######## block 1 ########
**Block 1: the metal 1 layer**

The bar under the picture is 20 µm long.
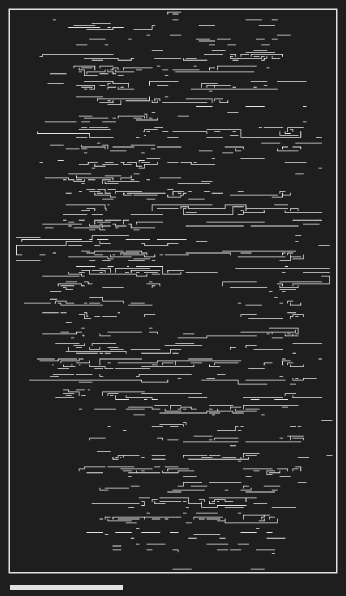

$ cat config.mk
export PLATFORM = sky130hd
export DESIGN_NAME = if_fetch
export DESIGN_NICKNAME = d
export VERILOG_FILES = /design/src/rtl/if_pkg.sv /design/src/rtl/if_fetch.sv
export SDC_FILE = /design/constraint.sdc
export NUM_CORES = 1
export LEC_CHECK = 0
export ABC_AREA = 1
export CORE_ASPECT_RATIO = 1.75
export CORE_MARGIN = 1
export CORE_UTILIZATION = 43
export CTS_CLUSTER_SIZE = 30
export DETAILED_ROUTE_END_ITERATION = 16
export PLACE_DENSITY = 0.8
export SLEW_MARGIN = 40
export SYNTH_ARGS = -nofsm -noshare
export SYNTH_HDL_FRONTEND = slang
export SYNTH_SLANG_ARGS = --single-unit
$ cat constraint.sdc
create_clock -name clk_IFU -period 2.2 [get_ports clk_IFU]
set_input_delay 0.33 -clock clk_IFU [delete_from_list [all_inputs] [get_ports clk_IFU]]
set_output_delay 0.33 -clock clk_IFU [all_outputs]
set_load 0.05 [all_outputs]
$ cat src/rtl/if_pkg.sv
// Shared types and constants for the instruction-fetch unit: FSM state
// encoding, J opcode, fetch step and PC alignment helper.
package if_pkg;

    typedef enum logic [1:0] {
        S_RESET = 2'd0,
        S_FETCH = 2'd1,
        S_FLUSH = 2'd2,
        S_HOLD  = 2'd3
    } if_state_e;

    localparam logic [5:0] J_OPCODE   = 6'b000010;
    localparam logic [7:0] FETCH_STEP = 8'd4;

    function automatic logic [7:0] align_pc(input logic [7:0] pc);
        return pc & 8'hFC;
    endfunction

endpackage

$ cat src/rtl/if_fetch.sv
// Instruction fetch: PC register, request FSM and decode-buffer output register.
// Define IFU_JFAST_EN to redirect the PC directly on fetched J instructions.
module if_fetch
    import if_pkg::*;
#(
    parameter logic [7:0] RESET_PC = 8'h00
) (
    input  logic        clk_IFU,
    input  logic        rst_n_IFU,
    output logic        imem_req_IFU,
    output logic [7:0]  imem_addr_IFU,
    input  logic        imem_ack_IFU,
    input  logic [31:0] imem_data_IFU,
    input  logic        stall_IFU,
    input  logic        redirect_IFU,
    input  logic [7:0]  redirect_pc_IFU,
    output logic [31:0] instruction_IFU,
    output logic [7:0]  nextInst_IFU,
    output logic        valid_IFU
);

    if_state_e   r_state;
    if_state_e   w_state_nxt;
    logic [7:0]  r_pc;
    logic [7:0]  w_pc_nxt;
    logic [7:0]  r_tgt;
    logic [7:0]  w_tgt_nxt;
    logic [7:0]  r_next;
    logic [31:0] r_instr;
    logic        r_valid;
    logic        w_valid_nxt;
    logic        w_load;
    logic        w_jump;
    logic [7:0]  w_seq_pc;
    logic [7:0]  w_redir_pc;

    assign w_seq_pc   = r_pc + FETCH_STEP;
    assign w_redir_pc = align_pc(redirect_pc_IFU);

`ifdef IFU_JFAST_EN
    assign w_jump = (imem_data_IFU[31:26] == J_OPCODE);
`else
    assign w_jump = 1'b0;
`endif

    always_ff @(posedge clk_IFU or negedge rst_n_IFU) begin
        if (!rst_n_IFU) begin
            r_state <= S_RESET;
        end else begin
            r_state <= w_state_nxt;
        end
    end

    // r_pc stays on the outstanding address during a flush; the redirect target waits in r_tgt
    always_comb begin
        w_state_nxt  = r_state;
        w_pc_nxt     = r_pc;
        w_tgt_nxt    = r_tgt;
        w_load       = 1'b0;
        w_valid_nxt  = r_valid & stall_IFU;
        imem_req_IFU = 1'b0;
        case (r_state)
            S_RESET: begin
                w_state_nxt = S_FETCH;
                if (redirect_IFU) begin
                    w_pc_nxt    = w_redir_pc;
                    w_valid_nxt = 1'b0;
                end
            end
            S_FETCH, S_FLUSH: begin
                imem_req_IFU = 1'b1;
                if (redirect_IFU) begin
                    w_valid_nxt = 1'b0;
                    if (imem_ack_IFU) begin
                        w_pc_nxt    = w_redir_pc;
                        w_state_nxt = S_FETCH;
                    end else begin
                        w_tgt_nxt   = w_redir_pc;
                        w_state_nxt = S_FLUSH;
                    end
                end else if (imem_ack_IFU) begin
                    if (r_state == S_FLUSH) begin
                        w_pc_nxt    = r_tgt;
                        w_state_nxt = S_FETCH;
                    end else begin
                        w_load      = 1'b1;
                        w_valid_nxt = 1'b1;
                        w_pc_nxt    = w_jump ? {imem_data_IFU[5:0], 2'b00} : w_seq_pc;
                        w_state_nxt = stall_IFU ? S_HOLD : S_FETCH;
                    end
                end
            end
            S_HOLD: begin
                if (redirect_IFU) begin
                    w_pc_nxt    = w_redir_pc;
                    w_valid_nxt = 1'b0;
                    w_state_nxt = S_FETCH;
                end else if (!stall_IFU) begin
                    w_state_nxt = S_FETCH;
                end
            end
            default: w_state_nxt = S_RESET;
        endcase
    end

    always_ff @(posedge clk_IFU or negedge rst_n_IFU) begin
        if (!rst_n_IFU) begin
            r_pc    <= RESET_PC;
            r_tgt   <= RESET_PC;
            r_valid <= 1'b0;
            r_instr <= '0;
            r_next  <= '0;
        end else begin
            r_pc    <= w_pc_nxt;
            r_tgt   <= w_tgt_nxt;
            r_valid <= w_valid_nxt;
            if (w_load) begin
                r_instr <= imem_data_IFU;
                r_next  <= w_seq_pc;
            end
        end
    end

    assign imem_addr_IFU   = r_pc;
    assign instruction_IFU = r_instr;
    assign nextInst_IFU    = r_next;
    assign valid_IFU       = r_valid;

endmodule

######## block 2 ########
### config.mk
export PLATFORM = sky130hd
export DESIGN_NAME = zbus_master
export DESIGN_NICKNAME = d
export VERILOG_FILES = /design/src/rtl/zbus_master.sv
export SDC_FILE = /design/constraint.sdc
export NUM_CORES = 1
export LEC_CHECK = 0
export ABC_CLOCK_PERIOD_IN_PS = 3900
export CAP_MARGIN = 40
export CORE_UTILIZATION = 42
export DETAILED_ROUTE_END_ITERATION = 6
export PLACE_DENSITY = 0.8
export RECOVER_POWER = 50
export SLEW_MARGIN = 20
export SYNTH_ARGS = -nofsm -noshare
export SYNTH_HDL_FRONTEND = slang
export SYNTH_SLANG_ARGS = --single-unit
export TNS_END_PERCENT = 5
### constraint.sdc
create_clock -name fclk -period 3.9 [get_ports fclk]
set_input_delay 0.975 -clock fclk [delete_from_list [all_inputs] [get_ports fclk]]
set_output_delay 0.975 -clock fclk [all_outputs]
set_load 0.02 [all_outputs]
### src/rtl/zbus_master.sv
// ZX-bus master cycle generator: turns one request/ack transaction into a Z80-style
// I/O or memory read/write cycle with programmable setup/strobe/hold and wait timeout.
module zbus_master #(
    parameter int unsigned SETUP_CLK  = 1,
    parameter int unsigned STROBE_CLK = 2,
    parameter int unsigned HOLD_CLK   = 1,
    parameter int unsigned WAIT_TMO   = 255
) (
    input  logic        fclk,
    input  logic        rst_n,
    input  logic        req,
    input  logic        req_io,
    input  logic        req_wr,
    input  logic [15:0] req_addr,
    input  logic [7:0]  req_wdata,
    output logic        busy,
    output logic        ack,
    output logic [7:0]  rdata,
    output logic        err,
    output logic [15:0] za,
    output logic [7:0]  zd_out,
    output logic        zd_oe,
    input  logic [7:0]  zd_in,
    output logic        ziorq_n,
    output logic        zmreq_n,
    output logic        zrd_n,
    output logic        zwr_n,
    input  logic        zwait_n
);

    typedef enum logic [1:0] {StIdle, StSetup, StStrobe, StHold} state_e;

    localparam logic [3:0] SetupLd  = 4'(SETUP_CLK - 1);
    localparam logic [3:0] StrobeLd = 4'(STROBE_CLK - 1);
    localparam logic [3:0] HoldLd   = 4'(HOLD_CLK - 1);
    localparam logic [7:0] WaitMax  = 8'(WAIT_TMO);

    state_e      state_q, state_d;
    logic [3:0]  cnt_q, cnt_d;
    logic [7:0]  wcnt_q, wcnt_d;
    logic        io_q, io_d;
    logic        wr_q, wr_d;
    logic [15:0] za_q, za_d;
    logic [7:0]  zd_out_q, zd_out_d;
    logic        zd_oe_q, zd_oe_d;
    logic        iorq_n_q, iorq_n_d;
    logic        mreq_n_q, mreq_n_d;
    logic        rd_n_q, rd_n_d;
    logic        wr_n_q, wr_n_d;
    logic        busy_q, busy_d;
    logic        ack_q, ack_d;
    logic [7:0]  rdata_q, rdata_d;
    logic        err_q, err_d;
    logic        wait_meta_q;
    logic        wait_sync_q;
    logic        wait_s;

    assign wait_s = ~wait_sync_q;

    always_comb begin
        state_d  = state_q;
        cnt_d    = cnt_q;
        wcnt_d   = wcnt_q;
        io_d     = io_q;
        wr_d     = wr_q;
        za_d     = za_q;
        zd_out_d = zd_out_q;
        zd_oe_d  = zd_oe_q;
        iorq_n_d = iorq_n_q;
        mreq_n_d = mreq_n_q;
        rd_n_d   = rd_n_q;
        wr_n_d   = wr_n_q;
        busy_d   = busy_q;
        ack_d    = 1'b0;
        rdata_d  = rdata_q;
        err_d    = err_q;

        unique case (state_q)
            StIdle: begin
                if (req) begin
                    io_d     = req_io;
                    wr_d     = req_wr;
                    za_d     = req_addr;
                    zd_out_d = req_wr ? req_wdata : zd_out_q;
                    zd_oe_d  = req_wr;
                    err_d    = 1'b0;
                    busy_d   = 1'b1;
                    cnt_d    = SetupLd;
                    state_d  = StSetup;
                end
            end
            StSetup: begin
                if (cnt_q == 4'd0) begin
                    state_d  = StStrobe;
                    cnt_d    = StrobeLd;
                    wcnt_d   = 8'd0;
                    iorq_n_d = ~io_q;
                    mreq_n_d = io_q;
                    rd_n_d   = wr_q;
                    wr_n_d   = ~wr_q;
                end else begin
                    cnt_d = cnt_q - 4'd1;
                end
            end
            StStrobe: begin
                if (cnt_q != 4'd0) begin
                    cnt_d = cnt_q - 4'd1;
                end else if (!wait_s || (wcnt_q == WaitMax)) begin
                    // Exit is reached with wait still active only on timeout
                    err_d    = wait_s;
                    rdata_d  = wr_q ? rdata_q : zd_in;
                    iorq_n_d = 1'b1;
                    mreq_n_d = 1'b1;
                    rd_n_d   = 1'b1;
                    wr_n_d   = 1'b1;
                    cnt_d    = HoldLd;
                    state_d  = StHold;
                end else begin
                    wcnt_d = wcnt_q + 8'd1;
                end
            end
            StHold: begin
                if (cnt_q == 4'd0) begin
                    state_d = StIdle;
                    ack_d   = 1'b1;
                    busy_d  = 1'b0;
                    zd_oe_d = 1'b0;
                end else begin
                    cnt_d = cnt_q - 4'd1;
                end
            end
            default: state_d = StIdle;
        endcase
    end

    always_ff @(posedge fclk or negedge rst_n) begin
        if (!rst_n) begin
            state_q     <= StIdle;
            cnt_q       <= 4'd0;
            wcnt_q      <= 8'd0;
            io_q        <= 1'b0;
            wr_q        <= 1'b0;
            za_q        <= 16'd0;
            zd_out_q    <= 8'd0;
            zd_oe_q     <= 1'b0;
            iorq_n_q    <= 1'b1;
            mreq_n_q    <= 1'b1;
            rd_n_q      <= 1'b1;
            wr_n_q      <= 1'b1;
            busy_q      <= 1'b0;
            ack_q       <= 1'b0;
            rdata_q     <= 8'd0;
            err_q       <= 1'b0;
            wait_meta_q <= 1'b1;
            wait_sync_q <= 1'b1;
        end else begin
            state_q     <= state_d;
            cnt_q       <= cnt_d;
            wcnt_q      <= wcnt_d;
            io_q        <= io_d;
            wr_q        <= wr_d;
            za_q        <= za_d;
            zd_out_q    <= zd_out_d;
            zd_oe_q     <= zd_oe_d;
            iorq_n_q    <= iorq_n_d;
            mreq_n_q    <= mreq_n_d;
            rd_n_q      <= rd_n_d;
            wr_n_q      <= wr_n_d;
            busy_q      <= busy_d;
            ack_q       <= ack_d;
            rdata_q     <= rdata_d;
            err_q       <= err_d;
            wait_meta_q <= zwait_n;
            wait_sync_q <= wait_meta_q;
        end
    end

    assign busy    = busy_q;
    assign ack     = ack_q;
    assign rdata   = rdata_q;
    assign err     = err_q;
    assign za      = za_q;
    assign zd_out  = zd_out_q;
    assign zd_oe   = zd_oe_q;
    assign ziorq_n = iorq_n_q;
    assign zmreq_n = mreq_n_q;
    assign zrd_n   = rd_n_q;
    assign zwr_n   = wr_n_q;

endmodule

######## block 3 ########
===== src/rtl/store_buf_pkg.sv =====
// store_buf_pkg: shared entry type, word-align mask and pointer width helper for the store buffer
package store_buf_pkg;
  localparam int SB_ADDR_W = 32;
  localparam logic [SB_ADDR_W-1:0] SB_WORD_ALIGN = ~SB_ADDR_W'(3);
  typedef struct packed {
    logic [SB_ADDR_W-1:0] addr;
    logic [31:0]          data;
    logic [3:0]           strb;
  } sb_entry_t;
  function automatic int sbPtrW(input int depth);
    return $clog2(depth);
  endfunction
endpackage


===== src/rtl/store_buf_fwd.sv =====
// store_buf_fwd: byte-lane overlay of buffered stores onto memory read data, entries ordered oldest to youngest
module store_buf_fwd import store_buf_pkg::*; #(
  parameter int DEPTH  = 4,
  parameter int ADDR_W = SB_ADDR_W
) (
  input  sb_entry_t         entries [DEPTH],
  input  logic [DEPTH-1:0]  valid,
  input  logic [ADDR_W-1:0] addr,
  input  logic [31:0]       memRdata,
  output logic [31:0]       rdata
);
  always_comb begin
    rdata = memRdata;
    for (int i = 0; i < DEPTH; i++)
      for (int b = 0; b < 4; b++)
        if (valid[i] && entries[i].addr == addr && entries[i].strb[b])
          rdata[8*b+:8] = entries[i].data[8*b+:8];
  end
endmodule


===== src/rtl/store_buffer.sv =====
// store_buffer: posted-write FIFO between core and data memory with store-to-load forwarding.
// Optional STORE_BUF_COALESCE_EN merges a store into the youngest non-head entry of the same word.
module store_buffer import store_buf_pkg::*; #(
  parameter int DEPTH  = 4,
  parameter int ADDR_W = SB_ADDR_W
) (
  input  logic              CLK,
  input  logic              RESET,
  input  logic [3:0]        MemWrite_in,
  input  logic              MemRead_in,
  input  logic [ADDR_W-1:0] Addr_in,
  input  logic [31:0]       WriteData_in,
  output logic [31:0]       ReadData_out,
  output logic              StallReq,
  output logic [ADDR_W-1:0] mem_raddr,
  input  logic [31:0]       mem_rdata,
  output logic              mem_wvalid,
  input  logic              mem_wready,
  output logic [ADDR_W-1:0] mem_waddr,
  output logic [31:0]       mem_wdata,
  output logic [3:0]        mem_wstrb
);
  localparam int PW = sbPtrW(DEPTH);
  sb_entry_t mem [DEPTH];
  sb_entry_t ordered [DEPTH];
  logic [DEPTH-1:0] orderedValid;
  logic [PW-1:0] rdPtr, wrPtr, youngest;
  logic [PW:0] count;
  logic storeReq, full, push, pop, coalesce, unusedRead;
  logic [ADDR_W-1:0] wordAddr;
  assign unusedRead = MemRead_in;
  assign storeReq = |MemWrite_in;
  assign full = count == (PW+1)'(DEPTH);
  assign wordAddr = Addr_in & SB_WORD_ALIGN;
  assign youngest = wrPtr - PW'(1);
`ifdef STORE_BUF_COALESCE_EN
  // the head may be mid-handshake, so only a non-head youngest entry (count>=2) absorbs stores
  assign coalesce = storeReq && count >= (PW+1)'(2) && mem[youngest].addr == wordAddr;
`else
  assign coalesce = 1'b0;
`endif
  assign StallReq = storeReq && full && !mem_wready && !coalesce;
  assign push = storeReq && !StallReq && !coalesce;
  assign pop = mem_wvalid && mem_wready;
  assign mem_wvalid = count != '0;
  assign mem_waddr = mem[rdPtr].addr;
  assign mem_wdata = mem[rdPtr].data;
  assign mem_wstrb = mem[rdPtr].strb;
  assign mem_raddr = wordAddr;
  always_ff @(posedge CLK) begin
    if (RESET) begin
      rdPtr <= '0;
      wrPtr <= '0;
      count <= '0;
    end else begin
      if (push) begin
        mem[wrPtr] <= '{addr: wordAddr, data: WriteData_in, strb: MemWrite_in};
        wrPtr <= wrPtr + PW'(1);
      end
`ifdef STORE_BUF_COALESCE_EN
      if (coalesce) begin
        for (int b = 0; b < 4; b++)
          if (MemWrite_in[b]) mem[youngest].data[8*b+:8] <= WriteData_in[8*b+:8];
        mem[youngest].strb <= mem[youngest].strb | MemWrite_in;
      end
`endif
      if (pop) rdPtr <= rdPtr + PW'(1);
      count <= count + (PW+1)'(push) - (PW+1)'(pop);
    end
  end
  // present entries oldest-first so the overlay's last match is the youngest
  always_comb begin
    for (int i = 0; i < DEPTH; i++) begin
      ordered[i] = mem[rdPtr + PW'(i)];
      orderedValid[i] = (PW+1)'(i) < count;
    end
  end
  store_buf_fwd #(.DEPTH(DEPTH), .ADDR_W(ADDR_W)) fwd (
    .entries  (ordered),
    .valid    (orderedValid),
    .addr     (wordAddr),
    .memRdata (mem_rdata),
    .rdata    (ReadData_out)
  );
endmodule


===== config.mk =====
export PLATFORM = sky130hd
export DESIGN_NAME = store_buffer
export DESIGN_NICKNAME = d
export VERILOG_FILES = /design/src/rtl/store_buf_pkg.sv /design/src/rtl/store_buf_fwd.sv /design/src/rtl/store_buffer.sv
export SDC_FILE = /design/constraint.sdc
export NUM_CORES = 1
export LEC_CHECK = 0
export ABC_CLOCK_PERIOD_IN_PS = 4850
export CAP_MARGIN = 25
export CORE_ASPECT_RATIO = 0.7
export CORE_MARGIN = 3
export CORE_UTILIZATION = 55
export CTS_CLUSTER_DIAMETER = 80
export DETAILED_ROUTE_END_ITERATION = 8
export GPL_TIMING_DRIVEN = 0
export PLACE_DENSITY = 0.84
export SLEW_MARGIN = 0
export SYNTH_ARGS = -nofsm -noshare
export SYNTH_HDL_FRONTEND = slang
export SYNTH_SLANG_ARGS = --single-unit

===== constraint.sdc =====
create_clock -name CLK -period 4.85 [get_ports CLK]
set_clock_uncertainty 0.1 [all_clocks]
set_input_delay 0.485 -clock CLK [delete_from_list [all_inputs] [get_ports CLK]]
set_output_delay 0.485 -clock CLK [all_outputs]
set_load 0.02 [all_outputs]


==> screenshots <==
Routing congestion map.
(a)
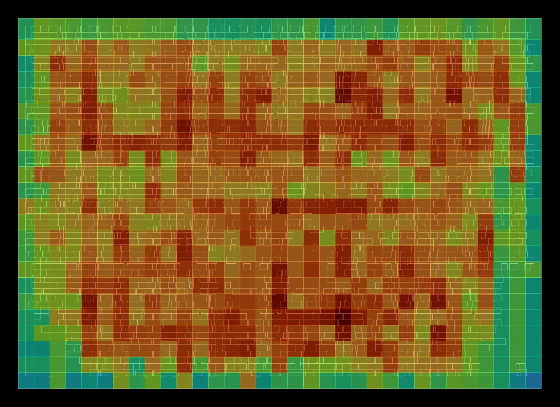
(b)
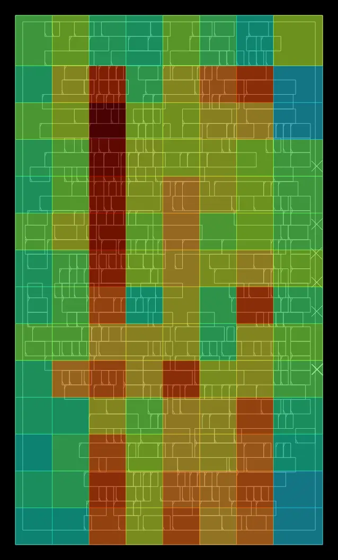
(c)
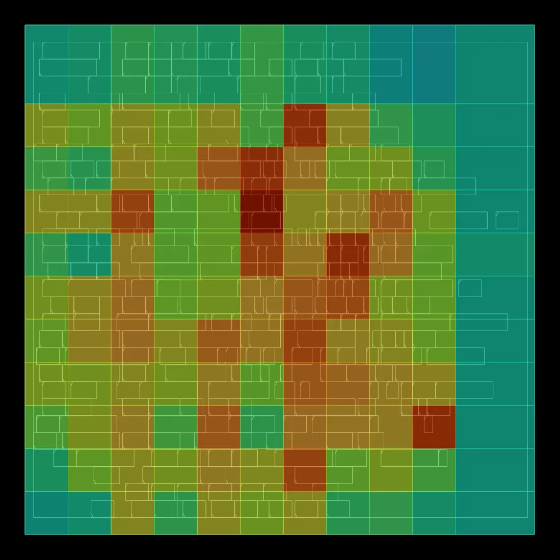
- least wire per cell: (b)
Block 3 is (a).
Block 2 is (c).
Block 1 is (b).

**Block 2: the metal 2 layer**

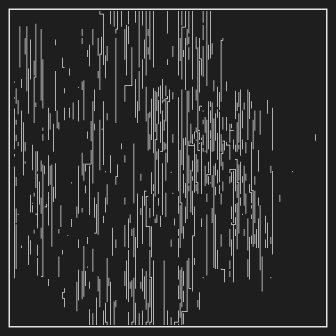
- main direction: vertical
- nets with wire on the layer: 309
- wire length on this layer: 2730 µm
- longest straight run: 33.0 µm
final WL: 5.67 mm
DR vias: 1983

==> impl_metrics.ini, block 2 <==
; yosys + openroad results
[flow_run]
openroad.warnings = 30

[synthesis]
ys_warn_count = 0
ys_chip_area_um2 = 2660
ys_top_cells_by_count = dfrtp_1, mux2_2, nor2_1

[timing]
rsz0062_at_grt = no
hold_viol = 0

[global_routing]
met1_usage_pct = 23.8
grt_max_degree = 22
use_met3_pct = 7.56

[floorplanning]
initCoreUtil_pct = 44.2

[setup_path]
path_delay_family = simple AND/OR/NAND/NOR gates
worstSetupPathType = reg2reg
setup.worst_path.end_class = register
cp_cell_sequence = inv_1 -> ha_1 -> nor3b_1 -> nand2_1 -> nor2_1 -> mux2_2

[run_status]
run_status = finished clean

[clock_network]
cts_made_buffers = 9
cts_resized = 0
cts_hold_buf = 0

[pwr]
finalPower_mw = 3.17
ir_drop_mv = 0.563

[layout]
lay_top_count = clkdlybuf4s50_1

[place]
gp_congestion = 0.781
block 2: cell type report:
cell class,instances,area [µm²]
Timing Repair Buffer,79,772
Fill cell,488,2340
Multi-Input combinational cell,139,1120
Inverter,7,26.3
Sequential cell,58,1460
Clock inverter,4,75.1
Tap cell,75,93.8
Clock buffer,12,145
block 2: power groups by stage:
stage          logic [mW]  registers (mW)  clock network [mW]
6_report             1.52            1.03               0.614
5_1_grt              1.64            1.07               0.656
4_1_cts              1.54            1.04               0.625
3_5_place_dp         1.54            1.04                   0
3_3_place_gp         1.50            1.03                   0
2_1_floorplan       0.722            1.27                   0
block 2: state kept, by name, summed over array words and instances, names as in the netlist:
register     cells
state_q          2
wait_meta_q      1
err              1
ack              1
zrd_n            1
wcnt_q           8
za              16
ziorq_n          1
zmreq_n          1
zd_out           8
rdata            8
zwr_n            1
io_q             1
zd_oe            1
cnt_q            4
busy             1
wr_q             1
wait_sync_q      1
block 2: kinds of logic after synthesis:
kind of cell | synth area share [%]
AOI/OAI and AO/OA | 11.3
and+or+nand+nor | 11.5
muxes | 16.1
adders and majority gates | 3.29
DFF | 54.8
buffers and inverters | 3.05
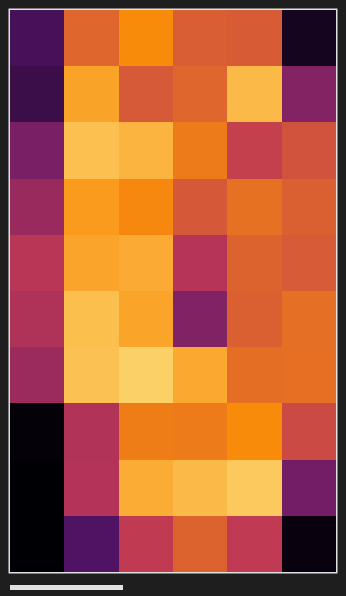
**Above:** block 1 (cell area per tile).
The bar under the picture is 20 µm long. The die is cut into 6 by 10 equal tiles; black is low, pale yellow is high, 0 to 100% covered.
- tiles over 75% full: 25%
- fullest tile: 90%
- mean over tiles: 57%
- emptiest ninth of the die: bottom left
Floorplan Utilization: 44.5%
core area: 5210 µm²
fin util: 63.7%

## Picture notes: 'the metal 1 layer' of block 1
- nets with wire on the layer: 359
- main direction: horizontal
- wire length on this layer: 2030 µm
DR vias: 2007
global routing usage on met1: 20.3%
final WL: 5.31 mm

==> impl_metrics.ini, block 1 <==
; yosys + openroad results
[run_status]
run_status = complete, but fails checks
violations = design-rule violations

[setup_path]
cp_cell_sequence = clkdlybuf4s50_1

[layout]
drive_above_1_share_pct = 7.00
lay_top_count = nand2_1
largest_reg_flops = 32

[synthesis]
synth.distinct_cells = 25
synthSimpleGateAreaFrac_pct = 24.3
yosysSeqAreaShare_pct = 57.2
top_cell = nand2_1
logic_family = simple AND/OR/NAND/NOR gates

[detailed_routing]
drc = 7
dr.first_iter.drc_count = 92

[clock_network]
clk_latency_ps = 310

[place]
portBuffers = 88

[flow_run]
openroad.warnings = 29
==> block 1: report_power, final <==
group | internal, mW | total, mW | switching (mW)
combinational | 1.16 | 3.50 | 2.34
clock | 0.225 | 0.535 | 0.310
sequential | 1.44 | 1.72 | 0.287
==> block 1: worst reg2reg max path, delay by kind of cell, from the launching register on <==
family / cells / cell delay (ps)
DFF: 1 / 360
buffers and inverters: 4 / 500
adders and majority gates: 1 / 330
and+or+nand+nor: 4 / 440
==> block 1: worst paths after layout <==
kind | endpoint | slack [ps] | cells after the start | start
max in group asynchronous | instruction_IFU[25] | 1460 | 2 | rst_n_IFU
max | imem_addr_IFU[2] | 200 | 1 | imem_addr_IFU[2]
max reg2reg | instruction_IFU[23] | 480 | 9 | r_state[0]
min in group clk_IFU | nextInst_IFU[4] | 470 | 2 | nextInst_IFU[4]
min | valid_IFU | 80 | 1 | rst_n_IFU
min reg2reg | nextInst_IFU[4] | 470 | 2 | nextInst_IFU[4]
==> block 1: layout make-up <==
type / instances / area share [%]
flip-flops and latches: 53 / 39.9
clock buffers: 6 / 2.18
repair buffers: 95 / 28.2
clock inverters: 2 / 0.452
multi-input cells: 184 / 25.2
inverters: 17 / 1.92
well taps: 55 / 2.07
**Block 3: cell area per tile**

The bar under the picture is 50 µm long. The die is cut into 23 by 16 equal tiles; black is low, pale yellow is high, 0 to 100% covered.
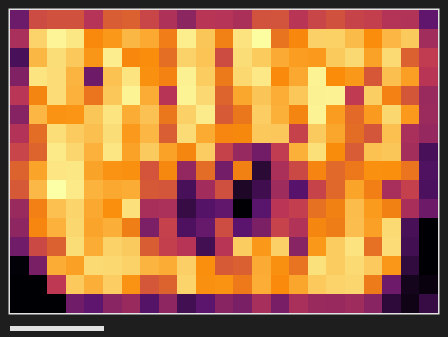
- nearly empty tiles: 2.7%
- tiles over 75% full: 47%
- fullest tile: 100%
Floorplan Utilization: 56.1%
fin util: 72.5%
core area: 33700 µm²

==> impl_metrics.ini, block 3 <==
; yosys + openroad results
[timing]
timing.final.ws_setup_ps = -25.8
rsz0062_at_grt = yes
fin_crit_ps = 4880
setup_viol = 8

[synthesis]
top_area_cell = edfxtp_1
synth-adder-area-share_pct = 0.635

[pwr]
power_leader = combinational logic

[setup_path]
reg2reg_slack_ps = 1760
timing.rr.start = rdPtr[0]
r2r_cells = 10

[run_status]
violations = negative setup slack
run_status = complete, but fails checks

[layout]
comb_area_share_pct = 42.8
lay_top_cells = edfxtp_1, clkdlybuf4s50_1, mux4_2
finalInstanceArea_um2 = 24400
sh_seq_area_pct = 33.2

[global_routing]
grt_antenna_before_repair = 1

[detailed_routing]
drt-wirelength-per-cell_um = 31.8

[clock_network]
clk_path_buf_depth = 3
[block 3: repair_timing]
action / CTS / global route
cloned: 2 / 5
resized: 267 / 151
buffers inserted: 19 / 31
endpoints found under the setup margin: 34 / 32
pin swaps: 11 / 46
[block 3: stage by stage]
stage | setup slack (ps) | TNS [ps] | utilization [%]
final | -25.8 | -136 | 72.5
after detailed placement | -1320 | -37040 | 65.1
after global placement | -1240 | -105260 | 64.7
after global routing | -59.0 | -718 | 72.5
after CTS | 0.796 | 0 | 69.4
after floorplan | 1050 | 0 | -
[block 3: layer usage]
| metal | GRT usage [%] | up-vias | share of wire, % |
|---|---|---|---|
| met3 | 11.8 | 159 | 16 |
| met4 | 7.91 | 0 | 2.5 |
| met5 | 0 | - | 0 |
| met1 | 55.5 | 7722 | 39 |
| met2 | 52.0 | 1454 | 43 |
| li1 | - | 6175 | - |
[block 3: worst min-delay path by stage]
stage / endpoint / cells past startpoint
finish: wrPtr[0] / 2
global route: register / 2
CTS: count[1] / 2
detailed placement: wrPtr[1] / 2
global placement: wrPtr[1] / 2
floorplan: wrPtr[1] / 2
[block 3: state kept, by name (all words and copies together) (netlist names), named ones only]
signal,cells
count,3
wrPtr,2
mem,264
rdPtr,2

######## block 4 ########
**Block 4: cell area per tile**

The bar under the picture is 20 µm long. The die is cut into 9 by 9 equal tiles; black is low, pale yellow is high, 0 to 100% covered.
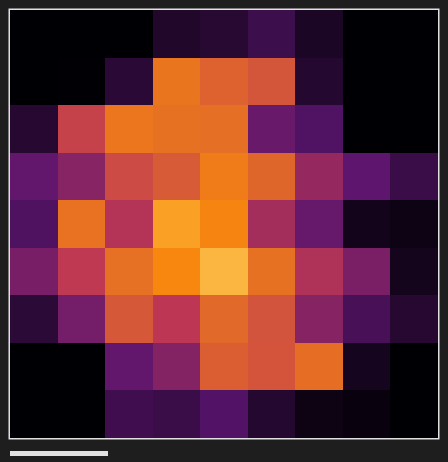

$ cat config.mk
export PLATFORM = sky130hd
export DESIGN_NAME = pipelined_addsub
export DESIGN_NICKNAME = d
export VERILOG_FILES = /design/src/rtl/pipelined_addsub.sv
export SDC_FILE = /design/constraint.sdc
export NUM_CORES = 1
export LEC_CHECK = 0
export CORE_MARGIN = 4
export CORE_UTILIZATION = 30
export CTS_CLUSTER_SIZE = 28
export DETAILED_ROUTE_END_ITERATION = 7
export SYNTH_ARGS = -nofsm -noshare
export SYNTH_HDL_FRONTEND = slang
export SYNTH_SLANG_ARGS = --single-unit
$ cat constraint.sdc
create_clock -name clk -period 1.7 [get_ports clk]
set_clock_uncertainty 0.1 [all_clocks]
set_input_delay 0.17 -clock clk [delete_from_list [all_inputs] [get_ports clk]]
set_output_delay 0.17 -clock clk [all_outputs]
set_load 0.005 [all_outputs]
$ cat src/rtl/pipelined_addsub.sv
// Pipelined WIDTH-bit adder/subtractor: operand register followed by STAGES carry-chain slices.
// Define PIPELINED_ADDSUB_SAT_EN to clamp overflowing results to the signed limits.
module pipelined_addsub #(
   parameter int unsigned WIDTH  = 8,
   parameter int unsigned STAGES = 2
) (
   input  logic             clk,
   input  logic             rst,
   input  logic             in_valid,
   output logic             in_ready,
   input  logic [WIDTH-1:0] a,
   input  logic [WIDTH-1:0] b,
   input  logic             cin,
   input  logic             op,
   output logic             out_valid,
   input  logic             out_ready,
   output logic [WIDTH-1:0] sum,
   output logic             cout,
   output logic             ovf
);

   localparam int unsigned Chunk = WIDTH / STAGES;
   localparam int unsigned Depth = STAGES + 1;

   if (WIDTH < 2 || STAGES == 0 || (WIDTH % STAGES) != 0) begin : g_bad_cfg
      $error("pipelined_addsub: WIDTH must be >= 2 and a multiple of STAGES");
   end

   // bx holds b already inverted for subtract; c is the carry into the next slice.
   typedef struct packed {
      logic             vld;
      logic [WIDTH-1:0] a;
      logic [WIDTH-1:0] bx;
      logic             c;
      logic [WIDTH-1:0] s;
      logic             ovf;
   } beat_t;

   beat_t st_q [Depth];
   beat_t st_d [Depth];
   logic  advance;

   function automatic beat_t slice_add(input beat_t src, input int unsigned idx);
      beat_t          res;
      logic [Chunk:0] part;
      res  = src;
      part = {1'b0, src.a[idx*Chunk +: Chunk]} + {1'b0, src.bx[idx*Chunk +: Chunk]}
             + {{Chunk{1'b0}}, src.c};
      res.s[idx*Chunk +: Chunk] = part[Chunk-1:0];
      res.c = part[Chunk];
      if (idx == STAGES - 1) begin
         res.ovf = (src.a[WIDTH-1] == src.bx[WIDTH-1]) && (res.s[WIDTH-1] != src.a[WIDTH-1]);
`ifdef PIPELINED_ADDSUB_SAT_EN
         if (res.ovf) begin
            res.s = {src.a[WIDTH-1], {(WIDTH-1){~src.a[WIDTH-1]}}};
         end
`endif
      end
      return res;
   endfunction

   assign advance   = !st_q[Depth-1].vld || out_ready;
   assign in_ready  = advance;
   assign out_valid = st_q[Depth-1].vld;
   assign sum       = st_q[Depth-1].s;
   assign cout      = st_q[Depth-1].c;
   assign ovf       = st_q[Depth-1].ovf;

   always_comb begin
      st_d[0] = st_q[0];
      if (advance) begin
         st_d[0].vld = in_valid;
         st_d[0].a   = a;
         st_d[0].bx  = op ? ~b : b;
         st_d[0].c   = op ? ~cin : cin;
         st_d[0].s   = '0;
         st_d[0].ovf = 1'b0;
      end
      for (int unsigned k = 1; k < Depth; k++) begin
         st_d[k] = advance ? slice_add(st_q[k-1], k - 1) : st_q[k];
      end
   end

   always_ff @(posedge clk) begin
      for (int unsigned k = 0; k < Depth; k++) begin
         if (rst) begin
            st_q[k] <= '0;
         end else begin
            st_q[k] <= st_d[k];
         end
      end
   end

endmodule
######## block 5 ########
$ cat src/rtl/color_sensor_pkg.sv
// color_sensor_pkg: shared encodings for the colour-sensor front end.
// Filter select codes (S2,S3), published colour codes, FSM state and
// channel enums, plus a channel-to-filter mapping helper.
package color_sensor_pkg;

  localparam logic [1:0] RED_FILTER   = 2'd0;
  localparam logic [1:0] BLUE_FILTER  = 2'd1;
  localparam logic [1:0] CLEAR_FILTER = 2'd2;
  localparam logic [1:0] GREEN_FILTER = 2'd3;

  localparam logic [1:0] NONE  = 2'd0;
  localparam logic [1:0] RED   = 2'd1;
  localparam logic [1:0] GREEN = 2'd2;
  localparam logic [1:0] BLUE  = 2'd3;

  typedef enum logic [1:0] {
    IDLE     = 2'd0,
    SETTLE   = 2'd1,
    COUNT    = 2'd2,
    CLASSIFY = 2'd3
  } state_t;

  // Channels are visited in this order within a frame.
  typedef enum logic [1:0] {
    CH_GREEN = 2'd0,
    CH_RED   = 2'd1,
    CH_BLUE  = 2'd2
  } chan_t;

  function automatic logic [1:0] chan_filter(input chan_t ch);
    logic [1:0] f;
    case (ch)
      CH_GREEN: f = GREEN_FILTER;
      CH_RED:   f = RED_FILTER;
      CH_BLUE:  f = BLUE_FILTER;
      default:  f = CLEAR_FILTER;
    endcase
    return f;
  endfunction

endpackage

$ cat src/rtl/cs_edge_sync.sv
// cs_edge_sync: brings the asynchronous sensor output into the clk domain
// with a 2-FF synchroniser and emits a registered one-cycle pulse for
// every synchronised rising edge.
module cs_edge_sync
  import color_sensor_pkg::*;
(
  input  logic clk,
  input  logic rst_n,
  input  logic din,
  output logic pulse
);

  logic sync1_r;
  logic sync2_r;
  logic prev_r;

  // Synchroniser chain, previous-level register and registered edge pulse.
  always_ff @(posedge clk or negedge rst_n) begin
    if (!rst_n) begin
      sync1_r <= 1'b0;
      sync2_r <= 1'b0;
      prev_r  <= 1'b0;
      pulse   <= 1'b0;
    end else begin
      sync1_r <= din;
      sync2_r <= sync1_r;
      prev_r  <= sync2_r;
      pulse   <= sync2_r & ~prev_r;
    end
  end

endmodule

$ cat src/rtl/color_sensor_ctrl.sv
// color_sensor_ctrl: sequences the sensor filter green -> red -> blue,
// counts synchronised sensor edges in a fixed window per channel, then
// classifies the frame and publishes colour, match and raw counts with a
// one-cycle frame_valid strobe.
// Build macro COLOR_HYST_EN: colour only follows a winner that repeats over
// two consecutive matching frames (history is cleared on reset and in IDLE).
module color_sensor_ctrl
  import color_sensor_pkg::*;
#(
  parameter int         CNT_W         = 8,
  parameter int         WINDOW_CYCLES = 511,
  parameter int         SETTLE_CYCLES = 16,
  parameter logic [1:0] SCALE         = 2'b11,
  parameter int         R_MIN         = 15,
  parameter int         R_MAX         = 50,
  parameter int         G_MIN         = 20,
  parameter int         G_MAX         = 40,
  parameter int         B_MIN         = 15,
  parameter int         B_MAX         = 40,
  parameter int         MARGIN        = 0
) (
  input  logic             clk_1MHz,
  input  logic             rst_n,
  input  logic             en,
  input  logic             cs_out,
  output logic [1:0]       filter,
  output logic [1:0]       cs_scaler,
  output logic [1:0]       color,
  output logic             match,
  output logic             frame_valid,
  output logic [CNT_W-1:0] red_cnt,
  output logic [CNT_W-1:0] green_cnt,
  output logic [CNT_W-1:0] blue_cnt
);

  localparam int CYC_W = $clog2((WINDOW_CYCLES > SETTLE_CYCLES) ? WINDOW_CYCLES : SETTLE_CYCLES) + 1;
  localparam int CW    = CNT_W + 1;
  localparam logic [CYC_W-1:0] CYC_ZERO    = {CYC_W{1'b0}};
  localparam logic [CYC_W-1:0] SETTLE_LAST = CYC_W'(SETTLE_CYCLES - 1);
  localparam logic [CYC_W-1:0] WINDOW_LAST = CYC_W'(WINDOW_CYCLES - 1);
  localparam logic [CNT_W-1:0] CNT_ZERO    = {CNT_W{1'b0}};
  localparam logic [CNT_W-1:0] CNT_MAX     = {CNT_W{1'b1}};
  // Thresholds widened by one bit so "count + MARGIN" cannot wrap.
  localparam logic [CNT_W:0] R_MIN_W  = CW'(R_MIN);
  localparam logic [CNT_W:0] R_MAX_W  = CW'(R_MAX);
  localparam logic [CNT_W:0] G_MIN_W  = CW'(G_MIN);
  localparam logic [CNT_W:0] G_MAX_W  = CW'(G_MAX);
  localparam logic [CNT_W:0] B_MIN_W  = CW'(B_MIN);
  localparam logic [CNT_W:0] B_MAX_W  = CW'(B_MAX);
  localparam logic [CNT_W:0] MARGIN_W = CW'(MARGIN);

  state_t           state_r;
  chan_t            chan_r;
  logic [CYC_W-1:0] cyc_r;
  logic [CNT_W-1:0] red_acc_r;
  logic [CNT_W-1:0] green_acc_r;
  logic [CNT_W-1:0] blue_acc_r;
  logic             edge_pulse_s;
  logic [CNT_W-1:0] cur_acc_s;
  logic [CNT_W-1:0] acc_inc_s;
  logic [CNT_W:0]   r_w_s;
  logic [CNT_W:0]   g_w_s;
  logic [CNT_W:0]   b_w_s;
  logic             r_q_s;
  logic             g_q_s;
  logic             b_q_s;
  logic             qualify_s;
  logic [1:0]       winner_s;
`ifdef COLOR_HYST_EN
  logic [1:0]       prev_winner_r;
  logic             prev_match_r;
`endif

  cs_edge_sync u_sync (
    .clk   (clk_1MHz),
    .rst_n (rst_n),
    .din   (cs_out),
    .pulse (edge_pulse_s)
  );

  // Saturating increment of the accumulator for the channel being counted.
  always_comb begin
    cur_acc_s = green_acc_r;
    case (chan_r)
      CH_RED:  cur_acc_s = red_acc_r;
      CH_BLUE: cur_acc_s = blue_acc_r;
      default: cur_acc_s = green_acc_r;
    endcase
    if (edge_pulse_s && (cur_acc_s != CNT_MAX)) begin
      acc_inc_s = cur_acc_s + CNT_W'(1);
    end else begin
      acc_inc_s = cur_acc_s;
    end
  end

  // Frame classification: in-range and strictly above both others by MARGIN.
  always_comb begin
    r_w_s = {1'b0, red_acc_r};
    g_w_s = {1'b0, green_acc_r};
    b_w_s = {1'b0, blue_acc_r};
    r_q_s = (r_w_s >= R_MIN_W) && (r_w_s <= R_MAX_W) &&
            (r_w_s > (g_w_s + MARGIN_W)) && (r_w_s > (b_w_s + MARGIN_W));
    g_q_s = (g_w_s >= G_MIN_W) && (g_w_s <= G_MAX_W) &&
            (g_w_s > (r_w_s + MARGIN_W)) && (g_w_s > (b_w_s + MARGIN_W));
    b_q_s = (b_w_s >= B_MIN_W) && (b_w_s <= B_MAX_W) &&
            (b_w_s > (r_w_s + MARGIN_W)) && (b_w_s > (g_w_s + MARGIN_W));
    qualify_s = r_q_s | g_q_s | b_q_s;
    if (r_q_s) begin
      winner_s = RED;
    end else if (g_q_s) begin
      winner_s = GREEN;
    end else if (b_q_s) begin
      winner_s = BLUE;
    end else begin
      winner_s = NONE;
    end
  end

  // Frame sequencer with registered pin and result outputs.
  always_ff @(posedge clk_1MHz or negedge rst_n) begin
    if (!rst_n) begin
      state_r     <= IDLE;
      chan_r      <= CH_GREEN;
      cyc_r       <= CYC_ZERO;
      red_acc_r   <= CNT_ZERO;
      green_acc_r <= CNT_ZERO;
      blue_acc_r  <= CNT_ZERO;
      filter      <= CLEAR_FILTER;
      cs_scaler   <= 2'b00;
      color       <= NONE;
      match       <= 1'b0;
      frame_valid <= 1'b0;
      red_cnt     <= CNT_ZERO;
      green_cnt   <= CNT_ZERO;
      blue_cnt    <= CNT_ZERO;
`ifdef COLOR_HYST_EN
      prev_winner_r <= NONE;
      prev_match_r  <= 1'b0;
`endif
    end else begin
      frame_valid <= 1'b0;
      case (state_r)
        IDLE: begin
          cyc_r <= CYC_ZERO;
          if (en) begin
            state_r   <= SETTLE;
            chan_r    <= CH_GREEN;
            filter    <= chan_filter(CH_GREEN);
            cs_scaler <= SCALE;
          end else begin
            filter    <= CLEAR_FILTER;
            cs_scaler <= 2'b00;
          end
        end
        SETTLE: begin
          case (chan_r)
            CH_RED:  red_acc_r   <= CNT_ZERO;
            CH_BLUE: blue_acc_r  <= CNT_ZERO;
            default: green_acc_r <= CNT_ZERO;
          endcase
          if (cyc_r == SETTLE_LAST) begin
            cyc_r   <= CYC_ZERO;
            state_r <= COUNT;
          end else begin
            cyc_r <= cyc_r + CYC_W'(1);
          end
        end
        COUNT: begin
          case (chan_r)
            CH_RED:  red_acc_r   <= acc_inc_s;
            CH_BLUE: blue_acc_r  <= acc_inc_s;
            default: green_acc_r <= acc_inc_s;
          endcase
          if (cyc_r == WINDOW_LAST) begin
            cyc_r <= CYC_ZERO;
            case (chan_r)
              CH_GREEN: begin
                chan_r  <= CH_RED;
                filter  <= chan_filter(CH_RED);
                state_r <= SETTLE;
              end
              CH_RED: begin
                chan_r  <= CH_BLUE;
                filter  <= chan_filter(CH_BLUE);
                state_r <= SETTLE;
              end
              default: state_r <= CLASSIFY;
            endcase
          end else begin
            cyc_r <= cyc_r + CYC_W'(1);
          end
        end
        CLASSIFY: begin
          red_cnt     <= red_acc_r;
          green_cnt   <= green_acc_r;
          blue_cnt    <= blue_acc_r;
          match       <= qualify_s;
          frame_valid <= 1'b1;
`ifdef COLOR_HYST_EN
          if (qualify_s && prev_match_r && (winner_s == prev_winner_r)) begin
            color <= winner_s;
          end
          prev_winner_r <= winner_s;
          prev_match_r  <= qualify_s;
`else
          if (qualify_s) begin
            color <= winner_s;
          end
`endif
          cyc_r <= CYC_ZERO;
          if (en) begin
            state_r   <= SETTLE;
            chan_r    <= CH_GREEN;
            filter    <= chan_filter(CH_GREEN);
            cs_scaler <= SCALE;
          end else begin
            state_r   <= IDLE;
            chan_r    <= CH_GREEN;
            filter    <= CLEAR_FILTER;
            cs_scaler <= 2'b00;
`ifdef COLOR_HYST_EN
            prev_match_r <= 1'b0;
`endif
          end
        end
        default: begin
          state_r   <= IDLE;
          filter    <= CLEAR_FILTER;
          cs_scaler <= 2'b00;
        end
      endcase
    end
  end

endmodule

$ cat config.mk
export PLATFORM = sky130hd
export DESIGN_NAME = color_sensor_ctrl
export DESIGN_NICKNAME = d
export VERILOG_FILES = /design/src/rtl/color_sensor_pkg.sv /design/src/rtl/cs_edge_sync.sv /design/src/rtl/color_sensor_ctrl.sv
export SDC_FILE = /design/constraint.sdc
export NUM_CORES = 1
export LEC_CHECK = 0
export CORE_MARGIN = 4
export CORE_UTILIZATION = 30
export DETAILED_ROUTE_END_ITERATION = 6
export GPL_TIMING_DRIVEN = 0
export SYNTH_ARGS = -nofsm -noshare
export SYNTH_HDL_FRONTEND = slang
export SYNTH_SLANG_ARGS = --single-unit
export TNS_END_PERCENT = 5
$ cat constraint.sdc
create_clock -name clk_1MHz -period 2.4 [get_ports clk_1MHz]
set_clock_uncertainty 0.1 [all_clocks]
set_input_delay 0.6 -clock clk_1MHz [delete_from_list [all_inputs] [get_ports clk_1MHz]]
set_output_delay 0.6 -clock clk_1MHz [all_outputs]
set_load 0.02 [all_outputs]
######## block 6 ########
**config.mk**
```make
export PLATFORM = sky130hd
export DESIGN_NAME = nibble_sum_accumulator
export DESIGN_NICKNAME = d
export VERILOG_FILES = /design/src/rtl/nibble_sum_accumulator.sv
export SDC_FILE = /design/constraint.sdc
export NUM_CORES = 1
export LEC_CHECK = 0
export CAP_MARGIN = 25
export CORE_AREA = 5 5 66 68
export CTS_CLUSTER_SIZE = 14
export DETAILED_ROUTE_END_ITERATION = 8
export DIE_AREA = 0 0 71 73
export MAX_ROUTING_LAYER = met4
export PLACE_DENSITY = 0.79
export RECOVER_POWER = 50
export SYNTH_ARGS = -nofsm -noshare
export SYNTH_HDL_FRONTEND = slang
export SYNTH_SLANG_ARGS = --single-unit
```
**constraint.sdc**
```tcl
create_clock -name clk -period 1.9 [get_ports clk]
set_input_delay 0.19 -clock clk [delete_from_list [all_inputs] [get_ports clk]]
set_output_delay 0.19 -clock clk [all_outputs]
set_load 0.05 [all_outputs]
```
**src/rtl/nibble_sum_accumulator.sv**
```systemverilog
// Windowed, saturating accumulator for the 5-bit sums of the nibble-adder stage.
// It collects WINDOW samples and offers the total and a saturation flag downstream over valid/ready.
module nibble_sum_accumulator #(
    parameter int SUM_W  = 5,
    parameter int ACC_W  = 8,
    parameter int WINDOW = 16
) (
    input  logic             clk,
    input  logic             reset,
    input  logic             clear,
    input  logic             in_valid,
    output logic             in_ready,
    input  logic [SUM_W-1:0] in_data,
    output logic             out_valid,
    input  logic             out_ready,
    output logic [ACC_W-1:0] out_sum,
    output logic             out_sat,
    output logic [7:0]       out_count
);

    typedef enum logic {
        ST_ACCUM = 1'b0,
        ST_HOLD  = 1'b1
    } state_t;

    localparam logic [7:0]       WINDOW_C = 8'(WINDOW);
    localparam logic [ACC_W-1:0] ACC_MAX  = '1;

    state_t           state_q, state_d;
    logic [ACC_W-1:0] acc_q, acc_d;
    logic             sat_q, sat_d;
    logic [7:0]       count_q, count_d;
    logic             out_valid_q, out_valid_d;
    logic [ACC_W-1:0] out_sum_q, out_sum_d;
    logic             out_sat_q, out_sat_d;

    logic             accept;
    logic [ACC_W:0]   sum_next;
    logic [ACC_W-1:0] acc_new;
    logic             sat_new;
    logic [7:0]       count_inc;
    logic             window_done;

    assign in_ready = (state_q == ST_ACCUM) && !clear;
    assign accept   = in_valid && in_ready;

    // One extra bit catches overflow; the MSB set means the total passed ACC_MAX.
    assign sum_next    = {1'b0, acc_q} + (ACC_W + 1)'(in_data);
    assign acc_new     = sum_next[ACC_W] ? ACC_MAX : sum_next[ACC_W-1:0];
    assign sat_new     = sat_q || sum_next[ACC_W];
    assign count_inc   = count_q + 8'd1;
    assign window_done = (count_inc == WINDOW_C);

    always_comb begin
        // NOTE: every _d gets its hold value first, so no path through this block can infer a latch.
        state_d     = state_q;
        acc_d       = acc_q;
        sat_d       = sat_q;
        count_d     = count_q;
        out_valid_d = out_valid_q;
        out_sum_d   = out_sum_q;
        out_sat_d   = out_sat_q;

        if (clear) begin
            // Abort wins over everything; the last published result stays on out_sum/out_sat.
            state_d     = ST_ACCUM;
            acc_d       = '0;
            sat_d       = 1'b0;
            count_d     = '0;
            out_valid_d = 1'b0;
        end else begin
            unique case (state_q)
                ST_ACCUM: begin
                    if (accept) begin
                        acc_d   = acc_new;
                        sat_d   = sat_new;
                        count_d = count_inc;
                        if (window_done) begin
                            out_sum_d   = acc_new;
                            out_sat_d   = sat_new;
                            out_valid_d = 1'b1;
                            state_d     = ST_HOLD;
                        end
                    end
                end
                ST_HOLD: begin
                    if (out_valid_q && out_ready) begin
                        state_d     = ST_ACCUM;
                        acc_d       = '0;
                        sat_d       = 1'b0;
                        count_d     = '0;
                        out_valid_d = 1'b0;
                    end
                end
                default: state_d = ST_ACCUM;
            endcase
        end
    end

    // NOTE: sequential state uses non-blocking assignments so every flop samples pre-edge values.
    always_ff @(posedge clk or posedge reset) begin
        if (reset) begin
            state_q     <= ST_ACCUM;
            acc_q       <= '0;
            sat_q       <= 1'b0;
            count_q     <= '0;
            out_valid_q <= 1'b0;
            out_sum_q   <= '0;
            out_sat_q   <= 1'b0;
        end else begin
            state_q     <= state_d;
            acc_q       <= acc_d;
            sat_q       <= sat_d;
            count_q     <= count_d;
            out_valid_q <= out_valid_d;
            out_sum_q   <= out_sum_d;
            out_sat_q   <= out_sat_d;
        end
    end

    assign out_valid = out_valid_q;
    assign out_sum   = out_sum_q;
    assign out_sat   = out_sat_q;
    assign out_count = count_q;

endmodule
```
######## block 7 ########
## config.mk

```make
export PLATFORM = sky130hd
export DESIGN_NAME = up_run_monitor
export DESIGN_NICKNAME = d
export VERILOG_FILES = /design/src/rtl/up_run_monitor.sv
export SDC_FILE = /design/constraint.sdc
export NUM_CORES = 1
export LEC_CHECK = 0
export CAP_MARGIN = 10
export CORE_ASPECT_RATIO = 0.7
export CORE_UTILIZATION = 48
export DETAILED_ROUTE_END_ITERATION = 10
export GPL_TIMING_DRIVEN = 0
export PLACE_DENSITY_LB_ADDON = 0.2
export SETUP_SLACK_MARGIN = 0.4
export SLEW_MARGIN = 25
export SYNTH_ARGS = -nofsm -noshare
export SYNTH_HDL_FRONTEND = slang
export SYNTH_SLANG_ARGS = --single-unit
```

## constraint.sdc

```tcl
create_clock -name clk -period 6.4 [get_ports clk]
set_clock_uncertainty 0.2 [all_clocks]
set_input_delay 0.96 -clock clk [delete_from_list [all_inputs] [get_ports clk]]
set_output_delay 0.96 -clock clk [all_outputs]
set_load 0.01 [all_outputs]
```

## src/rtl/up_run_monitor.sv

```systemverilog
// Run-control and observation block for the multicycle UP core: sequences IDLE/RUN/HALTED,
// counts cycles and fetches, and detects ebreak, PC stall and timeout. UP_MON_TRACE_EN adds a fetch trace.
module up_run_monitor #(
    parameter int XLEN         = 64,
    parameter int CNT_W        = 32,
    parameter int STALL_CYCLES = 64,
    parameter int TIMEOUT      = 100000,
    parameter int DEPTH        = 16
) (
    input  logic                     clk,
    input  logic                     rst,
    input  logic                     en,
    input  logic                     clear,
    input  logic [XLEN-1:0]          pc,
    input  logic [31:0]              instr,
    input  logic                     ir_write,
    input  logic                     reg_write,
    input  logic [4:0]               write_register,
    input  logic [XLEN-1:0]          write_data,
    input  logic [$clog2(DEPTH)-1:0] trace_idx,
    output logic                     running,
    output logic                     halted,
    output logic [1:0]               halt_cause,
    output logic [CNT_W-1:0]         cycle_count,
    output logic [CNT_W-1:0]         instr_count,
    output logic [XLEN-1:0]          x10_value,
    output logic [XLEN-1:0]          trace_pc,
    output logic [31:0]              trace_instr,
    output logic                     trace_valid
);

    localparam int                 IDX_W     = $clog2(DEPTH);
    localparam int                 STALL_W   = $clog2(STALL_CYCLES + 1);
    localparam logic [31:0]        EBREAK    = 32'h0010_0073;
    localparam logic [CNT_W-1:0]   CNT_MAX   = {CNT_W{1'b1}};
    localparam logic [CNT_W-1:0]   TIMEOUT_C = CNT_W'(TIMEOUT);
    localparam logic [STALL_W-1:0] STALL_LIM = STALL_W'(STALL_CYCLES);

    typedef enum logic [1:0] {
        ST_IDLE   = 2'b00,
        ST_RUN    = 2'b01,
        ST_HALTED = 2'b10
    } state_e;

    function automatic logic [CNT_W-1:0] sat_inc(input logic [CNT_W-1:0] v);
        return (v == CNT_MAX) ? v : v + CNT_W'(1);
    endfunction

    state_e             state_q, state_d;
    logic               running_q, running_d;
    logic               halted_q, halted_d;
    logic [1:0]         cause_q, cause_d;
    logic [CNT_W-1:0]   cycle_q, cycle_d;
    logic [CNT_W-1:0]   instr_q, instr_d;
    logic [XLEN-1:0]    x10_q, x10_d;
    logic [XLEN-1:0]    prev_pc_q, prev_pc_d;
    logic [STALL_W-1:0] stall_q, stall_d;
    logic [CNT_W-1:0]   cycle_inc_s;
    logic               ebreak_s;
    logic               trace_wr_s;
    logic               trace_clr_s;

    assign cycle_inc_s = sat_inc(cycle_q);
    assign ebreak_s    = ir_write && (instr == EBREAK);

    // Next-state and accounting logic; ebreak outranks stall, which outranks timeout.
    always_comb begin
        state_d     = state_q;
        cause_d     = cause_q;
        cycle_d     = cycle_q;
        instr_d     = instr_q;
        x10_d       = x10_q;
        prev_pc_d   = prev_pc_q;
        stall_d     = stall_q;
        trace_wr_s  = 1'b0;
        trace_clr_s = 1'b0;
        case (state_q)
            ST_IDLE: begin
                prev_pc_d = pc;
                if (clear) begin
                    cycle_d     = '0;
                    instr_d     = '0;
                    stall_d     = '0;
                    trace_clr_s = 1'b1;
                end else begin
                    trace_clr_s = 1'b0;
                end
                if (en) begin
                    state_d = ST_RUN;
                end else begin
                    state_d = ST_IDLE;
                end
            end
            ST_RUN: begin
                prev_pc_d = pc;
                if (clear) begin
                    cycle_d     = '0;
                    instr_d     = '0;
                    stall_d     = '0;
                    trace_clr_s = 1'b1;
                end else begin
                    cycle_d    = cycle_inc_s;
                    instr_d    = ir_write ? sat_inc(instr_q) : instr_q;
                    stall_d    = (pc == prev_pc_q) ? stall_q + STALL_W'(1) : '0;
                    trace_wr_s = ir_write;
                    if (reg_write && (write_register == 5'd10)) begin
                        x10_d = write_data;
                    end else begin
                        x10_d = x10_q;
                    end
                    if (ebreak_s) begin
                        state_d = ST_HALTED;
                        cause_d = 2'b01;
                    end else if (stall_d == STALL_LIM) begin
                        state_d = ST_HALTED;
                        cause_d = 2'b10;
                    end else if (cycle_inc_s == TIMEOUT_C) begin
                        state_d = ST_HALTED;
                        cause_d = 2'b11;
                    end else begin
                        state_d = ST_RUN;
                    end
                end
            end
            ST_HALTED: begin
                if (clear) begin
                    state_d     = ST_IDLE;
                    cause_d     = 2'b00;
                    cycle_d     = '0;
                    instr_d     = '0;
                    stall_d     = '0;
                    trace_clr_s = 1'b1;
                end else begin
                    state_d = ST_HALTED;
                end
            end
            default: begin
                state_d = ST_IDLE;
            end
        endcase
        running_d = (state_d == ST_RUN);
        halted_d  = (state_d == ST_HALTED);
    end

    // Control and counter registers with synchronous active-low reset.
    always_ff @(posedge clk) begin
        if (!rst) begin
            state_q   <= ST_IDLE;
            running_q <= 1'b0;
            halted_q  <= 1'b0;
            cause_q   <= 2'b00;
            cycle_q   <= '0;
            instr_q   <= '0;
            x10_q     <= '0;
            prev_pc_q <= '0;
            stall_q   <= '0;
        end else begin
            state_q   <= state_d;
            running_q <= running_d;
            halted_q  <= halted_d;
            cause_q   <= cause_d;
            cycle_q   <= cycle_d;
            instr_q   <= instr_d;
            x10_q     <= x10_d;
            prev_pc_q <= prev_pc_d;
            stall_q   <= stall_d;
        end
    end

    assign running     = running_q;
    assign halted      = halted_q;
    assign halt_cause  = cause_q;
    assign cycle_count = cycle_q;
    assign instr_count = instr_q;
    assign x10_value   = x10_q;

`ifdef UP_MON_TRACE_EN
    logic [XLEN+31:0] mem_q [DEPTH];
    logic [IDX_W-1:0] wr_ptr_q, wr_ptr_d;
    logic [IDX_W:0]   fill_q, fill_d;
    logic [IDX_W-1:0] rd_addr_s;
    logic             rd_valid_s;
    logic [XLEN-1:0]  trace_pc_q, trace_pc_d;
    logic [31:0]      trace_instr_q, trace_instr_d;
    logic             trace_valid_q, trace_valid_d;

    // Index 0 is the newest entry, one slot behind the write pointer.
    assign rd_addr_s  = wr_ptr_q - IDX_W'(1) - trace_idx;
    assign rd_valid_s = ({1'b0, trace_idx} < fill_q);

    // Trace pointer/occupancy update and registered read of the pre-write contents.
    always_comb begin
        wr_ptr_d = wr_ptr_q;
        fill_d   = fill_q;
        if (trace_clr_s) begin
            wr_ptr_d = '0;
            fill_d   = '0;
        end else if (trace_wr_s) begin
            wr_ptr_d = wr_ptr_q + IDX_W'(1);
            fill_d   = (fill_q == (IDX_W + 1)'(DEPTH)) ? fill_q : fill_q + (IDX_W + 1)'(1);
        end else begin
            wr_ptr_d = wr_ptr_q;
            fill_d   = fill_q;
        end
        if (rd_valid_s) begin
            trace_pc_d    = mem_q[rd_addr_s][XLEN+31:32];
            trace_instr_d = mem_q[rd_addr_s][31:0];
        end else begin
            trace_pc_d    = '0;
            trace_instr_d = '0;
        end
        trace_valid_d = rd_valid_s;
    end

    // Trace storage; contents need no reset because occupancy gates every read.
    always_ff @(posedge clk) begin
        if (rst && trace_wr_s) begin
            mem_q[wr_ptr_q] <= {pc, instr};
        end
    end

    // Trace pointer and read-port registers.
    always_ff @(posedge clk) begin
        if (!rst) begin
            wr_ptr_q      <= '0;
            fill_q        <= '0;
            trace_pc_q    <= '0;
            trace_instr_q <= '0;
            trace_valid_q <= 1'b0;
        end else begin
            wr_ptr_q      <= wr_ptr_d;
            fill_q        <= fill_d;
            trace_pc_q    <= trace_pc_d;
            trace_instr_q <= trace_instr_d;
            trace_valid_q <= trace_valid_d;
        end
    end

    assign trace_pc    = trace_pc_q;
    assign trace_instr = trace_instr_q;
    assign trace_valid = trace_valid_q;
`else
    logic trace_unused;
    assign trace_unused = ^{trace_idx, trace_wr_s, trace_clr_s};
    assign trace_pc     = '0;
    assign trace_instr  = 32'h0000_0000;
    assign trace_valid  = 1'b0;
`endif

endmodule

```

**Block 6: the metal 1 layer**

The bar under the picture is 20 µm long.
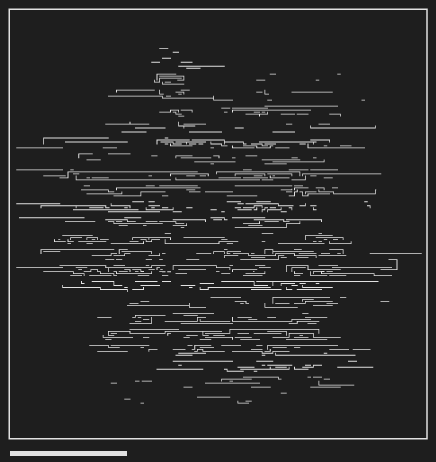
- nets with wire on the layer: 208
- share of all routed wire: 43%
- wire length on this layer: 1710 µm
DR vias: 1409
final WL: 4.02 mm
global routing usage on met1: 19.2%

==> impl_metrics.ini, block 6 <==
; yosys + openroad results
[pwr]
combPwrFrac_pct = 25.1
powerComb_uw = 338
p_leak_nw = 1.01
ir_drop_mv = 0.305

[place]
dpl.hpwl_mm = 2.78
gp_congestion = 0.839

[run_status]
violations = negative setup slack
run_status = complete, but fails checks

[setup_path]
reg2reg_slack_ps = -30
path_buffers = 0
worstSetupPathType = reg2reg
required_ps = 2070

[timing]
setup_viol = 2
hold-worst-slack_ps = 519
timing.final.ws_setup_ps = -30.2
rsz0062_at_grt = yes

[floorplanning]
die_area_um2 = 5180
coreArea_um2 = 3800

[flow_run]
cap_violations = 0

[synthesis]
yosysTopAreaCellShare_pct = 42.1
logic_family = AND-OR/OR-AND gates
ys_top_cells_by_area = dfrtp_1, ha_1, nand2_1
synth-adder-area-share_pct = 6.46
xor_share_pct = 4.21
yosysSeqAreaShare_pct = 42.1
ys.flops = 28

[layout]
utilization_pct = 59.7
drive_above_1_share_pct = 24.3
lay_top_count = clkdlybuf4s50_1

[detailed_routing]
top_layer = met4
dr.first_iter.drc_count = 87

[global_routing]
grt_use_total_pct = 15.7
grt_antenna_before_repair = 0
grt_pass1_vias = 1323
grt_pass1_wl_mm = 6.19
grt-ovfl-total = 0

[clock_network]
cts.clk_slew.worst_paths_ps = 90
clock_sinks = 28
block 6: flip-flops by register name, indices dropped and copies added (netlist names):
signal,flops
state_q,1
acc_q,8
out_sum,8
out_count,8
sat_q,1
out_sat,1
out_valid,1
block 6: cell type report:
| class | count | area share (%) |
|---|---|---|
| inverter | 9 | 1.49 |
| clock buffer | 4 | 2.43 |
| timing repair buffer | 45 | 18.4 |
| tap | 50 | 2.76 |
| multi-input combinational | 124 | 43.7 |
| sequential | 28 | 31.3 |
block 6: final timing paths:
check / startpoint / cells past startpoint / endpoint
worst max-delay path: acc_q[0] / 6 / out_sum[7]
worst min-delay path: out_sum[4] / 1 / out_sum[4]
worst max register to register: acc_q[0] / 6 / out_sum[7]
worst min register to register: out_sum[4] / 1 / out_sum[4]
max in group asynchronous: reset / 3 / out_count[2]
min in group asynchronous: reset / 3 / out_sum[0]
block 6: worst reg2reg max path, stage by stage (launching register included):
cell and delay, ps:
dfrtp_1 430, ha_4 180, fa_2 370, a31o_4 260, o41ai_2 190, o31ai_1 120
mux2_4 270
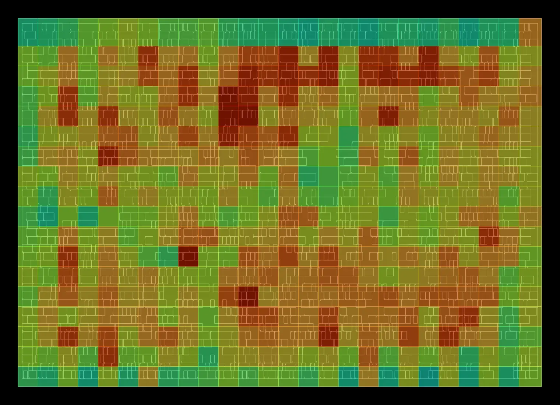
**Above:** block 7 (routing congestion map).
Avg WL per Cell: 16.3 µm
GR Layer Usage met3: 5.74%
gr busiest metal: met2
global routing usage on met1: 39.2%

==> impl_metrics.ini, block 7 <==
; yosys + openroad results
[floorplanning]
coreArea_um2 = 21700
die_w_um = 180
die_area_um2 = 22900

[pwr]
switchingPower_uw = 716
combPwrFrac_pct = 13.6
sw_frac_of_total_pct = 24.3
p_int_mw = 2.23
powerComb_uw = 401

[timing]
fmax_mhz = 267
setup_viol = 0

[synthesis]
avgSynthCellArea_um2 = 7.72
ys_sh_mux_pct = 0.656
logic_family = simple AND/OR/NAND/NOR gates
top_cell = nand2_1
synthSimpleGateAreaFrac_pct = 26.1
ys_chip_area_um2 = 10700

[clock_network]
clk_path_buf_depth = 3
post_cts_buffers = 0
clk_latency_ps = 490
cts_hold_buf = 0

[detailed_routing]
routed_wirelength_mm = 34.2
num_vias = 10800
routed_via_density = 5.15

[run_status]
run_status = finished clean

[place]
dp_cells = 2063

[global_routing]
grt_max_degree = 14
grt_antenna_before_repair = 0
gr-usage-met2_pct = 47.4

[hold_path]
worstHoldPathCells = 2

[setup_path]
critical_path.max_stage_delay_ps = 660
arrival_ps = 3960
critical_path.endpoint = halt_cause[1]
cp_cell_sequence = ha_1 -> nand4_2 -> nor3_4 -> nand2_1 -> a2111oi_0 -> o211ai_1 -> nor4_2 -> a21o_2 -> mux2i_1
setup.worst_path.start_class = register
## block 7: metrics by stage
stage | utilization (%) | cell area [µm²] | setup slack (ps)
3_3_place_gp | 66.3 | 14400 | 2490
3_5_place_dp | 66.3 | 14400 | 2460
5_1_grt | 69.4 | 15100 | 2410
2_1_floorplan | - | 11000 | 3380
4_1_cts | 69.4 | 15100 | 2790
6_report | 69.4 | 15100 | 2660
## block 7: layout make-up
cell class,count,area (µm²),share of cell area [%]
buffer,180,1100,7.32
clock buffer,33,621,4.11
clock inverter,4,51.3,0.340
inverter,13,48.8,0.323
multi-input combinational,1081,5780,38.3
sequential,205,4100,27.2
tap,282,353,2.34
timing repair buffer,302,3020,20.0
## block 7: registers in the layout, summed over array words and instances (netlist names)
name / count
state_q: 2
instr_count: 32
x10_value: 64
halted: 1
cycle_count: 32
halt_cause: 2
prev_pc_q: 64
running: 1
stall_q: 7
## block 7: critical path, delay by kind of cell (launching register included)
family	cells	cell delay, ps
and+or+nand+nor	4	1650
AOI/OAI and AO/OA	3	830
muxes	1	180
adders and majority gates	1	370
DFF	1	450
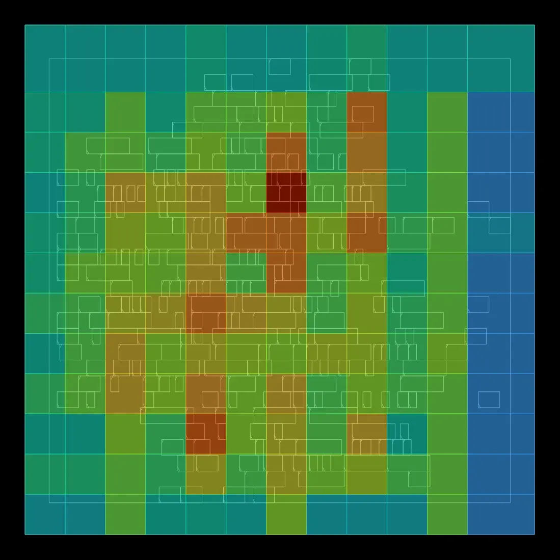
**Above:** block 4 (routing congestion map).
GR Layer Usage met3: 3.60%
GRT Util Overall: 10.6%
met2 usage: 15.9%
gr busiest metal: met2

Notes on 'cell area per tile' of block 4 above:
- fullest tile: 84%
- emptiest ninth of the die: top right
- tiles over 75% full: 2.5%
- mean over tiles: 31%
- densest ninth of the die: middle
- nearly empty tiles: 21%
fin util: 40.2%
Floorplan Utilization: 31.4%
core area: 6030 µm²

==> impl_metrics.ini, block 4 <==
; yosys + openroad results
[clock_network]
post_cts_buffers = 0
cts_made_buffers = 5
cts_root_buffer = clkbuf_8
cts_hold_buf = 0
cts_tree = done
clk_path_buf_depth = 2
cts.clk_slew.worst_paths_ps = 80

[setup_path]
setup.worst_path.start_class = register
setup.worst_path.end_class = output pin
worstSetupPathType = reg2out
required_ps = 1430

[layout]
area_share_clock_buf_inv_pct = 4.39
lay_top_cells = nand2_1, dfxtp_1, clkdlybuf4s50_1
finalNetCount = 283

[detailed_routing]
num_vias = 1495
routed_wirelength_mm = 3.73
drt-wirelength-per-cell_um = 11.5

[pwr]
p_clk_share_pct = 34.7
p_leak_nw = 0.928
power_density_nw_per_um2 = 902
ir_drop_mv = 0.401
switchingPower_uw = 500
p_int_mw = 1.68

[timing]
fin_crit_ps = 1620
rsz0062_at_grt = yes

[hold_path]
whs_endpoint = st_q[0][18]
hold_path_class = in2reg

[floorplanning]
tap_cells = 75
num_rows = 28
ios = 34

[global_routing]
grt_pass1_vias = 1392

[flow_run]
cap_violations = 0

[synthesis]
synth.distinct_cells = 25

[run_status]
run_status = finished clean
==> block 4: through the flow <==
stage	total power [mW]	util, %	cells
floorplan	1.32	-	218
global placement	1.44	38.2	319
detailed placement	1.45	38.2	319
CTS	2.22	40.0	326
global route	2.31	40.2	326
finish	2.18	40.2	326
==> block 4: worst max-delay path, stage by stage (launching register included) <==
cell and delay, ps:
dfxtp_1 330, nor2b_4 200, inv_2 80, clkdlybuf4s50_1 450
==> block 4: synth_stat cells, drive strengths merged <==
cell	count	area, µm²
a2111o	3	33.8
a211oi	13	97.6
a21oi	28	140
buf	12	72.6
clkbuf	3	11.3
dfxtp	43	861
fa	4	80.1
ha	6	75.1
inv	7	26.3
nand2	53	199
nand3	3	15.0
nand3b	4	30.0
nand4	1	6.26
nor2	17	63.8
nor2b	4	32.5
o211ai	2	20.0
o21ai	2	10.0
or2	1	6.26
or4b	1	13.8
xnor2	10	87.6
xor2	1	8.76
==> block 4: cells by family (layout without fill, tap and decap cells) <==
family	Yosys count	in the layout	synth area share (%)
AND-OR/OR-AND	48	48	15.9
XOR/XNOR	11	11	5.10
adder cells (fa/ha/maj)	10	10	8.21
buffers and inverters	22	55	5.82
flip-flops	43	43	45.5
AND/OR/NAND/NOR	84	84	19.4
**Block 5: wiring heat map**

The bar under the picture is 50 µm long. The die is cut into 25 by 25 equal tiles; black is low, pale yellow is high, scaled to the fullest tile. Values are wire area over tile area, all layers added.
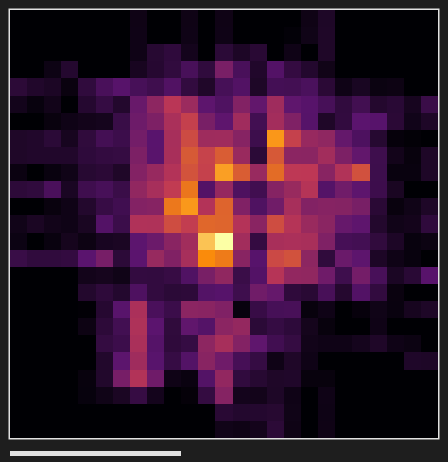
- fullest tile: 0.66
- densest ninth of the die: middle
- mean over tiles: 0.10
final WL: 9.98 mm
Avg WL per Cell: 15.8 µm

==> impl_metrics.ini, block 5 <==
; yosys + openroad results
[run_status]
run_status = finished clean

[hold_path]
hold_path_class = in2async

[global_routing]
grt-ovfl-total = 0
grt_use_total_pct = 12.6
grt_max_degree = 59

[layout]
sh_seq_area_pct = 34.1
finalInstanceArea_um2 = 5380
lay_top_cells = dfrtp_1, clkdlybuf4s50_1, nand2_1
largestClassByArea = multi-input combinational cells
finalNetCount = 490
inv_count = 25
regArea_um2 = 1840
nFlopsAndLatches = 73

[flow_run]
openroad.warnings = 36
cap_violations = 0

[synthesis]
top_cell = dfrtp_1
avgSynthCellArea_um2 = 10.8
ys_warn_count = 0
edf_count = 0
synthSimpleGateAreaFrac_pct = 14.7
ys.flops = 73
ys_top_cells_by_count = dfrtp_1, ha_1, nand2_1

[clock_network]
cts_tree = done
cts_root_buffer = clkbuf_16
clk_path_buf_depth = 2
clk_latency_ps = 330

[setup_path]
cpMaxStageDelayCell = dfrtp_1
worstSetupPathType = reg2reg
setup.worst_path.end_class = register
arrival_ps = 2500
setup.worst_path.start_class = register
critical_path.endpoint = green_acc_r[3]
r2r-end = green_acc_r[3]
path_common_cell = a211oi_2

[timing]
fin_setup_tns_ps = 0
setup_viol = 0
fmax_mhz = 419
final_max_slew_viol_count = 0
fin_crit_ps = 2390
hold-worst-slack_ps = 34.1
slew_headroom_pct = 45.6

[pwr]
p_int_mw = 2.55
combPwrFrac_pct = 25.2
p_clk_share_pct = 37.0
sw_frac_of_total_pct = 29.2
clk-power_mw = 1.33
power_density_nw_per_um2 = 670

[detailed_routing]
routed_via_density = 5.08
postRouteAntennaNets = 0

[floorplanning]
initCoreUtil_pct = 30.9
ios = 36
num_rows = 42
die_h_um = 125
coreArea_um2 = 13300
==> block 5: state kept, by name, summed over array words and instances (netlist names) <==
name / flops
blue_acc_r: 8
blue_cnt: 8
chan_r: 2
color: 2
cs_scaler: 1
cyc_r: 10
filter: 2
frame_valid: 1
green_acc_r: 8
green_cnt: 8
match: 1
red_acc_r: 8
red_cnt: 8
state_r: 2
u_sync.prev_r: 1
u_sync.pulse: 1
u_sync.sync1_r: 1
u_sync.sync2_r: 1
==> block 5: worst max-delay path, delay by kind of cell (launching register included) <==
| kind | cells | cell delay, ps |
|---|---|---|
| buf+inv | 3 | 390 |
| mux | 1 | 310 |
| fa+ha+maj | 1 | 290 |
| compound gates | 3 | 540 |
| simple gates | 2 | 210 |
| flops | 1 | 420 |
==> block 5: per-layer routing <==
metal | part of all wire, % | GRT usage, % | up-vias
met2 | 49 | 20.4 | 90
met3 | 5.8 | 3.41 | 12
li1 | - | - | 1521
met1 | 44 | 16.2 | 1577
met5 | 0 | 0 | -
met4 | 1.6 | 4.66 | 0


==> notes/layouts.md <==
Pictures saved along the way, in no particular order.

The metal 2 layer.
shot_01.png
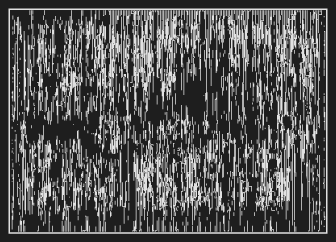
shot_02.png
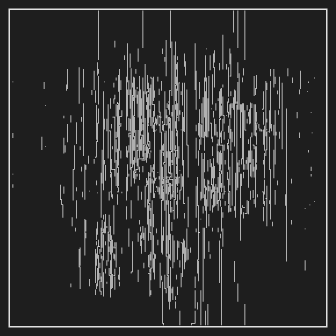
shot_03.png
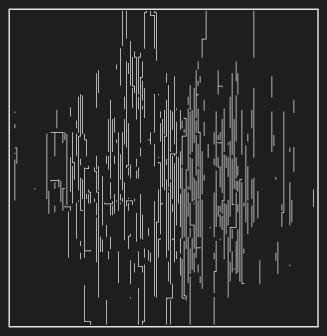
shot_04.png
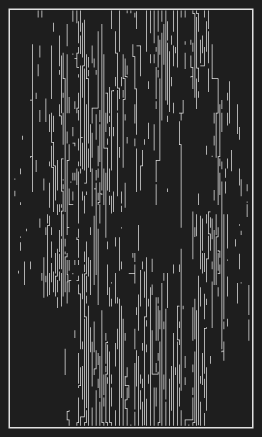
shot_05.png
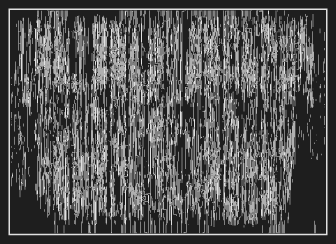
shot_06.png
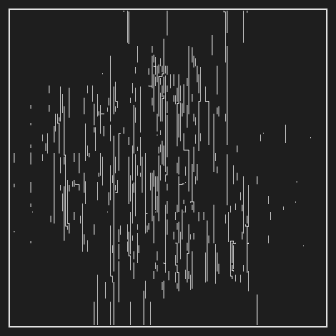
shot_06.png comes from block 4.
shot_02.png comes from block 5.
shot_04.png comes from block 1.
shot_05.png comes from block 3.
shot_03.png comes from block 6.
shot_01.png comes from block 7.


==> layout pictures side by side <==
Wiring heat map.
panel A
The bar under the picture is 20 µm long. The die is cut into 14 by 15 equal tiles; black is low, pale yellow is high, scaled to the fullest tile. Values are wire area over tile area, all layers added.
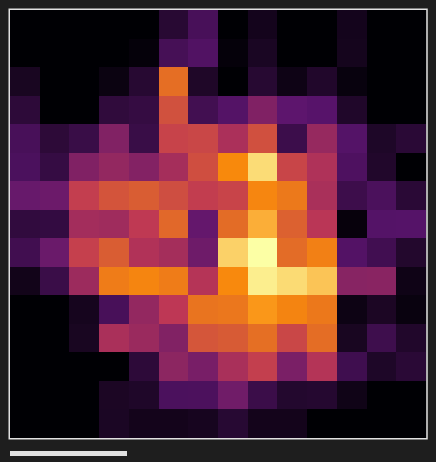
panel B
The bar under the picture is 20 µm long. The die is cut into 12 by 20 equal tiles; black is low, pale yellow is high, scaled to the fullest tile. Values are wire area over tile area, all layers added.
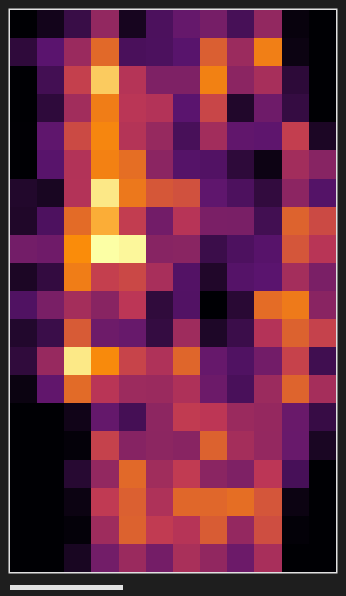
panel C
The bar under the picture is 20 µm long. The die is cut into 17 by 17 equal tiles; black is low, pale yellow is high, scaled to the fullest tile. Values are wire area over tile area, all layers added.
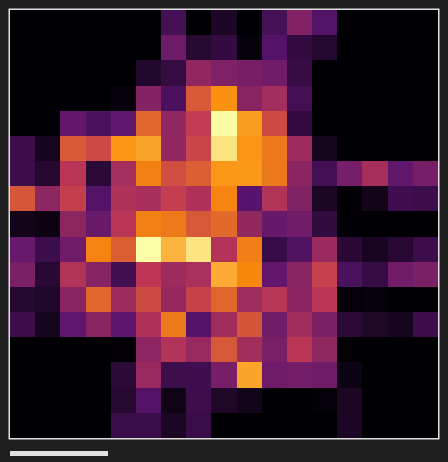
panel D
The bar under the picture is 50 µm long. The die is cut into 23 by 16 equal tiles; black is low, pale yellow is high, scaled to the fullest tile. Values are wire area over tile area, all layers added.
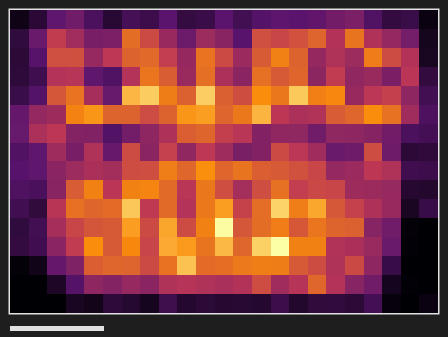
panel E
The bar under the picture is 20 µm long. The die is cut into 16 by 16 equal tiles; black is low, pale yellow is high, scaled to the fullest tile. Values are wire area over tile area, all layers added.
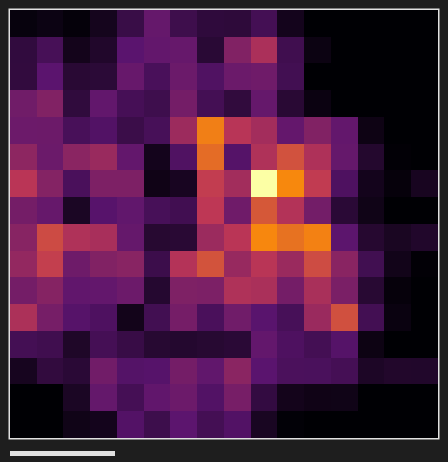
panel F
The bar under the picture is 50 µm long. The die is cut into 36 by 25 equal tiles; black is low, pale yellow is high, scaled to the fullest tile. Values are wire area over tile area, all layers added.
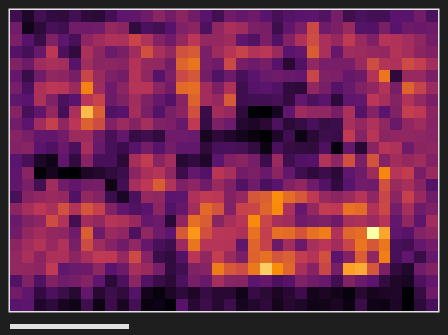
| from | picture |
|---|---|
| block 7 | panel F |
| block 1 | panel B |
| block 4 | panel C |
| block 2 | panel E |
| block 3 | panel D |
| block 6 | panel A |

Power is estimated from default activity; no workload was simulated.
